=== design 1 ===
==> design_1/final_placement.png <==
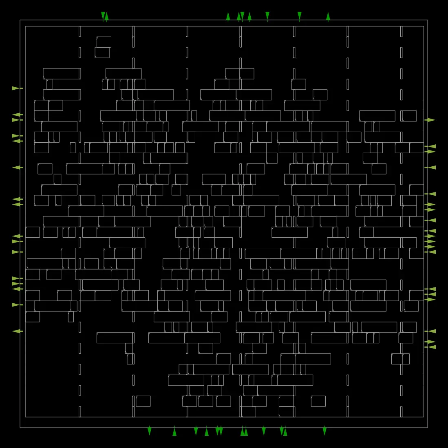

--- src/rtl/nn_pkg.sv ---
// Shared constants and state type for the network output stage.
package nn_pkg;
  localparam int SUM_W     = 22;
  localparam int N_CLASSES = 10;
  localparam int IDX_W     = 4;

  typedef enum logic [0:0] {
    COLLECT = 1'b0,
    HOLD    = 1'b1
  } state_e;

  localparam logic signed [SUM_W-1:0] SUM_MIN  = {1'b1, {(SUM_W-1){1'b0}}};
  localparam logic [IDX_W-1:0]        LAST_IDX = IDX_W'(N_CLASSES - 1);
endpackage

--- src/rtl/argmax_classifier_if.sv ---
// Sum-beat stream in, classification result out. Optional res_margin under ARGMAX_MARGIN_EN.
interface argmax_classifier_if;
  import nn_pkg::*;

  logic                    sum_valid;
  logic                    sum_ready;
  logic signed [SUM_W-1:0] sum_data;
  logic                    sum_last;
  logic                    res_valid;
  logic                    res_ready;
  logic [IDX_W-1:0]        res_class;
  logic signed [SUM_W-1:0] res_max;
  logic                    res_err;
`ifdef ARGMAX_MARGIN_EN
  logic [SUM_W:0]          res_margin;
`endif

  modport slave (
    input  sum_valid, sum_data, sum_last, res_ready,
`ifdef ARGMAX_MARGIN_EN
    output res_margin,
`endif
    output sum_ready, res_valid, res_class, res_max, res_err
  );

  modport master (
    output sum_valid, sum_data, sum_last, res_ready,
`ifdef ARGMAX_MARGIN_EN
    input  res_margin,
`endif
    input  sum_ready, res_valid, res_class, res_max, res_err
  );
endinterface

--- src/rtl/argmax_cmp_stage.sv ---
// One-beat compare/update of running (max, idx[, second]); second tracked only with ARGMAX_MARGIN_EN.
module argmax_cmp_stage
  import nn_pkg::*;
(
  input  logic                    first,
  input  logic signed [SUM_W-1:0] din,
  input  logic [IDX_W-1:0]        din_idx,
  input  logic signed [SUM_W-1:0] max_in,
  input  logic [IDX_W-1:0]        idx_in,
`ifdef ARGMAX_MARGIN_EN
  input  logic signed [SUM_W-1:0] second_in,
  output logic signed [SUM_W-1:0] second_out,
`endif
  output logic signed [SUM_W-1:0] max_out,
  output logic [IDX_W-1:0]        idx_out
);

  // Strict compare: ties keep the earlier index.
  always_comb begin
    max_out = max_in;
    idx_out = idx_in;
    if (first) begin
      max_out = din;
      idx_out = '0;
    end else if (din > max_in) begin
      max_out = din;
      idx_out = din_idx;
    end
  end

`ifdef ARGMAX_MARGIN_EN
  always_comb begin
    second_out = second_in;
    if (first)
      second_out = SUM_MIN;
    else if (din > max_in)
      second_out = max_in;
    else if (din > second_in)
      second_out = din;
  end
`endif

endmodule

--- src/rtl/argmax_classifier.sv ---
// Frame argmax over N_CLASSES signed sums with a held valid/ready result.
// Optional res_margin (max minus runner-up) when ARGMAX_MARGIN_EN is defined.
//   state   | meaning
//   COLLECT | accepting sum beats, tracking running max
//   HOLD    | result presented, waiting for res_ready
module argmax_classifier
  import nn_pkg::*;
(
  input logic          clk,
  input logic          rst_n,
  argmax_classifier_if.slave bus
);

  localparam logic [0:0] S_COLLECT = COLLECT;
  localparam logic [0:0] S_HOLD    = HOLD;

  logic [0:0]              state, state_d;
  logic [IDX_W-1:0]        cnt;
  logic signed [SUM_W-1:0] max_q, max_d;
  logic [IDX_W-1:0]        idx_q, idx_d;
  logic                    xfer, at_last, frame_end;
`ifdef ARGMAX_MARGIN_EN
  logic signed [SUM_W-1:0] second_q, second_d;
  logic [SUM_W:0]          margin_d;
`endif

  assign xfer      = bus.sum_valid && bus.sum_ready;
  assign at_last   = (cnt == LAST_IDX);
  assign frame_end = xfer && (bus.sum_last || at_last);

  argmax_cmp_stage u_cmp (
    .first      (cnt == '0),
    .din        (bus.sum_data),
    .din_idx    (cnt),
    .max_in     (max_q),
    .idx_in     (idx_q),
`ifdef ARGMAX_MARGIN_EN
    .second_in  (second_q),
    .second_out (second_d),
`endif
    .max_out    (max_d),
    .idx_out    (idx_d)
  );

`ifdef ARGMAX_MARGIN_EN
  // Sign-extended difference is always non-negative and fits SUM_W+1 bits.
  assign margin_d = {max_d[SUM_W-1], max_d} - {second_d[SUM_W-1], second_d};
`endif

  always_comb begin
    state_d = state;
    if (state == S_COLLECT) begin
      if (frame_end) state_d = S_HOLD;
    end else begin
      if (bus.res_ready) state_d = S_COLLECT;
    end
  end

  always_ff @(posedge clk or negedge rst_n) begin
    if (!rst_n) begin
      state         <= S_COLLECT;
      bus.sum_ready <= 1'b0;
      bus.res_valid <= 1'b0;
      cnt           <= '0;
      max_q         <= '0;
      idx_q         <= '0;
      bus.res_class <= '0;
      bus.res_max   <= '0;
      bus.res_err   <= 1'b0;
`ifdef ARGMAX_MARGIN_EN
      second_q       <= SUM_MIN;
      bus.res_margin <= '0;
`endif
    end else begin
      state         <= state_d;
      bus.sum_ready <= (state_d == S_COLLECT);
      bus.res_valid <= (state_d == S_HOLD);
      if (xfer) begin
        max_q <= max_d;
        idx_q <= idx_d;
`ifdef ARGMAX_MARGIN_EN
        second_q <= second_d;
`endif
        cnt   <= frame_end ? '0 : cnt + IDX_W'(1);
      end
      if (frame_end) begin
        bus.res_class <= idx_d;
        bus.res_max   <= max_d;
        // Short frame (early last) or long frame (no last at N) both flag.
        bus.res_err   <= bus.sum_last ^ at_last;
`ifdef ARGMAX_MARGIN_EN
        bus.res_margin <= margin_d;
`endif
      end
    end
  end

endmodule

--- src/flat_wrapper.sv ---
// flat-port wrapper written by rule: the top's interface ports become plain ports
module argmax_classifier_flat import nn_pkg::*;
  (clk, rst_n, bus_sum_valid, bus_sum_data, bus_sum_last, bus_res_ready, bus_sum_ready, bus_res_valid, bus_res_class, bus_res_max, bus_res_err);
  argmax_classifier_if bus_i ();
  input logic clk;
  input logic rst_n;
  input wire logic [$bits(bus_i.sum_valid)-1:0] bus_sum_valid;
  input wire logic [$bits(bus_i.sum_data)-1:0] bus_sum_data;
  input wire logic [$bits(bus_i.sum_last)-1:0] bus_sum_last;
  input wire logic [$bits(bus_i.res_ready)-1:0] bus_res_ready;
  output wire logic [$bits(bus_i.sum_ready)-1:0] bus_sum_ready;
  output wire logic [$bits(bus_i.res_valid)-1:0] bus_res_valid;
  output wire logic [$bits(bus_i.res_class)-1:0] bus_res_class;
  output wire logic [$bits(bus_i.res_max)-1:0] bus_res_max;
  output wire logic [$bits(bus_i.res_err)-1:0] bus_res_err;
  assign bus_i.sum_valid = bus_sum_valid;
  assign bus_i.sum_data = bus_sum_data;
  assign bus_i.sum_last = bus_sum_last;
  assign bus_i.res_ready = bus_res_ready;
  assign bus_sum_ready = bus_i.sum_ready;
  assign bus_res_valid = bus_i.res_valid;
  assign bus_res_class = bus_i.res_class;
  assign bus_res_max = bus_i.res_max;
  assign bus_res_err = bus_i.res_err;
  argmax_classifier u_core (.clk(clk), .rst_n(rst_n), .bus(bus_i));
endmodule
--- config.mk ---
export PLATFORM = sky130hd
export DESIGN_NAME = argmax_classifier_flat
export DESIGN_NICKNAME = d
export VERILOG_FILES = /design/src/rtl/nn_pkg.sv /design/src/rtl/argmax_classifier_if.sv /design/src/rtl/argmax_cmp_stage.sv /design/src/rtl/argmax_classifier.sv /design/src/flat_wrapper.sv
export SDC_FILE = /design/constraint.sdc
export NUM_CORES = 1
export LEC_CHECK = 0
export CORE_UTILIZATION = 30
export CTS_BUF_LIST = sky130_fd_sc_hd__clkbuf_4
export DETAILED_ROUTE_END_ITERATION = 7
export PLACE_DENSITY = 0.57
export SYNTH_ARGS = -nofsm -noshare
export SYNTH_HDL_FRONTEND = slang
export SYNTH_SLANG_ARGS = --single-unit
--- constraint.sdc ---
create_clock -name clk -period 6.3 [get_ports clk]
set_input_delay 1.89 -clock clk [delete_from_list [all_inputs] [get_ports clk]]
set_output_delay 1.89 -clock clk [all_outputs]
set_load 0.02 [all_outputs]
=== design 2 ===
===== src/rtl/csi_rx_pkt_decoder_pkg.sv =====
// Package csi_rx_pkg: shared types and constants for the CSI-2 receive packet decoder.
//   state_t       decoder FSM states
//   DT_*          CSI-2 data-type codes; DT_SHORT_MAX is the last short-packet code
//   CRC_INIT/POLY payload CRC-16 start value and reflected polynomial
//   csi_ecc6()    6-bit CSI-2 Hamming ECC over {WC_MSB, WC_LSB, DI}
package csi_rx_pkg;

   typedef enum logic [2:0] {
      ST_IDLE,
      ST_HDR,
      ST_PAYLOAD,
      ST_CRC,
      ST_WAIT_END
   } state_t;

   localparam logic [5:0] DT_FS        = 6'h00;
   localparam logic [5:0] DT_FE        = 6'h01;
   localparam logic [5:0] DT_LS        = 6'h02;
   localparam logic [5:0] DT_LE        = 6'h03;
   localparam logic [5:0] DT_SHORT_MAX = 6'h0F;

   localparam logic [15:0] CRC_INIT = 16'hFFFF;
   localparam logic [15:0] CRC_POLY = 16'h8408;

   // Each ECC bit is the parity of the header bits selected by its mask
   // (bit 0 of d is DI bit 0, bit 23 is WC MSB bit 7).
   function automatic logic [5:0] csi_ecc6(input logic [23:0] d);
      logic [5:0] e;
      e[0] = ^(d & 24'hF12CB7);
      e[1] = ^(d & 24'hF2555B);
      e[2] = ^(d & 24'h749A6D);
      e[3] = ^(d & 24'hB8E38E);
      e[4] = ^(d & 24'hDF03F0);
      e[5] = ^(d & 24'hEFFC00);
      return e;
   endfunction

endpackage


===== src/rtl/csi_rx_pkt_decoder_if.sv =====
// Interface bundling the PPI receive byte stream and the decoder outputs.
//   rx_byte/rx_valid/rx_active/rx_sync   PPI HS receive signals (into the decoder)
//   out_data/out_valid/out_be/out_last   packed payload beats (from the decoder)
//   evt_valid/evt_vc/evt_dt/evt_data     short-packet events (from the decoder)
//   crc_err/pkt_err/ecc_err              one-cycle error pulses (from the decoder)
// Modports: master = PPI source / output sink side, slave = decoder side.
interface csi_rx_pkt_decoder_if #(
   parameter int P_DATA_WIDTH = 32
);
   logic [7:0]                rx_byte;
   logic                      rx_valid;
   logic                      rx_active;
   logic                      rx_sync;
   logic [P_DATA_WIDTH-1:0]   out_data;
   logic                      out_valid;
   logic [P_DATA_WIDTH/8-1:0] out_be;
   logic                      out_last;
   logic                      evt_valid;
   logic [1:0]                evt_vc;
   logic [5:0]                evt_dt;
   logic [15:0]               evt_data;
   logic                      crc_err;
   logic                      pkt_err;
   logic                      ecc_err;

   modport master (
      output rx_byte, rx_valid, rx_active, rx_sync,
      input  out_data, out_valid, out_be, out_last,
      input  evt_valid, evt_vc, evt_dt, evt_data,
      input  crc_err, pkt_err, ecc_err
   );

   modport slave (
      input  rx_byte, rx_valid, rx_active, rx_sync,
      output out_data, out_valid, out_be, out_last,
      output evt_valid, evt_vc, evt_dt, evt_data,
      output crc_err, pkt_err, ecc_err
   );
endinterface


===== src/rtl/csi_rx_pkt_decoder_crc16.sv =====
// Byte-serial CRC-16 (reflected poly 0x8408, init 0xFFFF), one byte per enabled cycle.
//   clk, rst  clock and asynchronous active-high reset
//   clr       reload the init value (wins over en)
//   en        fold din into the running CRC
//   din       input byte, processed LSB first
//   crc       running CRC value, registered
module csi_rx_crc16
   import csi_rx_pkg::*;
(
   input  logic        clk,
   input  logic        rst,
   input  logic        clr,
   input  logic        en,
   input  logic [7:0]  din,
   output logic [15:0] crc
);

   function automatic logic [15:0] crc16_byte(input logic [15:0] c, input logic [7:0] d);
      logic [15:0] r;
      r = c ^ {8'h00, d};
      for (int i = 0; i < 8; i++) begin
         r = r[0] ? ((r >> 1) ^ CRC_POLY) : (r >> 1);
      end
      return r;
   endfunction

   always_ff @(posedge clk or posedge rst) begin
      if (rst) begin
         crc <= CRC_INIT;
      end else if (clr) begin
         crc <= CRC_INIT;
      end else if (en) begin
         crc <= crc16_byte(crc, din);
      end
   end

endmodule


===== src/rtl/csi_rx_pkt_decoder.sv =====
// CSI-2 receive packet decoder for one D-PHY lane, clocked by the byte clock.
// Parses the 4-byte header, emits short packets as events, packs long-packet
// payload LSB-first into P_DATA_WIDTH words and checks the payload CRC-16.
//   hs_clk  byte clock
//   rst     asynchronous active-high reset
//   bus     csi_rx_pkt_decoder_if.slave (PPI inputs, beat/event/error outputs)
// Build option: define CSI_RX_ECC_CHECK_EN to check the header ECC and report
// mismatches on ecc_err; otherwise the ECC byte is skipped and ecc_err is 0.
module csi_rx_pkt_decoder
   import csi_rx_pkg::*;
#(
   parameter int P_DATA_WIDTH = 32,
   parameter int P_WC_WIDTH   = 16
) (
   input  logic                  hs_clk,
   input  logic                  rst,
   csi_rx_pkt_decoder_if.slave   bus
);

   localparam int NB    = P_DATA_WIDTH / 8;
   localparam int IDX_W = (NB > 1) ? $clog2(NB) : 1;

   state_t                  state_q;
   logic [1:0]              cnt_q;
   logic [7:0]              di_q;
   logic [15:0]             wc16_q;
   logic [7:0]              crc_lo_q;
   logic [P_WC_WIDTH-1:0]   rem_q;
   logic [P_DATA_WIDTH-1:0] pack_q;
   logic [IDX_W-1:0]        idx_q;

   logic [P_DATA_WIDTH-1:0] out_data_q;
   logic [NB-1:0]           out_be_q;
   logic                    out_valid_q, out_last_q;
   logic                    evt_valid_q;
   logic [1:0]              evt_vc_q;
   logic [5:0]              evt_dt_q;
   logic [15:0]             evt_data_q;
   logic                    crc_err_q, pkt_err_q;

   logic [P_DATA_WIDTH-1:0] word_nxt;
   logic [NB-1:0]           be_nxt;
   logic [P_WC_WIDTH-1:0]   wc_len;
   logic                    last_byte, word_done, hdr_ecc_ok;
   logic [15:0]             crc_val;
   logic                    crc_clr, crc_en;

   assign wc_len    = P_WC_WIDTH'(wc16_q);
   assign last_byte = (rem_q == P_WC_WIDTH'(1));
   assign word_done = last_byte || (idx_q == IDX_W'(NB - 1));

   // Current word with the incoming byte dropped into its lane.
   always_comb begin
      word_nxt = pack_q;
      be_nxt   = '0;
      for (int i = 0; i < NB; i++) begin
         if (idx_q == IDX_W'(i)) word_nxt[i*8 +: 8] = bus.rx_byte;
         be_nxt[i] = (IDX_W'(i) <= idx_q);
      end
   end

`ifdef CSI_RX_ECC_CHECK_EN
   logic ecc_err_q;
   assign hdr_ecc_ok  = (csi_ecc6({wc16_q, di_q}) == bus.rx_byte[5:0]);
   assign bus.ecc_err = ecc_err_q;
`else
   assign hdr_ecc_ok  = 1'b1;
   assign bus.ecc_err = 1'b0;
`endif

   // CRC restarts while idle so every long packet begins from the init value.
   assign crc_clr = (state_q == ST_IDLE);
   assign crc_en  = (state_q == ST_PAYLOAD) && bus.rx_valid && bus.rx_active;

   csi_rx_crc16 u_crc (
      .clk (hs_clk),
      .rst (rst),
      .clr (crc_clr),
      .en  (crc_en),
      .din (bus.rx_byte),
      .crc (crc_val)
   );

   always_ff @(posedge hs_clk or posedge rst) begin
      if (rst) begin
         state_q     <= ST_IDLE;
         cnt_q       <= '0;
         di_q        <= '0;
         wc16_q      <= '0;
         crc_lo_q    <= '0;
         rem_q       <= '0;
         pack_q      <= '0;
         idx_q       <= '0;
         out_data_q  <= '0;
         out_be_q    <= '0;
         out_valid_q <= 1'b0;
         out_last_q  <= 1'b0;
         evt_valid_q <= 1'b0;
         evt_vc_q    <= '0;
         evt_dt_q    <= '0;
         evt_data_q  <= '0;
         crc_err_q   <= 1'b0;
         pkt_err_q   <= 1'b0;
`ifdef CSI_RX_ECC_CHECK_EN
         ecc_err_q   <= 1'b0;
`endif
      end else begin
         out_valid_q <= 1'b0;
         out_last_q  <= 1'b0;
         evt_valid_q <= 1'b0;
         crc_err_q   <= 1'b0;
         pkt_err_q   <= 1'b0;
`ifdef CSI_RX_ECC_CHECK_EN
         ecc_err_q   <= 1'b0;
`endif
         case (state_q)
            ST_IDLE: begin
               if (bus.rx_sync && bus.rx_valid && bus.rx_active) begin
                  di_q    <= bus.rx_byte;
                  cnt_q   <= '0;
                  state_q <= ST_HDR;
               end
            end
            ST_HDR: begin
               if (!bus.rx_active) begin
                  pkt_err_q <= 1'b1;
                  state_q   <= ST_IDLE;
               end else if (bus.rx_valid) begin
                  case (cnt_q)
                     2'd0: begin
                        wc16_q[7:0] <= bus.rx_byte;
                        cnt_q       <= 2'd1;
                     end
                     2'd1: begin
                        wc16_q[15:8] <= bus.rx_byte;
                        cnt_q        <= 2'd2;
                     end
                     default: begin
                        // ECC byte: header complete, pick the packet kind.
                        cnt_q  <= '0;
                        pack_q <= '0;
                        idx_q  <= '0;
                        rem_q  <= wc_len;
                        if (!hdr_ecc_ok) begin
`ifdef CSI_RX_ECC_CHECK_EN
                           ecc_err_q <= 1'b1;
`endif
                           state_q <= ST_WAIT_END;
                        end else if (di_q[5:0] <= DT_SHORT_MAX) begin
                           evt_valid_q <= 1'b1;
                           evt_vc_q    <= di_q[7:6];
                           evt_dt_q    <= di_q[5:0];
                           evt_data_q  <= wc16_q;
                           state_q     <= ST_WAIT_END;
                        end else if (wc_len == '0) begin
                           state_q <= ST_CRC;
                        end else begin
                           state_q <= ST_PAYLOAD;
                        end
                     end
                  endcase
               end
            end
            ST_PAYLOAD: begin
               if (!bus.rx_active) begin
                  // Truncated: the partially filled word is dropped.
                  pkt_err_q <= 1'b1;
                  pack_q    <= '0;
                  idx_q     <= '0;
                  state_q   <= ST_IDLE;
               end else if (bus.rx_valid) begin
                  rem_q <= rem_q - P_WC_WIDTH'(1);
                  if (word_done) begin
                     out_data_q  <= word_nxt;
                     out_be_q    <= be_nxt;
                     out_valid_q <= 1'b1;
                     out_last_q  <= last_byte;
                     pack_q      <= '0;
                     idx_q       <= '0;
                  end else begin
                     pack_q <= word_nxt;
                     idx_q  <= idx_q + IDX_W'(1);
                  end
                  if (last_byte) state_q <= ST_CRC;
               end
            end
            ST_CRC: begin
               if (!bus.rx_active) begin
                  pkt_err_q <= 1'b1;
                  cnt_q     <= '0;
                  state_q   <= ST_IDLE;
               end else if (bus.rx_valid) begin
                  if (cnt_q == 2'd0) begin
                     crc_lo_q <= bus.rx_byte;
                     cnt_q    <= 2'd1;
                  end else begin
                     crc_err_q <= ({bus.rx_byte, crc_lo_q} != crc_val);
                     cnt_q     <= '0;
                     state_q   <= ST_WAIT_END;
                  end
               end
            end
            ST_WAIT_END: begin
               if (!bus.rx_active) state_q <= ST_IDLE;
            end
            default: state_q <= ST_IDLE;
         endcase
      end
   end

   assign bus.out_data  = out_data_q;
   assign bus.out_be    = out_be_q;
   assign bus.out_valid = out_valid_q;
   assign bus.out_last  = out_last_q;
   assign bus.evt_valid = evt_valid_q;
   assign bus.evt_vc    = evt_vc_q;
   assign bus.evt_dt    = evt_dt_q;
   assign bus.evt_data  = evt_data_q;
   assign bus.crc_err   = crc_err_q;
   assign bus.pkt_err   = pkt_err_q;

endmodule


===== src/flat_wrapper.sv =====
// flat-port wrapper written by rule: the top's interface ports become plain ports
module csi_rx_pkt_decoder_flat import csi_rx_pkg::*;
#(
   parameter int P_DATA_WIDTH = 32,
   parameter int P_WC_WIDTH   = 16
)
  (hs_clk, rst, bus_rx_byte, bus_rx_valid, bus_rx_active, bus_rx_sync, bus_out_data, bus_out_valid, bus_out_be, bus_out_last, bus_evt_valid, bus_evt_vc, bus_evt_dt, bus_evt_data, bus_crc_err, bus_pkt_err, bus_ecc_err);
  csi_rx_pkt_decoder_if #(.P_DATA_WIDTH(P_DATA_WIDTH)) bus_i ();
  input  logic hs_clk;
  input  logic rst;
  input wire logic [$bits(bus_i.rx_byte)-1:0] bus_rx_byte;
  input wire logic [$bits(bus_i.rx_valid)-1:0] bus_rx_valid;
  input wire logic [$bits(bus_i.rx_active)-1:0] bus_rx_active;
  input wire logic [$bits(bus_i.rx_sync)-1:0] bus_rx_sync;
  output wire logic [$bits(bus_i.out_data)-1:0] bus_out_data;
  output wire logic [$bits(bus_i.out_valid)-1:0] bus_out_valid;
  output wire logic [$bits(bus_i.out_be)-1:0] bus_out_be;
  output wire logic [$bits(bus_i.out_last)-1:0] bus_out_last;
  output wire logic [$bits(bus_i.evt_valid)-1:0] bus_evt_valid;
  output wire logic [$bits(bus_i.evt_vc)-1:0] bus_evt_vc;
  output wire logic [$bits(bus_i.evt_dt)-1:0] bus_evt_dt;
  output wire logic [$bits(bus_i.evt_data)-1:0] bus_evt_data;
  output wire logic [$bits(bus_i.crc_err)-1:0] bus_crc_err;
  output wire logic [$bits(bus_i.pkt_err)-1:0] bus_pkt_err;
  output wire logic [$bits(bus_i.ecc_err)-1:0] bus_ecc_err;
  assign bus_i.rx_byte = bus_rx_byte;
  assign bus_i.rx_valid = bus_rx_valid;
  assign bus_i.rx_active = bus_rx_active;
  assign bus_i.rx_sync = bus_rx_sync;
  assign bus_out_data = bus_i.out_data;
  assign bus_out_valid = bus_i.out_valid;
  assign bus_out_be = bus_i.out_be;
  assign bus_out_last = bus_i.out_last;
  assign bus_evt_valid = bus_i.evt_valid;
  assign bus_evt_vc = bus_i.evt_vc;
  assign bus_evt_dt = bus_i.evt_dt;
  assign bus_evt_data = bus_i.evt_data;
  assign bus_crc_err = bus_i.crc_err;
  assign bus_pkt_err = bus_i.pkt_err;
  assign bus_ecc_err = bus_i.ecc_err;
  csi_rx_pkt_decoder #(.P_DATA_WIDTH(P_DATA_WIDTH), .P_WC_WIDTH(P_WC_WIDTH)) u_core (.hs_clk(hs_clk), .rst(rst), .bus(bus_i));
endmodule

===== config.mk =====
export PLATFORM = sky130hd
export DESIGN_NAME = csi_rx_pkt_decoder_flat
export DESIGN_NICKNAME = d
export VERILOG_FILES = /design/src/rtl/csi_rx_pkt_decoder_pkg.sv /design/src/rtl/csi_rx_pkt_decoder_if.sv /design/src/rtl/csi_rx_pkt_decoder_crc16.sv /design/src/rtl/csi_rx_pkt_decoder.sv /design/src/flat_wrapper.sv
export SDC_FILE = /design/constraint.sdc
export NUM_CORES = 1
export LEC_CHECK = 0
export CAP_MARGIN = 20
export CORE_MARGIN = 1.5
export CORE_UTILIZATION = 55
export DETAILED_ROUTE_END_ITERATION = 8
export PLACE_DENSITY = 0.77
export SLEW_MARGIN = 0
export SYNTH_ARGS = -nofsm -noshare
export SYNTH_HDL_FRONTEND = slang
export SYNTH_HIERARCHICAL = 1
export SYNTH_SLANG_ARGS = --single-unit

===== constraint.sdc =====
create_clock -name hs_clk -period 5.97 [get_ports hs_clk]
set_clock_uncertainty 0.1 [all_clocks]
set_input_delay 0.597 -clock hs_clk [delete_from_list [all_inputs] [get_ports hs_clk]]
set_output_delay 0.597 -clock hs_clk [all_outputs]
set_load 0.005 [all_outputs]

=== design 3 ===
===== config.mk =====
export PLATFORM = sky130hd
export DESIGN_NAME = shift_arb_ctrl
export DESIGN_NICKNAME = d
export VERILOG_FILES = /design/src/rtl/shift_arb_ctrl.sv
export SDC_FILE = /design/constraint.sdc
export NUM_CORES = 1
export LEC_CHECK = 0
export CAP_MARGIN = 20
export CORE_MARGIN = 1.5
export CORE_UTILIZATION = 42
export CTS_CLUSTER_DIAMETER = 100
export DETAILED_ROUTE_END_ITERATION = 7
export PLACE_DENSITY = 0.71
export SLEW_MARGIN = 10
export SYNTH_ARGS = -nofsm -noshare
export SYNTH_HDL_FRONTEND = slang
export SYNTH_SLANG_ARGS = --single-unit

===== constraint.sdc =====
create_clock -name clk -period 2.1 [get_ports clk]
set_input_delay 0.21 -clock clk [delete_from_list [all_inputs] [get_ports clk]]
set_output_delay 0.21 -clock clk [all_outputs]
set_load 0.01 [all_outputs]

===== src/rtl/shift_arb_ctrl.sv =====
// Round-robin arbiter and 1-cycle right-shift sequencer for the shared mantissa shifter.
// Optional sticky-bit logic is built only when SHIFT_ARB_STICKY_EN is defined.
module shift_arb_ctrl #(
   parameter int MW = 24,
   parameter int SW = 5
) (
   input  logic          clk,
   input  logic          rst,
   input  logic          req0_valid,
   output logic          req0_ready,
   input  logic [MW-1:0] req0_mant,
   input  logic [SW-1:0] req0_nshift,
   input  logic          req1_valid,
   output logic          req1_ready,
   input  logic [MW-1:0] req1_mant,
   input  logic [SW-1:0] req1_nshift,
   output logic          resp_valid,
   input  logic          resp_ready,
   output logic [MW-1:0] resp_data,
   output logic          resp_sticky,
   output logic          resp_id,
   output logic          busy
);

   // Handshake: a transfer happens on a rising edge where valid && ready are both
   // high. reqN_ready is only ever raised alongside reqN_valid. resp_* are held
   // stable while resp_valid && !resp_ready.
   typedef enum logic {EMPTY = 1'b0, FULL = 1'b1} state_e;

   state_e          state_q, state_d;
   logic            last_grant_q, last_grant_d;
   logic [MW-1:0]   data_q, data_d;
   logic            sticky_q, sticky_d;
   logic            id_q, id_d;

   logic            can_accept;
   logic            gnt0, gnt1;
   logic [MW-1:0]   sel_mant;
   logic [SW-1:0]   sel_nshift;
   logic [MW-1:0]   shifted;

   always_comb begin
      can_accept = (state_q == EMPTY) || resp_ready;
      gnt0       = 1'b0;
      gnt1       = 1'b0;
      if (!rst && can_accept) begin
         if (req0_valid && req1_valid) begin
            // Tie goes to whoever did not win last time.
            gnt0 = last_grant_q;
            gnt1 = ~last_grant_q;
         end else begin
            gnt0 = req0_valid;
            gnt1 = req1_valid;
         end
      end
   end

   assign sel_mant   = gnt1 ? req1_mant   : req0_mant;
   assign sel_nshift = gnt1 ? req1_nshift : req0_nshift;
   assign shifted    = sel_mant >> sel_nshift;

`ifdef SHIFT_ARB_STICKY_EN
   logic [MW-1:0] lost_mask;
   // Ones over the bits shifted out; the left shift saturates to zero for
   // amounts >= MW, so the mask then covers the whole mantissa.
   assign lost_mask = ~({MW{1'b1}} << sel_nshift);
   assign sticky_d  = |(sel_mant & lost_mask);
`else
   assign sticky_d  = 1'b0;
`endif

   always_comb begin
      state_d      = state_q;
      last_grant_d = last_grant_q;
      data_d       = data_q;
      id_d         = id_q;
      if (gnt0 || gnt1) begin
         state_d      = FULL;
         last_grant_d = gnt1;
         data_d       = shifted;
         id_d         = gnt1;
      end else if (state_q == FULL && resp_ready) begin
         state_d = EMPTY;
      end
   end

   always_ff @(posedge clk) begin
      if (rst) begin
         state_q      <= EMPTY;
         last_grant_q <= 1'b0;
         data_q       <= '0;
         sticky_q     <= 1'b0;
         id_q         <= 1'b0;
      end else begin
         state_q      <= state_d;
         last_grant_q <= last_grant_d;
         data_q       <= data_d;
         id_q         <= id_d;
         if (gnt0 || gnt1) begin
            sticky_q <= sticky_d;
         end
      end
   end

   assign req0_ready  = gnt0;
   assign req1_ready  = gnt1;
   assign resp_valid  = (state_q == FULL);
   assign busy        = (state_q == FULL);
   assign resp_data   = data_q;
   assign resp_sticky = sticky_q;
   assign resp_id     = id_q;

endmodule



==> gallery <==
Routed metal per tile.
shot_01.png
25 x 25 tiles, from dark blue (low) to red (high), scaled to the fullest tile. Values are wire area over tile area, all layers added.
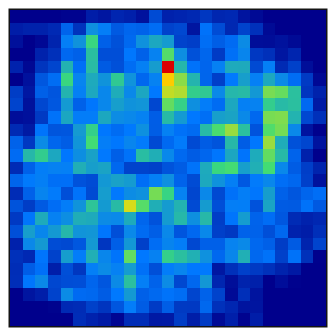
shot_02.png
21 x 21 tiles, from dark blue (low) to red (high), scaled to the fullest tile. Values are wire area over tile area, all layers added.
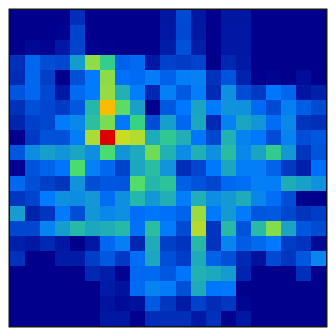
shot_03.png
19 x 19 tiles, from dark blue (low) to red (high), scaled to the fullest tile. Values are wire area over tile area, all layers added.
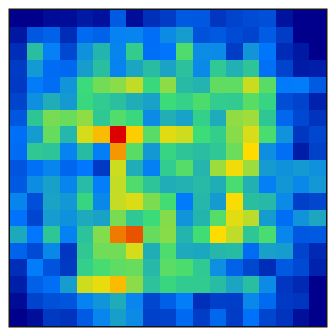
design 3 -> shot_03.png
design 2 -> shot_01.png
design 1 -> shot_02.png

==> design_2/final_placement.png <==
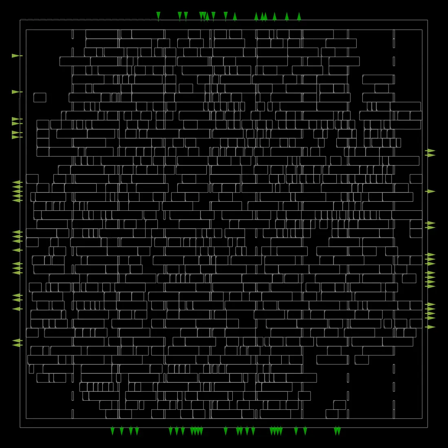
num tapcells: 180
post-layout instance count excluding filler cells: 922

==> run_results.csv, design 2 <==
group,metric,value,unit
yosys,synth_adder_area_share,1.113,%
cells_and_area,register_area,0.004224,mm^2
cells_and_area,clock_tree_area_fraction,6.304,%
route,route.antenna.remaining_nets,0,
cells_and_area,layout.sequential_cells,168,
grt,grt-ovfl-total,0,
yosys,number_of_enable_type_register_cells_in_the_synthesized_netlist,0,
worst_setup_path,critPathCaptureType,"flop",
clock_network,tritoncts.num_buffers,17,
grt,grt_util_met2,40.12,%
cells_and_area,final_net_count,749,
cells_and_area,num_antenna_cells,0,
status,status,"finished clean",
final_timing,finalSetupTns,0,ps
clock_network,post_cts.resized_instances,0,
grt,global_route.usage.total,24.73,%
worst_setup_path,worst_ep_required_time,6230,ps
yosys,ffs_latches_synth,168,
power,power.share.clock,29.5,%
cells_and_area,multi_input_comb_cells,444,
power,netSwitchingPower,0.001173,W
placed_design,pre_cts_slack,2484,ps
route,detail_route.wirelength,17520,um
power,design_power_total,0.003696,W
worst_setup_path,startpoint_type,"input port",
yosys,yosys_area,0.007869,mm^2
cells_and_area,bufAreaShareNonClock,9.182,%
final_timing,worst_slew_margin_rel,32.04,%
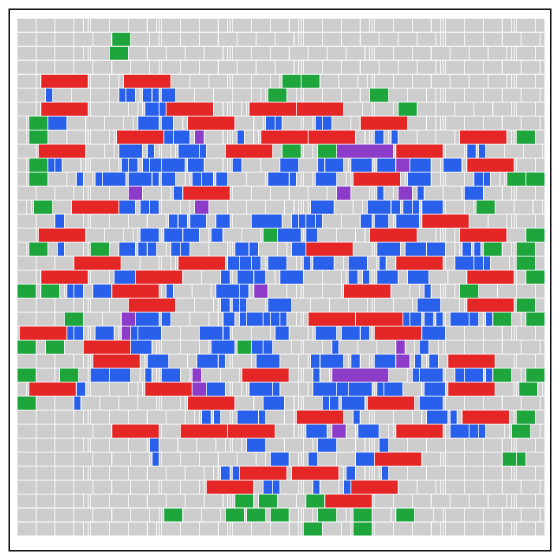
(design_1/cell_classes.png)
Fill, decap, tap and diode cells in gray.
Key: other buffers and delay cells = green [cells 58, share of their area 15%]; all other logic = blue [cells 232, share of their area 43%]; clock drivers and dummy loads = purple [cells 16, share of their area 4.0%]; flops = red [cells 59, share of their area 38%]
final instance area: 0.004006 mm^2
Post-Route Utilization: 38.81%
register share of the cell area: 36.85%
number of standard-cell rows in the floorplan: 37

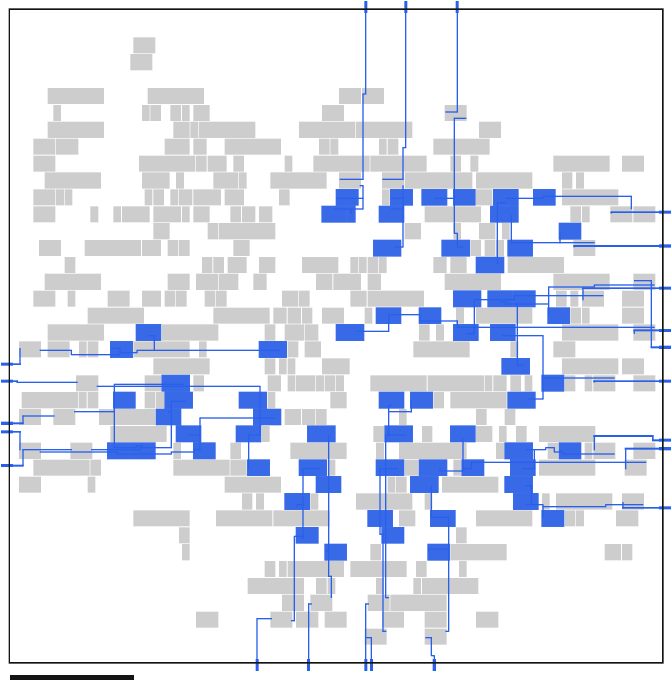
(design_1/port_nets.png)
The bar under the picture is 20 um long.
Key: bus_sum_data = blue [bits 22, direction input, end cells 66, wire 943 um]
count of input and output buffers: 55
I/O Pins: 56

## Picture notes: design_1/final_placement.png
post-layout instance count excluding filler cells: 501
total core area: 0.01032 mm^2
Layout fillers: 1012
num tapcells: 136

==> run_results.csv, design 1 <==
group,metric,value,unit
status,status,"finished clean",
cells_and_area,area.combinational,0.001535,mm^2
worst_setup_path,timing.rr.start,"u_core.max_q[21]",
yosys,synth.yosys.seq_area_share,46.42,%
run,max_cap_violations,0,
cells_and_area,bufAreaShareNonClock,14.18,%
grt,global_route.usage.total,13.82,%
route,post_drt_via_cell_ratio,4.707,
cells_and_area,drive_gt1_share,7.397,%
grt,grt-ovfl-total,0,
final_timing,setup_violations,0,
clock_network,hold_fix_buffer_count_after_cts,0,
power,power.sequential.fraction,34.8,%
cells_and_area,clock_buffers,10,
worst_setup_path,critical_path_arrival,5030,ps
clock_network,post_cts_buffers,0,
clock_network,ctsRootBufferMaster,"clkbuf_4",
floorplanning,fp_util,30.81,%
worst_setup_path,worstSetupPathDepth,10,
yosys,yosys_area,0.003181,mm^2
yosys,synth.cellmix.compoundShare,11.68,%
yosys,post-synth-top-count-cell,"dfrtp_1",
yosys,ys_cells,304,
cells_and_area,clock_tree_area_fraction,3.873,%
cells_and_area,final_net_count,413,
route,route.antenna.remaining_nets,0,
route,post-route-drc-count,0,
floorplanning,die_height,105.0,um
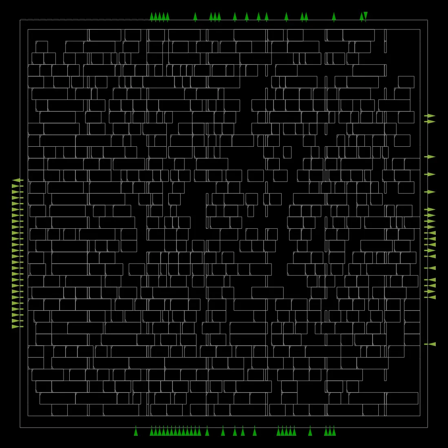
(design_3/final_placement.png)
post-layout instance count excluding filler cells: 664
number of sequential storage elements: 26
Post-Route Utilization: 69.02%
total core area: 0.008175 mm^2
register share of the cell area: 9.224%

==> run_results.csv, design 3 <==
group,metric,value,unit
power,internal-power,0.001354,W
worst_setup_path,crit_path_cell_trace,"clkdlybuf4s50_1 -> buf_12 -> mux4_2 -> o31a_1 -> or4_4 -> a21oi_2 -> o31ai_1",
cells_and_area,inverters,6,
route,post-route-drc-count,0,
yosys,synth.distinct_cells,58,
placed_design,pre_cts_slack,-402.3,ps
route,route.antenna.remaining_nets,0,
worst_setup_path,cp-startpoint,"req0_nshift[1]",
worst_setup_path,timing.setup.critical_path_class,"input port to flop",
cells_and_area,fillerInstances,657,
worst_setup_path,crit_family,"buffers and inverters",
yosys,postSynth.asyncResetShare,0,%
yosys,synthesis.instances,357,
worst_setup_path,worstReg2RegEnd,"resp_data[4]",
grt,grt-ovfl-total,0,
yosys,post-synth-top-count-cell,"mux2i_1",
yosys,ys_top_cells_by_count,"mux2i_1 (49), mux4_2 (40), nand2_1 (27)",
final_timing,timing.clock.skew,2.406,ps
yosys,synth_area_per_cell,9.887,um^2
status,status,"finished clean",
route,met2_wirelength,7276,um

=== design 4 ===
==> design_4/final_placement.png <==
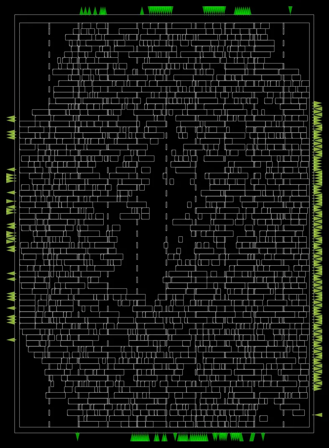

[config.mk]
export PLATFORM = sky130hd
export DESIGN_NAME = exc_commit_ctrl_flat
export DESIGN_NICKNAME = d
export VERILOG_FILES = /design/src/rtl/exc_commit_if.sv /design/src/rtl/exc_commit_ctrl.sv /design/src/flat_wrapper.sv
export SDC_FILE = /design/constraint.sdc
export NUM_CORES = 1
export LEC_CHECK = 0
export CORE_AREA = 2 2 139 195
export CTS_CLUSTER_SIZE = 40
export DETAILED_ROUTE_END_ITERATION = 7
export DIE_AREA = 0 0 141 197
export HOLD_SLACK_MARGIN = 0.08
export PLACE_DENSITY = 0.71
export SYNTH_ARGS = -nofsm -noshare
export SYNTH_HDL_FRONTEND = slang
export SYNTH_SLANG_ARGS = --single-unit
[constraint.sdc]
create_clock -name clk -period 2.75 [get_ports clk]
set_input_delay 0.6875 -clock clk [delete_from_list [all_inputs] [get_ports clk]]
set_output_delay 0.6875 -clock clk [all_outputs]
set_load 0.03 [all_outputs]
[src/rtl/exc_commit_if.sv]
// Exception/ERET commit bus between the pipeline side and the commit controller.
// The slave modport is the controller's view. The master modport is the pipeline/CP0 view.
interface exc_commit_if #(
    parameter int PC_W = 32
);
    // Pipeline control and fetch boundary
    logic            pipe_adv;
    logic            if_valid;
    logic [PC_W-1:0] if_pc;
    logic            if_bd;

    // Decode results for the instruction in ID
    logic            id_ri;
    logic            id_sys;
    logic            id_bp;
    logic            id_eret;

    // Execute-stage faults
    logic            ex_ov;
    logic            ex_adel;
    logic            ex_ades;
    logic [PC_W-1:0] ex_badvaddr;

    // CP0 status inputs
    logic            interupt;
    logic            CP0_STATUS_EXL;
    logic [PC_W-1:0] return_addr;

    // Commit outputs toward CP0
    logic            execption;
    logic            ret;
    logic [4:0]      CP0_CAUSE_ExcCode;
    logic [PC_W-1:0] CP0_EPC;
    logic            CP0_STATUS_BD;
    logic [PC_W-1:0] CP0_BadVaddr;

    // Front-end control outputs
    logic            wb_cancel;
    logic            flush;
    logic            redirect_valid;
    logic [PC_W-1:0] redirect_pc;

    modport slave (
        input  pipe_adv, if_valid, if_pc, if_bd,
        input  id_ri, id_sys, id_bp, id_eret,
        input  ex_ov, ex_adel, ex_ades, ex_badvaddr,
        input  interupt, CP0_STATUS_EXL, return_addr,
        output execption, ret, CP0_CAUSE_ExcCode, CP0_EPC, CP0_STATUS_BD, CP0_BadVaddr,
        output wb_cancel, flush, redirect_valid, redirect_pc
    );

    modport master (
        output pipe_adv, if_valid, if_pc, if_bd,
        output id_ri, id_sys, id_bp, id_eret,
        output ex_ov, ex_adel, ex_ades, ex_badvaddr,
        output interupt, CP0_STATUS_EXL, return_addr,
        input  execption, ret, CP0_CAUSE_ExcCode, CP0_EPC, CP0_STATUS_BD, CP0_BadVaddr,
        input  wb_cancel, flush, redirect_valid, redirect_pc
    );
endinterface

[src/rtl/exc_commit_ctrl.sv]
// Exception/ERET collector that sits just upstream of the CP0 register file.
// It carries exception info for each instruction through ID -> EX -> MEM.
// The exception is resolved when the instruction commits out of MEM.
// After a commit, the front end gets a one-cycle flush and redirect.
//
//   state    | meaning
//   ---------+--------------------------------------------------------------
//   S_NORMAL | pipeline running; an exc/eret leaving MEM fires a commit pulse
//   S_FLUSH  | one cycle: flush + redirect driven, all stage valids cleared
//
// The CP0 "return" pulse is carried on bus.ret, because "return" is a keyword.
module exc_commit_ctrl #(
    parameter int              PC_W    = 32,
    parameter logic [PC_W-1:0] EXC_VEC = 32'hbfc00380
) (
    input logic         clk,
    input logic         rstn,
    exc_commit_if.slave bus
);

    localparam logic [4:0] CODE_INT  = 5'h00;
    localparam logic [4:0] CODE_ADEL = 5'h04;
    localparam logic [4:0] CODE_ADES = 5'h05;
    localparam logic [4:0] CODE_SYS  = 5'h08;
    localparam logic [4:0] CODE_BP   = 5'h09;
    localparam logic [4:0] CODE_RI   = 5'h0a;
    localparam logic [4:0] CODE_OV   = 5'h0c;
    localparam logic [PC_W-1:0] PC_STEP = PC_W'(4);

    typedef struct packed {
        logic            valid;
        logic            exc;
        logic [4:0]      code;
        logic [PC_W-1:0] pc;
        logic            bd;
        logic [PC_W-1:0] badvaddr;
        logic            eret;
    } stage_t;

    typedef enum logic {S_NORMAL, S_FLUSH} state_t;

    state_t          state_q;
    logic            flush_q;
    logic            redir_valid_q;
    logic [PC_W-1:0] redir_pc_q;

    stage_t id_q, id_d;
    stage_t ex_q, ex_d;
    stage_t mem_q, mem_d;

    logic commit_any;
    logic exc_commit;
    logic ret_commit;

    // A commit happens only when MEM advances out while in NORMAL. An exception takes priority over ERET.
    always_comb begin
        commit_any = (state_q == S_NORMAL) && mem_q.valid && bus.pipe_adv
                     && (mem_q.exc || mem_q.eret);
        exc_commit = commit_any && mem_q.exc;
        ret_commit = commit_any && !mem_q.exc;
    end

    // Next values for the stage registers: flushed in FLUSH, held on a stall, otherwise advance and collect exceptions.
    always_comb begin
        id_d  = id_q;
        ex_d  = ex_q;
        mem_d = mem_q;
        if (state_q == S_FLUSH) begin
            id_d  = '0;
            ex_d  = '0;
            mem_d = '0;
        end else if (bus.pipe_adv) begin
            id_d       = '0;
            id_d.valid = bus.if_valid;
            id_d.pc    = bus.if_pc;
            id_d.bd    = bus.if_bd;
            if (bus.if_valid && (bus.if_pc[1:0] != 2'b00)) begin
                id_d.exc      = 1'b1;
                id_d.code     = CODE_ADEL;
                id_d.badvaddr = bus.if_pc;
            end

            ex_d      = id_q;
            ex_d.eret = id_q.valid && bus.id_eret;
            if (id_q.valid && !id_q.exc) begin
                if (bus.interupt && !bus.CP0_STATUS_EXL) begin
                    ex_d.exc  = 1'b1;
                    ex_d.code = CODE_INT;
                end else if (bus.id_ri) begin
                    ex_d.exc  = 1'b1;
                    ex_d.code = CODE_RI;
                end else if (bus.id_sys) begin
                    ex_d.exc  = 1'b1;
                    ex_d.code = CODE_SYS;
                end else if (bus.id_bp) begin
                    ex_d.exc  = 1'b1;
                    ex_d.code = CODE_BP;
                end
            end

            mem_d = ex_q;
            if (ex_q.valid && !ex_q.exc) begin
                if (bus.ex_ov) begin
                    mem_d.exc  = 1'b1;
                    mem_d.code = CODE_OV;
                end else if (bus.ex_adel) begin
                    mem_d.exc      = 1'b1;
                    mem_d.code     = CODE_ADEL;
                    mem_d.badvaddr = bus.ex_badvaddr;
                end else if (bus.ex_ades) begin
                    mem_d.exc      = 1'b1;
                    mem_d.code     = CODE_ADES;
                    mem_d.badvaddr = bus.ex_badvaddr;
                end
            end
        end
    end

    // Stage registers
    always_ff @(posedge clk or negedge rstn) begin
        if (!rstn) begin
            id_q  <= '0;
            ex_q  <= '0;
            mem_q <= '0;
        end else begin
            id_q  <= id_d;
            ex_q  <= ex_d;
            mem_q <= mem_d;
        end
    end

    // NORMAL/FLUSH sequencer. The registered flush/redirect outputs are valid only in the FLUSH cycle.
    always_ff @(posedge clk or negedge rstn) begin
        if (!rstn) begin
            state_q       <= S_NORMAL;
            flush_q       <= 1'b0;
            redir_valid_q <= 1'b0;
            redir_pc_q    <= '0;
        end else begin
            case (state_q)
                S_NORMAL: begin
                    if (commit_any) begin
                        state_q       <= S_FLUSH;
                        flush_q       <= 1'b1;
                        redir_valid_q <= 1'b1;
                        redir_pc_q    <= exc_commit ? EXC_VEC : bus.return_addr;
                    end
                end
                default: begin
                    state_q       <= S_NORMAL;
                    flush_q       <= 1'b0;
                    redir_valid_q <= 1'b0;
                    redir_pc_q    <= '0;
                end
            endcase
        end
    end

    // Commit outputs toward CP0. They are zero outside the commit cycle.
    always_comb begin
        bus.execption         = exc_commit;
        bus.ret               = ret_commit;
        bus.wb_cancel         = exc_commit || ret_commit;
        bus.CP0_CAUSE_ExcCode = exc_commit ? mem_q.code : 5'h00;
        bus.CP0_STATUS_BD     = exc_commit && mem_q.bd;
        bus.CP0_EPC           = '0;
        bus.CP0_BadVaddr      = '0;
        if (exc_commit) begin
            bus.CP0_EPC      = mem_q.bd ? (mem_q.pc - PC_STEP) : mem_q.pc;
            bus.CP0_BadVaddr = mem_q.badvaddr;
        end
        bus.flush          = flush_q;
        bus.redirect_valid = redir_valid_q;
        bus.redirect_pc    = redir_pc_q;
    end

endmodule
[src/flat_wrapper.sv]
// flat-port wrapper written by rule: the top's interface ports become plain ports
module exc_commit_ctrl_flat 
#(
    parameter int              PC_W    = 32,
    parameter logic [PC_W-1:0] EXC_VEC = 32'hbfc00380
)
  (clk, rstn, bus_pipe_adv, bus_if_valid, bus_if_pc, bus_if_bd, bus_id_ri, bus_id_sys, bus_id_bp, bus_id_eret, bus_ex_ov, bus_ex_adel, bus_ex_ades, bus_ex_badvaddr, bus_interupt, bus_CP0_STATUS_EXL, bus_return_addr, bus_execption, bus_ret, bus_CP0_CAUSE_ExcCode, bus_CP0_EPC, bus_CP0_STATUS_BD, bus_CP0_BadVaddr, bus_wb_cancel, bus_flush, bus_redirect_valid, bus_redirect_pc);
  exc_commit_if #(.PC_W(PC_W)) bus_i ();
  input logic clk;
  input logic rstn;
  input wire logic [$bits(bus_i.pipe_adv)-1:0] bus_pipe_adv;
  input wire logic [$bits(bus_i.if_valid)-1:0] bus_if_valid;
  input wire logic [$bits(bus_i.if_pc)-1:0] bus_if_pc;
  input wire logic [$bits(bus_i.if_bd)-1:0] bus_if_bd;
  input wire logic [$bits(bus_i.id_ri)-1:0] bus_id_ri;
  input wire logic [$bits(bus_i.id_sys)-1:0] bus_id_sys;
  input wire logic [$bits(bus_i.id_bp)-1:0] bus_id_bp;
  input wire logic [$bits(bus_i.id_eret)-1:0] bus_id_eret;
  input wire logic [$bits(bus_i.ex_ov)-1:0] bus_ex_ov;
  input wire logic [$bits(bus_i.ex_adel)-1:0] bus_ex_adel;
  input wire logic [$bits(bus_i.ex_ades)-1:0] bus_ex_ades;
  input wire logic [$bits(bus_i.ex_badvaddr)-1:0] bus_ex_badvaddr;
  input wire logic [$bits(bus_i.interupt)-1:0] bus_interupt;
  input wire logic [$bits(bus_i.CP0_STATUS_EXL)-1:0] bus_CP0_STATUS_EXL;
  input wire logic [$bits(bus_i.return_addr)-1:0] bus_return_addr;
  output wire logic [$bits(bus_i.execption)-1:0] bus_execption;
  output wire logic [$bits(bus_i.ret)-1:0] bus_ret;
  output wire logic [$bits(bus_i.CP0_CAUSE_ExcCode)-1:0] bus_CP0_CAUSE_ExcCode;
  output wire logic [$bits(bus_i.CP0_EPC)-1:0] bus_CP0_EPC;
  output wire logic [$bits(bus_i.CP0_STATUS_BD)-1:0] bus_CP0_STATUS_BD;
  output wire logic [$bits(bus_i.CP0_BadVaddr)-1:0] bus_CP0_BadVaddr;
  output wire logic [$bits(bus_i.wb_cancel)-1:0] bus_wb_cancel;
  output wire logic [$bits(bus_i.flush)-1:0] bus_flush;
  output wire logic [$bits(bus_i.redirect_valid)-1:0] bus_redirect_valid;
  output wire logic [$bits(bus_i.redirect_pc)-1:0] bus_redirect_pc;
  assign bus_i.pipe_adv = bus_pipe_adv;
  assign bus_i.if_valid = bus_if_valid;
  assign bus_i.if_pc = bus_if_pc;
  assign bus_i.if_bd = bus_if_bd;
  assign bus_i.id_ri = bus_id_ri;
  assign bus_i.id_sys = bus_id_sys;
  assign bus_i.id_bp = bus_id_bp;
  assign bus_i.id_eret = bus_id_eret;
  assign bus_i.ex_ov = bus_ex_ov;
  assign bus_i.ex_adel = bus_ex_adel;
  assign bus_i.ex_ades = bus_ex_ades;
  assign bus_i.ex_badvaddr = bus_ex_badvaddr;
  assign bus_i.interupt = bus_interupt;
  assign bus_i.CP0_STATUS_EXL = bus_CP0_STATUS_EXL;
  assign bus_i.return_addr = bus_return_addr;
  assign bus_execption = bus_i.execption;
  assign bus_ret = bus_i.ret;
  assign bus_CP0_CAUSE_ExcCode = bus_i.CP0_CAUSE_ExcCode;
  assign bus_CP0_EPC = bus_i.CP0_EPC;
  assign bus_CP0_STATUS_BD = bus_i.CP0_STATUS_BD;
  assign bus_CP0_BadVaddr = bus_i.CP0_BadVaddr;
  assign bus_wb_cancel = bus_i.wb_cancel;
  assign bus_flush = bus_i.flush;
  assign bus_redirect_valid = bus_i.redirect_valid;
  assign bus_redirect_pc = bus_i.redirect_pc;
  exc_commit_ctrl #(.PC_W(PC_W), .EXC_VEC(EXC_VEC)) u_core (.clk(clk), .rstn(rstn), .bus(bus_i));
endmodule
=== design 5 ===
--- config.mk ---
export PLATFORM = sky130hd
export DESIGN_NAME = mem_access_unit
export DESIGN_NICKNAME = d
export VERILOG_FILES = /design/src/rtl/mem_access_unit.sv
export SDC_FILE = /design/constraint.sdc
export NUM_CORES = 1
export LEC_CHECK = 0
export ABC_CLOCK_PERIOD_IN_PS = 2300
export CORE_UTILIZATION = 42
export CTS_BUF_LIST = sky130_fd_sc_hd__clkbuf_8
export CTS_CLUSTER_DIAMETER = 60
export DETAILED_ROUTE_END_ITERATION = 10
export GPL_ROUTABILITY_DRIVEN = 0
export GPL_TIMING_DRIVEN = 0
export PLACE_DENSITY = 0.79
export SYNTH_ARGS = -nofsm -noshare
export SYNTH_HDL_FRONTEND = slang
export SYNTH_SLANG_ARGS = --single-unit
--- constraint.sdc ---
create_clock -name clk -period 2.3 [get_ports clk]
set_input_delay 0.46 -clock clk [delete_from_list [all_inputs] [get_ports clk]]
set_output_delay 0.46 -clock clk [all_outputs]
set_load 0.05 [all_outputs]
--- src/rtl/mem_access_unit.sv ---
// mem_access_unit -- MEM-stage load/store unit.
// Turns one load/store per instruction into a req/gnt/rvalid bus transaction,
// places store bytes on the right lanes, extends load data and rejects
// misaligned accesses. The pipeline is stalled while a transaction is open.
//
// Ports:
//   clk, rst_n         clock, synchronous active-low reset
//   mem_ctrl           MemRW (none/read/write) + RWType (funct3 size code)
//   valid, flush, hold MEM-stage valid, kill, downstream stall
//   addr, wdata        effective address, store data
//   stall              freeze IF..MEM until the access completes
//   rdata              extended load result (valid in DONE)
//   misaligned         1-cycle pulse, access rejected
//   bus_err            1-cycle pulse, timeout expired, access abandoned
//   dbus_*             data bus request side (req/we/addr/wdata/be) and
//                      response side (gnt/rvalid/rdata)

package mem_access_pkg;
  typedef enum logic [1:0] {
    MEM_NONE  = 2'b00,
    MEM_READ  = 2'b01,
    MEM_WRITE = 2'b10
  } mem_rw_e;

  typedef struct packed {
    mem_rw_e    MemRW;
    logic [2:0] RWType;
  } mem_control_t;
endpackage

module mem_access_unit
  import mem_access_pkg::*;
#(
  parameter int unsigned TIMEOUT = 255
) (
  input  logic         clk,
  input  logic         rst_n,
  input  mem_control_t mem_ctrl,
  input  logic         valid,
  input  logic         flush,
  input  logic         hold,
  input  logic [31:0]  addr,
  input  logic [31:0]  wdata,
  output logic         stall,
  output logic [31:0]  rdata,
  output logic         misaligned,
  output logic         bus_err,
  output logic         dbus_req,
  output logic         dbus_we,
  output logic [31:0]  dbus_addr,
  output logic [31:0]  dbus_wdata,
  output logic [3:0]   dbus_be,
  input  logic         dbus_gnt,
  input  logic         dbus_rvalid,
  input  logic [31:0]  dbus_rdata
);

  // Counter only has to reach TIMEOUT-1: the timeout fires during that cycle.
  localparam int unsigned   CW      = (TIMEOUT > 1) ? $clog2(TIMEOUT) : 1;
  localparam bit            TO_EN   = (TIMEOUT != 0);
  localparam logic [CW-1:0] TO_LAST = CW'(TIMEOUT - 1);

  typedef enum logic [1:0] {
    S_IDLE,
    S_REQ,
    S_WAIT,
    S_DONE
  } state_e;

  state_e        state_q, state_d;
  logic [31:0]   addr_q, addr_d;
  logic [31:0]   wdata_q, wdata_d;
  logic [31:0]   rdata_q, rdata_d;
  logic [1:0]    size_q, size_d;
  logic          uns_q, uns_d;
  logic          we_q, we_d;
  logic          kill_q, kill_d;
  logic          err_q, err_d;
  logic [CW-1:0] cnt_q, cnt_d;

  logic          access;
  logic          bad_align;
  logic          timeout_hit;
  logic [31:0]   rd_shift;
  logic [31:0]   rd_ext;

  assign access = valid & ~flush & (mem_ctrl.MemRW != MEM_NONE);

  always_comb begin
    bad_align = 1'b0;
    case (mem_ctrl.RWType)
      3'b011, 3'b110, 3'b111: bad_align = 1'b1;
      3'b001, 3'b101:         bad_align = addr[0];
      3'b010:                 bad_align = |addr[1:0];
      default:                bad_align = 1'b0;
    endcase
  end

  assign timeout_hit = TO_EN && (cnt_q == TO_LAST);

  // Load extraction from the returned word, using the latched offset/size.
  assign rd_shift = dbus_rdata >> {addr_q[1:0], 3'b000};

  always_comb begin
    rd_ext = rd_shift;
    case (size_q)
      2'b00:   rd_ext = uns_q ? {24'h0, rd_shift[7:0]}
                              : {{24{rd_shift[7]}}, rd_shift[7:0]};
      2'b01:   rd_ext = uns_q ? {16'h0, rd_shift[15:0]}
                              : {{16{rd_shift[15]}}, rd_shift[15:0]};
      default: rd_ext = rd_shift;
    endcase
  end

  // Bus outputs come from latched state only, so they cannot move before gnt.
  always_comb begin
    dbus_req   = 1'b0;
    dbus_we    = 1'b0;
    dbus_addr  = '0;
    dbus_wdata = '0;
    dbus_be    = '0;
    if (state_q == S_REQ) begin
      dbus_req  = 1'b1;
      dbus_we   = we_q;
      dbus_addr = {addr_q[31:2], 2'b00};
      dbus_be   = 4'hF;
      if (we_q) begin
        case (size_q)
          2'b00: begin
            dbus_be    = 4'b0001 << addr_q[1:0];
            dbus_wdata = {4{wdata_q[7:0]}};
          end
          2'b01: begin
            dbus_be    = 4'b0011 << addr_q[1:0];
            dbus_wdata = {2{wdata_q[15:0]}};
          end
          default: dbus_wdata = wdata_q;
        endcase
      end
    end
  end

  always_comb begin
    state_d    = state_q;
    addr_d     = addr_q;
    wdata_d    = wdata_q;
    rdata_d    = rdata_q;
    size_d     = size_q;
    uns_d      = uns_q;
    we_d       = we_q;
    kill_d     = kill_q;
    cnt_d      = cnt_q;
    err_d      = 1'b0;
    stall      = 1'b0;
    misaligned = 1'b0;

    case (state_q)
      S_IDLE: begin
        if (access) begin
          if (bad_align) begin
            misaligned = 1'b1;
          end else begin
            stall   = 1'b1;
            addr_d  = addr;
            wdata_d = wdata;
            size_d  = mem_ctrl.RWType[1:0];
            uns_d   = mem_ctrl.RWType[2];
            we_d    = (mem_ctrl.MemRW == MEM_WRITE);
            kill_d  = 1'b0;
            cnt_d   = '0;
            state_d = S_REQ;
          end
        end
      end

      S_REQ: begin
        stall = 1'b1;
        cnt_d = cnt_q + CW'(1);
        // A granted read cannot be withdrawn; a flush alongside gnt is
        // remembered and the response is awaited then dropped.
        if (dbus_gnt) begin
          if (we_q) begin
            state_d = flush ? S_IDLE : S_DONE;
          end else begin
            kill_d  = flush;
            state_d = S_WAIT;
          end
        end else if (flush) begin
          state_d = S_IDLE;
        end else if (timeout_hit) begin
          err_d   = 1'b1;
          rdata_d = '0;
          state_d = S_DONE;
        end
      end

      S_WAIT: begin
        stall = 1'b1;
        cnt_d = cnt_q + CW'(1);
        if (flush) kill_d = 1'b1;
        if (dbus_rvalid) begin
          if (kill_q | flush) begin
            state_d = S_IDLE;
          end else begin
            rdata_d = rd_ext;
            state_d = S_DONE;
          end
        end else if (timeout_hit) begin
          err_d = 1'b1;
          if (kill_q | flush) begin
            state_d = S_IDLE;
          end else begin
            rdata_d = '0;
            state_d = S_DONE;
          end
        end
      end

      S_DONE: begin
        if (!hold) state_d = S_IDLE;
      end

      default: state_d = S_IDLE;
    endcase
  end

  always_ff @(posedge clk) begin
    if (!rst_n) begin
      state_q <= S_IDLE;
      addr_q  <= '0;
      wdata_q <= '0;
      rdata_q <= '0;
      size_q  <= '0;
      uns_q   <= 1'b0;
      we_q    <= 1'b0;
      kill_q  <= 1'b0;
      err_q   <= 1'b0;
      cnt_q   <= '0;
    end else begin
      state_q <= state_d;
      addr_q  <= addr_d;
      wdata_q <= wdata_d;
      rdata_q <= rdata_d;
      size_q  <= size_d;
      uns_q   <= uns_d;
      we_q    <= we_d;
      kill_q  <= kill_d;
      err_q   <= err_d;
      cnt_q   <= cnt_d;
    end
  end

  assign rdata   = rdata_q;
  assign bus_err = err_q;

endmodule

=== design 6 ===
[src/rtl/ifu_pkg.sv]
// Shared types and constants for the instruction fetch unit.
// Latency: n/a (definitions only).
// Backpressure: n/a (definitions only).
package ifu_pkg;

  localparam int unsigned INST_W = 32;
  localparam int unsigned ADDR_W = 64;

  localparam logic [ADDR_W-1:0] RESET_PC_DEFAULT = 64'h8000_0000;

  // Fetch sequencing: request, wait for data, present to decode, or stopped.
  typedef enum logic [1:0] {
    S_REQ   = 2'd0,
    S_WAIT  = 2'd1,
    S_VALID = 2'd2,
    S_HALT  = 2'd3
  } state_e;

endpackage : ifu_pkg

[src/rtl/ifu_fetch.sv]
// Single-outstanding instruction fetch: request at PC, capture word, hold it for decode until commit.
// Latency: 3 cycles per instruction minimum (request, wait, present) with immediate ready/response.
// Backpressure: request held stable until imem_req_ready; instruction and PC held until inst_ready.
module ifu_fetch
  import ifu_pkg::*;
#(
  parameter logic [ADDR_W-1:0] RESET_PC = RESET_PC_DEFAULT
) (
  input  logic              clk,
  input  logic              rst_n,

  output logic              imem_req_valid,
  input  logic              imem_req_ready,
  output logic [ADDR_W-1:0] imem_addr,
  input  logic              imem_rsp_valid,
  input  logic [INST_W-1:0] imem_rsp_data,

  output logic              inst_valid,
  input  logic              inst_ready,
  output logic [INST_W-1:0] inst,
  output logic [ADDR_W-1:0] PC,
  output logic [ADDR_W-1:0] snpc,

  input  logic              j,
  input  logic [ADDR_W-1:0] jPC,
  input  logic              halt,
  output logic              halted,
  output logic [ADDR_W-1:0] commit_cnt
);

  state_e              state_q,    state_d;
  logic [ADDR_W-1:0]   pc_q,       pc_d;
  logic [INST_W-1:0]   inst_q,     inst_d;
  logic [ADDR_W-1:0]   cnt_q,      cnt_d;
  logic                req_vld_q,  req_vld_d;
  logic                inst_vld_q, inst_vld_d;
  logic                halted_q,   halted_d;

  logic                commit;

  // The instruction is consumed only while it is actually being presented.
  assign commit = inst_vld_q & inst_ready;

  // Next-state, PC, captured word and commit counter; outputs derive from the next state so they come straight from flops.
  always_comb begin
    state_d = state_q;
    pc_d    = pc_q;
    inst_d  = inst_q;
    cnt_d   = cnt_q;

    case (state_q)
      S_REQ: begin
        if (imem_req_ready) begin
          state_d = S_WAIT;
        end
      end
      S_WAIT: begin
        if (imem_rsp_valid) begin
          inst_d  = imem_rsp_data;
          state_d = S_VALID;
        end
      end
      S_VALID: begin
        if (commit) begin
          // Redirect targets are forced to halfword alignment; PC update happens even when halting.
          pc_d    = j ? (jPC & ~64'h1) : (pc_q + 64'd4);
          cnt_d   = cnt_q + 64'd1;
          state_d = halt ? S_HALT : S_REQ;
        end
      end
      S_HALT: begin
        state_d = S_HALT;
      end
      default: begin
        state_d = S_REQ;
      end
    endcase

    req_vld_d  = (state_d == S_REQ);
    inst_vld_d = (state_d == S_VALID);
    halted_d   = (state_d == S_HALT);
  end

  // State register with synchronous active-low reset; reset lands in S_REQ so the first request is up immediately.
  always_ff @(posedge clk) begin
    if (!rst_n) begin
      state_q    <= S_REQ;
      pc_q       <= RESET_PC;
      inst_q     <= '0;
      cnt_q      <= '0;
      req_vld_q  <= 1'b1;
      inst_vld_q <= 1'b0;
      halted_q   <= 1'b0;
    end else begin
      state_q    <= state_d;
      pc_q       <= pc_d;
      inst_q     <= inst_d;
      cnt_q      <= cnt_d;
      req_vld_q  <= req_vld_d;
      inst_vld_q <= inst_vld_d;
      halted_q   <= halted_d;
    end
  end

  assign imem_req_valid = req_vld_q;
  assign imem_addr      = pc_q;
  assign inst_valid     = inst_vld_q;
  assign inst           = inst_q;
  assign PC             = pc_q;
  assign snpc           = pc_q + 64'd4;
  assign halted         = halted_q;
  assign commit_cnt     = cnt_q;

endmodule : ifu_fetch

[config.mk]
export PLATFORM = sky130hd
export DESIGN_NAME = ifu_fetch
export DESIGN_NICKNAME = d
export VERILOG_FILES = /design/src/rtl/ifu_pkg.sv /design/src/rtl/ifu_fetch.sv
export SDC_FILE = /design/constraint.sdc
export NUM_CORES = 1
export LEC_CHECK = 0
export ABC_CLOCK_PERIOD_IN_PS = 2600
export CORE_ASPECT_RATIO = 0.6
export CORE_UTILIZATION = 35
export CTS_CLUSTER_DIAMETER = 120
export CTS_CLUSTER_SIZE = 24
export DETAILED_ROUTE_END_ITERATION = 12
export HOLD_SLACK_MARGIN = 0.15
export MAX_ROUTING_LAYER = met4
export PLACE_DENSITY = 0.79
export SYNTH_ARGS = -nofsm -noshare
export SYNTH_HDL_FRONTEND = slang
export SYNTH_SLANG_ARGS = --single-unit
[constraint.sdc]
create_clock -name clk -period 2.6 [get_ports clk]
set_input_delay 0.39 -clock clk [delete_from_list [all_inputs] [get_ports clk]]
set_output_delay 0.39 -clock clk [all_outputs]
set_load 0.005 [all_outputs]
=== design 7 ===
## src/rtl/data_compare_serial.sv

```systemverilog
// Serial multi-nibble magnitude comparator: walks two operands LSB nibble first
// through a 4-bit cascade compare, one nibble per clock, producing a one-hot result.
module data_compare_serial #(
   parameter int unsigned NIBBLES = 4
) (
   input  logic                   iClk,
   input  logic                   iRst,
   input  logic                   iStart,
   input  logic [4*NIBBLES-1:0]   iData_a,
   input  logic [4*NIBBLES-1:0]   iData_b,
   input  logic [2:0]             iData,
   output logic [2:0]             oData,
   output logic                   oBusy,
   output logic                   oDone
);

   localparam int unsigned CW = (NIBBLES > 1) ? $clog2(NIBBLES) : 1;
   localparam logic [CW-1:0] LAST_K = CW'(NIBBLES - 1);

   typedef enum logic {IDLE, RUN} state_t;

   state_t                 state;
   state_t                 stateNext;
   logic [4*NIBBLES-1:0]   regA;
   logic [4*NIBBLES-1:0]   regB;
   logic [2:0]             cascade;
   logic [2:0]             cascadeIn;
   logic [2:0]             cmpRes;
   logic [CW-1:0]          k;
   logic [3:0]             aNib;
   logic [3:0]             bNib;
   logic                   lastNib;

   assign aNib    = regA[{k, 2'b00} +: 4];
   assign bNib    = regB[{k, 2'b00} +: 4];
   assign lastNib = (k == LAST_K);

   // Anything other than a single hot bit is treated as "equal so far".
   always_comb begin
      case (iData)
         3'b100, 3'b010, 3'b001: cascadeIn = iData;
         default:                cascadeIn = 3'b001;
      endcase
   end

   always_comb begin
      cmpRes = cascade;
      if (aNib > bNib)      cmpRes = 3'b100;
      else if (aNib < bNib) cmpRes = 3'b010;
   end

   always_ff @(posedge iClk or posedge iRst) begin
      if (iRst) state <= IDLE;
      else      state <= stateNext;
   end

   always_comb begin
      stateNext = state;
      case (state)
         IDLE:    if (iStart) stateNext = RUN;
         RUN:     if (lastNib) stateNext = IDLE;
         default: stateNext = IDLE;
      endcase
   end

   always_comb begin
      oBusy = (state == RUN);
   end

   // Counter parks at the last nibble instead of wrapping; the next start clears it.
   always_ff @(posedge iClk or posedge iRst) begin
      if (iRst) begin
         regA    <= '0;
         regB    <= '0;
         cascade <= 3'b001;
         k       <= '0;
         oData   <= '0;
         oDone   <= 1'b0;
      end else begin
         oDone <= 1'b0;
         case (state)
            IDLE: begin
               if (iStart) begin
                  regA    <= iData_a;
                  regB    <= iData_b;
                  cascade <= cascadeIn;
                  k       <= '0;
               end
            end
            RUN: begin
               cascade <= cmpRes;
               if (lastNib) begin
                  oData <= cmpRes;
                  oDone <= 1'b1;
               end else begin
                  k <= k + CW'(1);
               end
            end
            default: ;
         endcase
      end
   end

endmodule

```

## config.mk

```make
export PLATFORM = sky130hd
export DESIGN_NAME = data_compare_serial
export DESIGN_NICKNAME = d
export VERILOG_FILES = /design/src/rtl/data_compare_serial.sv
export SDC_FILE = /design/constraint.sdc
export NUM_CORES = 1
export LEC_CHECK = 0
export CORE_ASPECT_RATIO = 1.4
export CORE_UTILIZATION = 38
export DETAILED_ROUTE_END_ITERATION = 7
export MAX_ROUTING_LAYER = met4
export PLACE_DENSITY_LB_ADDON = 0.05
export SKIP_CTS_REPAIR_TIMING = 1
export SYNTH_ARGS = -nofsm -noshare
export SYNTH_HDL_FRONTEND = slang
export SYNTH_SLANG_ARGS = --single-unit
```

## constraint.sdc

```tcl
create_clock -name iClk -period 3.3 [get_ports iClk]
set_clock_uncertainty 0.15 [all_clocks]
set_input_delay 0.66 -clock iClk [delete_from_list [all_inputs] [get_ports iClk]]
set_output_delay 0.66 -clock iClk [all_outputs]
set_load 0.03 [all_outputs]
```

==> design_5/port_nets.png <==
The bar under the picture is 20 um long.
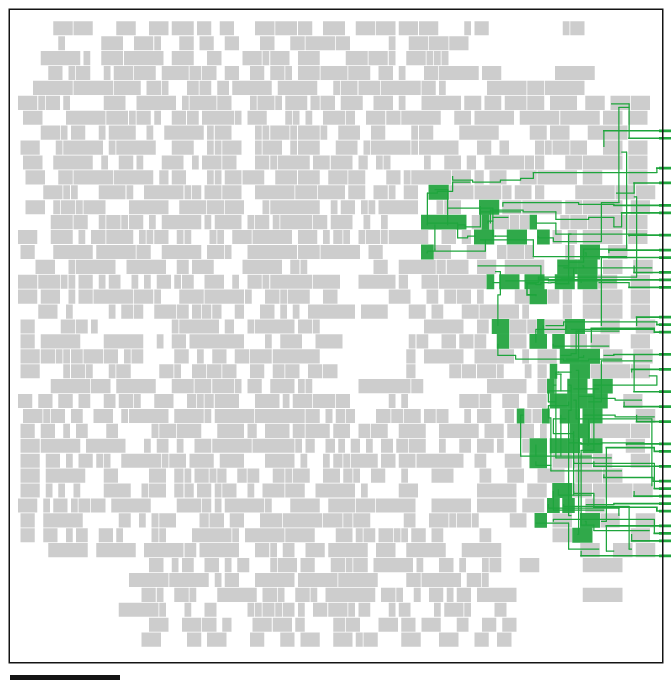
Key: dbus_rdata = green [bits 32, direction input, end cells 50, wire 1310 um]

==> run_results.csv, design 5 <==
group,metric,value,unit
status,status,"finished, violations left",
status,failing_checks,"setup timing",
final_timing,setup_violations,1,
grt,global_route.usage.total,26.62,%
power,powerSeq,0.00202,W
yosys,synth.yosys.seq_area_share,39.04,%
placed_design,pre_cts_slack,-1669,ps
floorplanning,io_pins,213,
worst_setup_path,crit_family,"simple AND/OR/NAND/NOR gates",
yosys,synth_adder_area_share,1.743,%
yosys,ffs_latches_synth,112,
worst_setup_path,worst-path-max-fanout,2,
power,clock_net_power,0.00113,W
worst_setup_path,critical-path-slowest-cell,"or4_4",
yosys,synth_area_per_cell,8.077,um^2
cells_and_area,bufAreaShareNonClock,28.27,%
worst_setup_path,critical_path_arrival,1900,ps
route,count_of_vias_placed_by_the_detailed_router,5915,
final_timing,report.final.hold_viol_count,0,
cells_and_area,layout.sequential_cells,112,
yosys,ys_sh_mux,6.492,%
final_timing,layout_worst_path_cycle_share,102.7,%
yosys,synth.distinct_cells,51,
final_timing,setup_ws,-61.61,ps
hold_path,holdPathEnd,"addr_q[1]",
final_timing,grt_setup_unrepaired,"yes",
floorplanning,die_width,118.9,um
cells_and_area,drive_gt1_share,22.00,%
placed_design,placed_cells_incl_taps,1098,
power,cellPowerDensity,468.4,mW/mm^2
worst_setup_path,cp-startpoint,"addr[1]",
grt,met3_usage,7.711,%
yosys,synth.cellmix.compoundShare,23.64,%
power,internal-power,0.002835,W
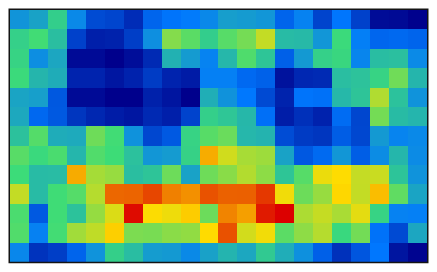
(design_6/wire_density.png)
22 x 13 tiles, from dark blue (low) to red (high), scaled to the fullest tile. Values are wire area over tile area, all layers added.
The fullest tile reaches 0.65. 2.4% of the tiles are nearly empty. The mean over all tiles is 0.26.

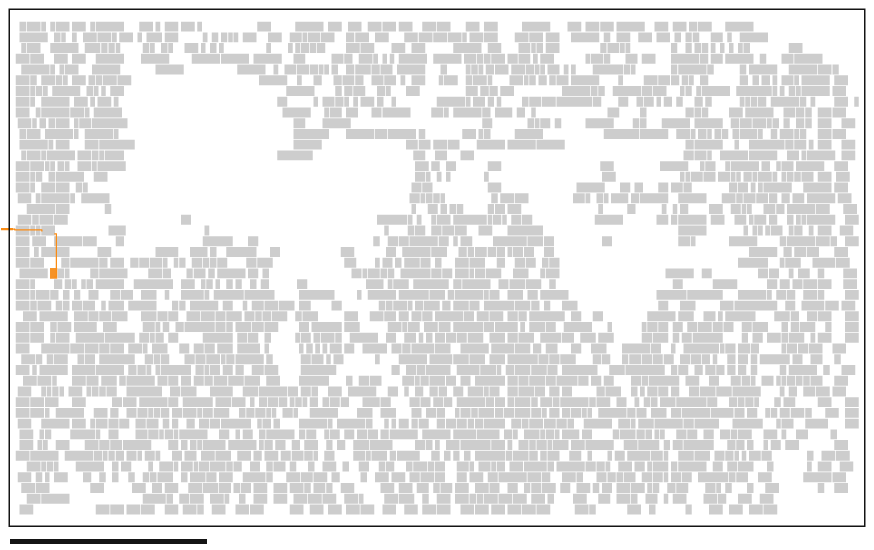
(design_6/port_nets.png)
The bar under the picture is 50 um long.
Key: imem_req_ready = orange [bits 1, direction input, end cells 1, wire 19.9 um]
count of input and output buffers: 389
I/O Pins: 394

==> run_results.csv, design 6 <==
group,metric,value,unit
route,post-route-drc-count,0,
clock_network,post_cts.resized_instances,323,
worst_setup_path,worstReg2RegEnd,"PC[40]",
hold_path,holdPathEnd,"PC[58]",
power,p_sw_share,25.63,%
final_timing,setup_ws,-336.8,ps
status,failing_checks,"setup timing",
floorplanning,rows,46,
status,status,"finished, violations left",
power,power.combinational.fraction,8.6,%
power,powerSeq,0.00256,W
route,post_drt_wl_per_cell,19.83,um
worst_setup_path,crit_family,"simple AND/OR/NAND/NOR gates",
floorplanning,floorplan.core_area,0.02676,mm^2
clock_network,post_cts_buffers,53,
final_timing,timing.clock.skew,14.44,ps
clock_network,clock.latency.late_pin,450,ps
yosys,synth.yosys.seq_area_share,33.98,%
worst_setup_path,critPathCaptureType,"output pin",
worst_setup_path,critical_path_max_stage_delay,380,ps
route,count_of_vias_placed_by_the_detailed_router,12000,
cells_and_area,final_net_count,1916,
hold_path,worstHoldPathType,"input port to flop",
yosys,synthSimpleGateAreaFrac,30.59,%
cells_and_area,final_common_cell,"clkdlybuf4s50_1",
power,cellPowerDensity,335.5,mW/mm^2
placed_design,finalWeightedCongestion,1.000,
clock_network,hold_fix_buffer_count_after_cts,0,
worst_setup_path,startpoint_type,"flop",
final_timing,setup_violations,40,
hold_path,holdCritStartpoint,"rst_n",
worst_setup_path,crit_path_cell_trace,"buf_6 -> nand4_1 -> buf_4 -> nor3_2 -> nand4_1 -> buf_4 -> or3_4 -> buf_6 -> xnor2_2 -> buf_2",
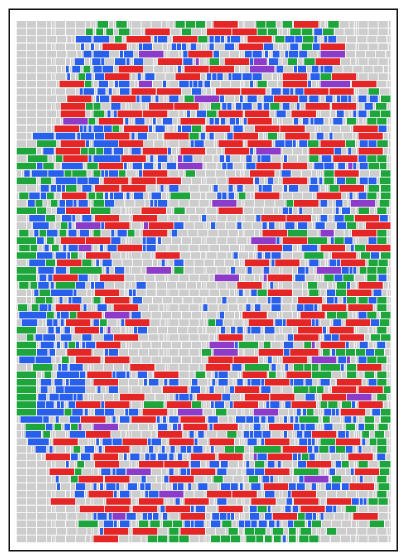
(design_4/cell_classes.png)
Fill, decap, tap and diode cells in gray.
Key: all other logic = blue [cells 735, share of their area 34%]; other buffers and delay cells = green [cells 302, share of their area 21%]; flops = red [cells 245, share of their area 39%]; clock drivers and dummy loads = purple [cells 42, share of their area 4.9%]
number of standard-cell rows in the floorplan: 70
register share of the cell area: 38.45%
final instance area: 0.01596 mm^2

## Picture notes: design_4/final_placement.png
total core area: 0.02601 mm^2
post-layout instance count excluding filler cells: 1648
num tapcells: 324

==> run_results.csv, design 4 <==
group,metric,value,unit
grt,global_route.usage.total,21.10,%
clock_network,clkTransAtPathRegs,60,ps
route,met3WireLength,1256,um
yosys,synth_area_per_cell,10.54,um^2
power,internal-power,0.009423,W
worst_setup_path,ff2ff_setup_slack,900,ps
status,failing_checks,"setup timing",
final_timing,achievable-frequency,286.8,MHz
final_timing,setup_ws,-737.0,ps
final_timing,setup_violations,26,
worst_setup_path,timing.setup.critical_path_class,"flop to output pin",
yosys,synth_adder_area_share,0.1112,%
cells_and_area,fillerInstances,2125,
status,status,"finished, violations left",
worst_setup_path,worst_ep_required_time,2060,ps
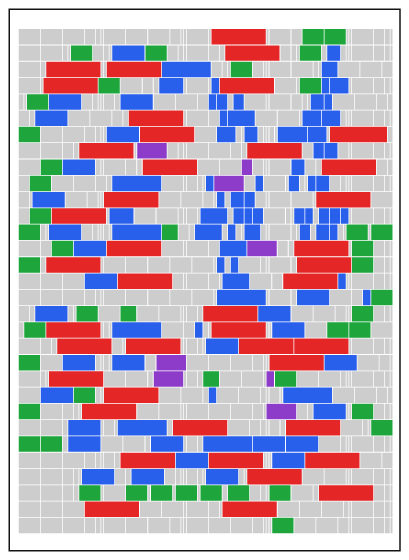
(design_7/cell_classes.png)
Fill, decap, tap and diode cells in gray.
Key: flops = red [cells 42, share of their area 41%]; all other logic = blue [cells 92, share of their area 38%]; other buffers and delay cells = green [cells 45, share of their area 17%]; clock drivers and dummy loads = purple [cells 8, share of their area 3.6%]
Post-Route Utilization: 50.00%
number of standard-cell rows in the floorplan: 31
final instance area: 0.002638 mm^2

==> run_results.csv, design 7 <==
group,metric,value,unit
status,status,"finished clean",
cells_and_area,area.share.combinational,35.58,%
final_timing,worst_slew_pin_slew,562.9,ps
clock_network,numClockSinks,42,
grt,gr-max-usage-layer,"met2",
route,count_of_vias_placed_by_the_detailed_router,1261,
power,comb_cell_power,0.00125,W
grt,grt_pass1_wl,6920,um
clock_network,tritoncts.num_buffers,5,
grt,grt_util_met2,26.65,%
placed_design,placement.io_buffers,42,
worst_setup_path,count_of_buffer_and_inverter_cells_on_the_critical_path,0,
floorplanning,die_width,64.97,um
cells_and_area,inverters,8,
floorplanning,num_tap_cells,66,


## Gallery

Cells colored by class.
Fill, decap, tap and diode cells in gray.
panel A
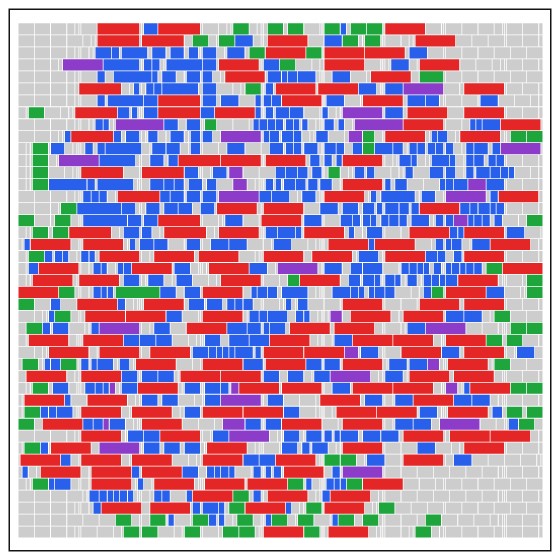
panel B
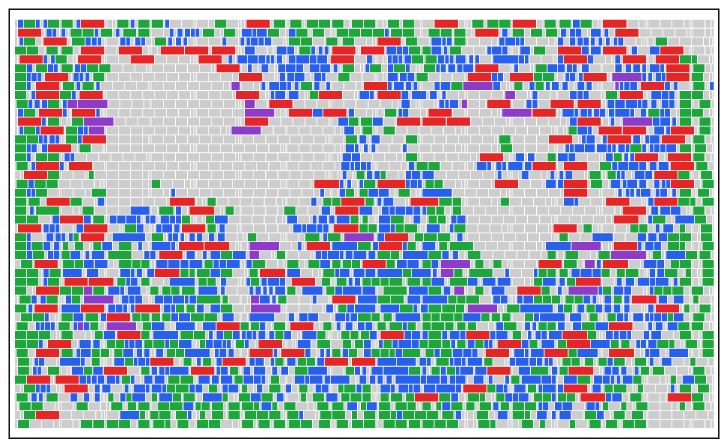
panel C
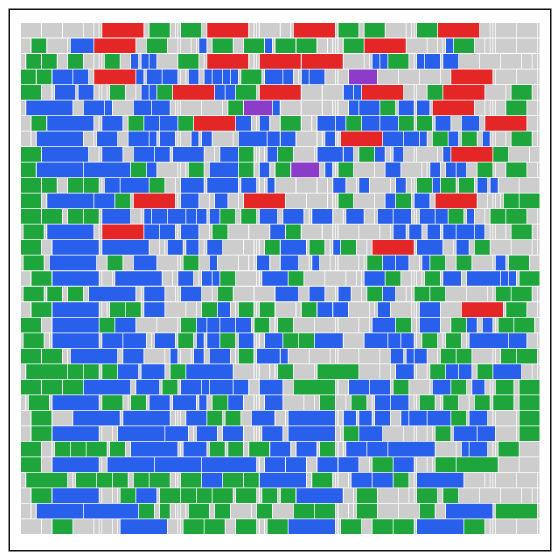
panel D
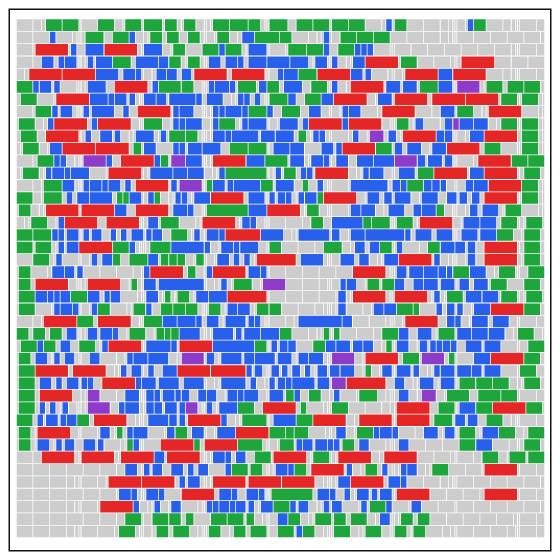
- fewest cells: panel C
- most cells: panel B
design 6: panel B
design 2: panel A
design 5: panel D
design 3: panel C

Key to panel B:
Key: clock drivers and dummy loads = purple [cells 32, share of their area 3.5%]; flops = red [cells 164, share of their area 20%]; all other logic = blue [cells 959, share of their area 39%]; other buffers and delay cells = green [cells 669, share of their area 37%]


## Gallery

PDN straps and rails.
picture 1
The bar under the picture is 20 um long. Pins as bars on the die edge. Tap cells in gray.
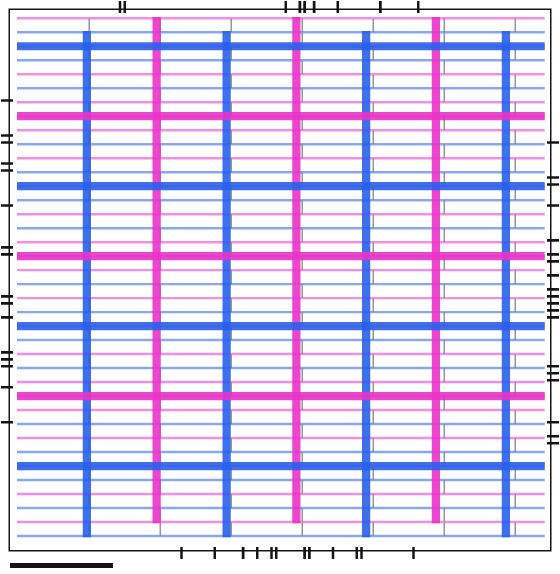
picture 2
The bar under the picture is 20 um long. Pins as bars on the die edge. Tap cells in gray.
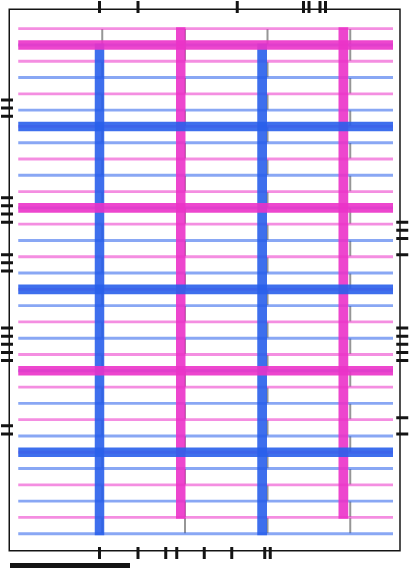
picture 3
The bar under the picture is 20 um long. Pins as bars on the die edge. Tap cells in gray.
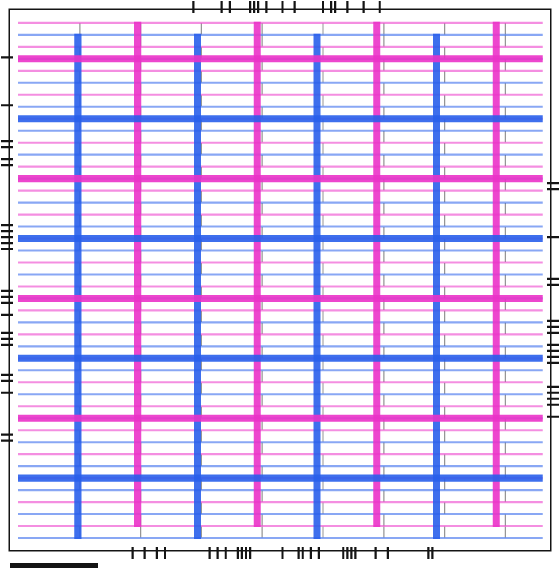
picture 4
The bar under the picture is 50 um long. Pins as bars on the die edge. Tap cells in gray.
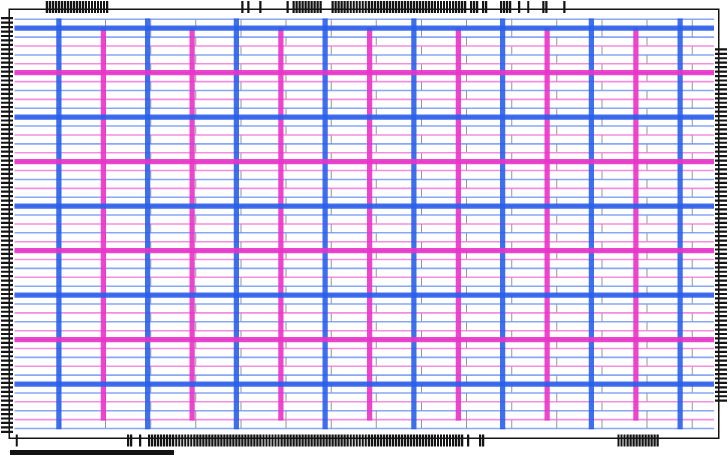
picture 5
The bar under the picture is 20 um long. Pins as bars on the die edge. Tap cells in gray.
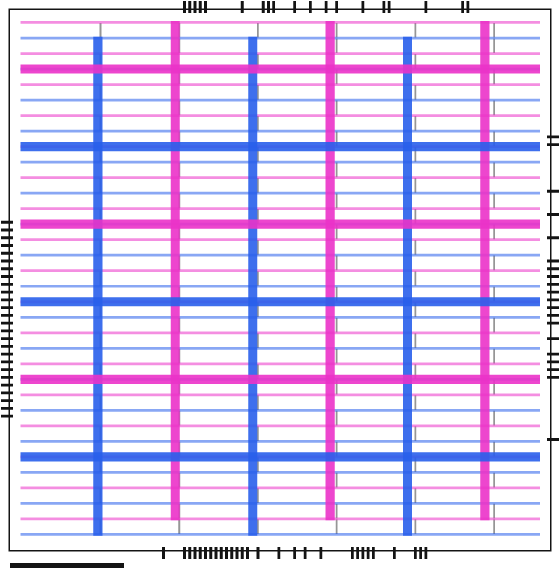
picture 6
The bar under the picture is 20 um long. Pins as bars on the die edge. Tap cells in gray.
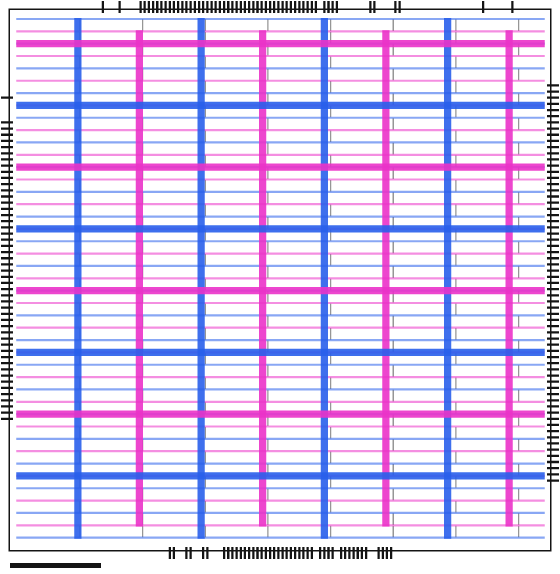
| from | picture |
|---|---|
| design 1 | picture 1 |
| design 2 | picture 3 |
| design 3 | picture 5 |
| design 6 | picture 4 |
| design 7 | picture 2 |
| design 5 | picture 6 |
The one with the largest die is picture 4.

Key to picture 4:
Key: VSS = blue; VDD = magenta
360 tap cells. 47 met1 rails follow the rows. 394 signal pins sit on the boundary. The core has 46 rows.

No activity file was given, so power comes from the tool's default toggle rates.
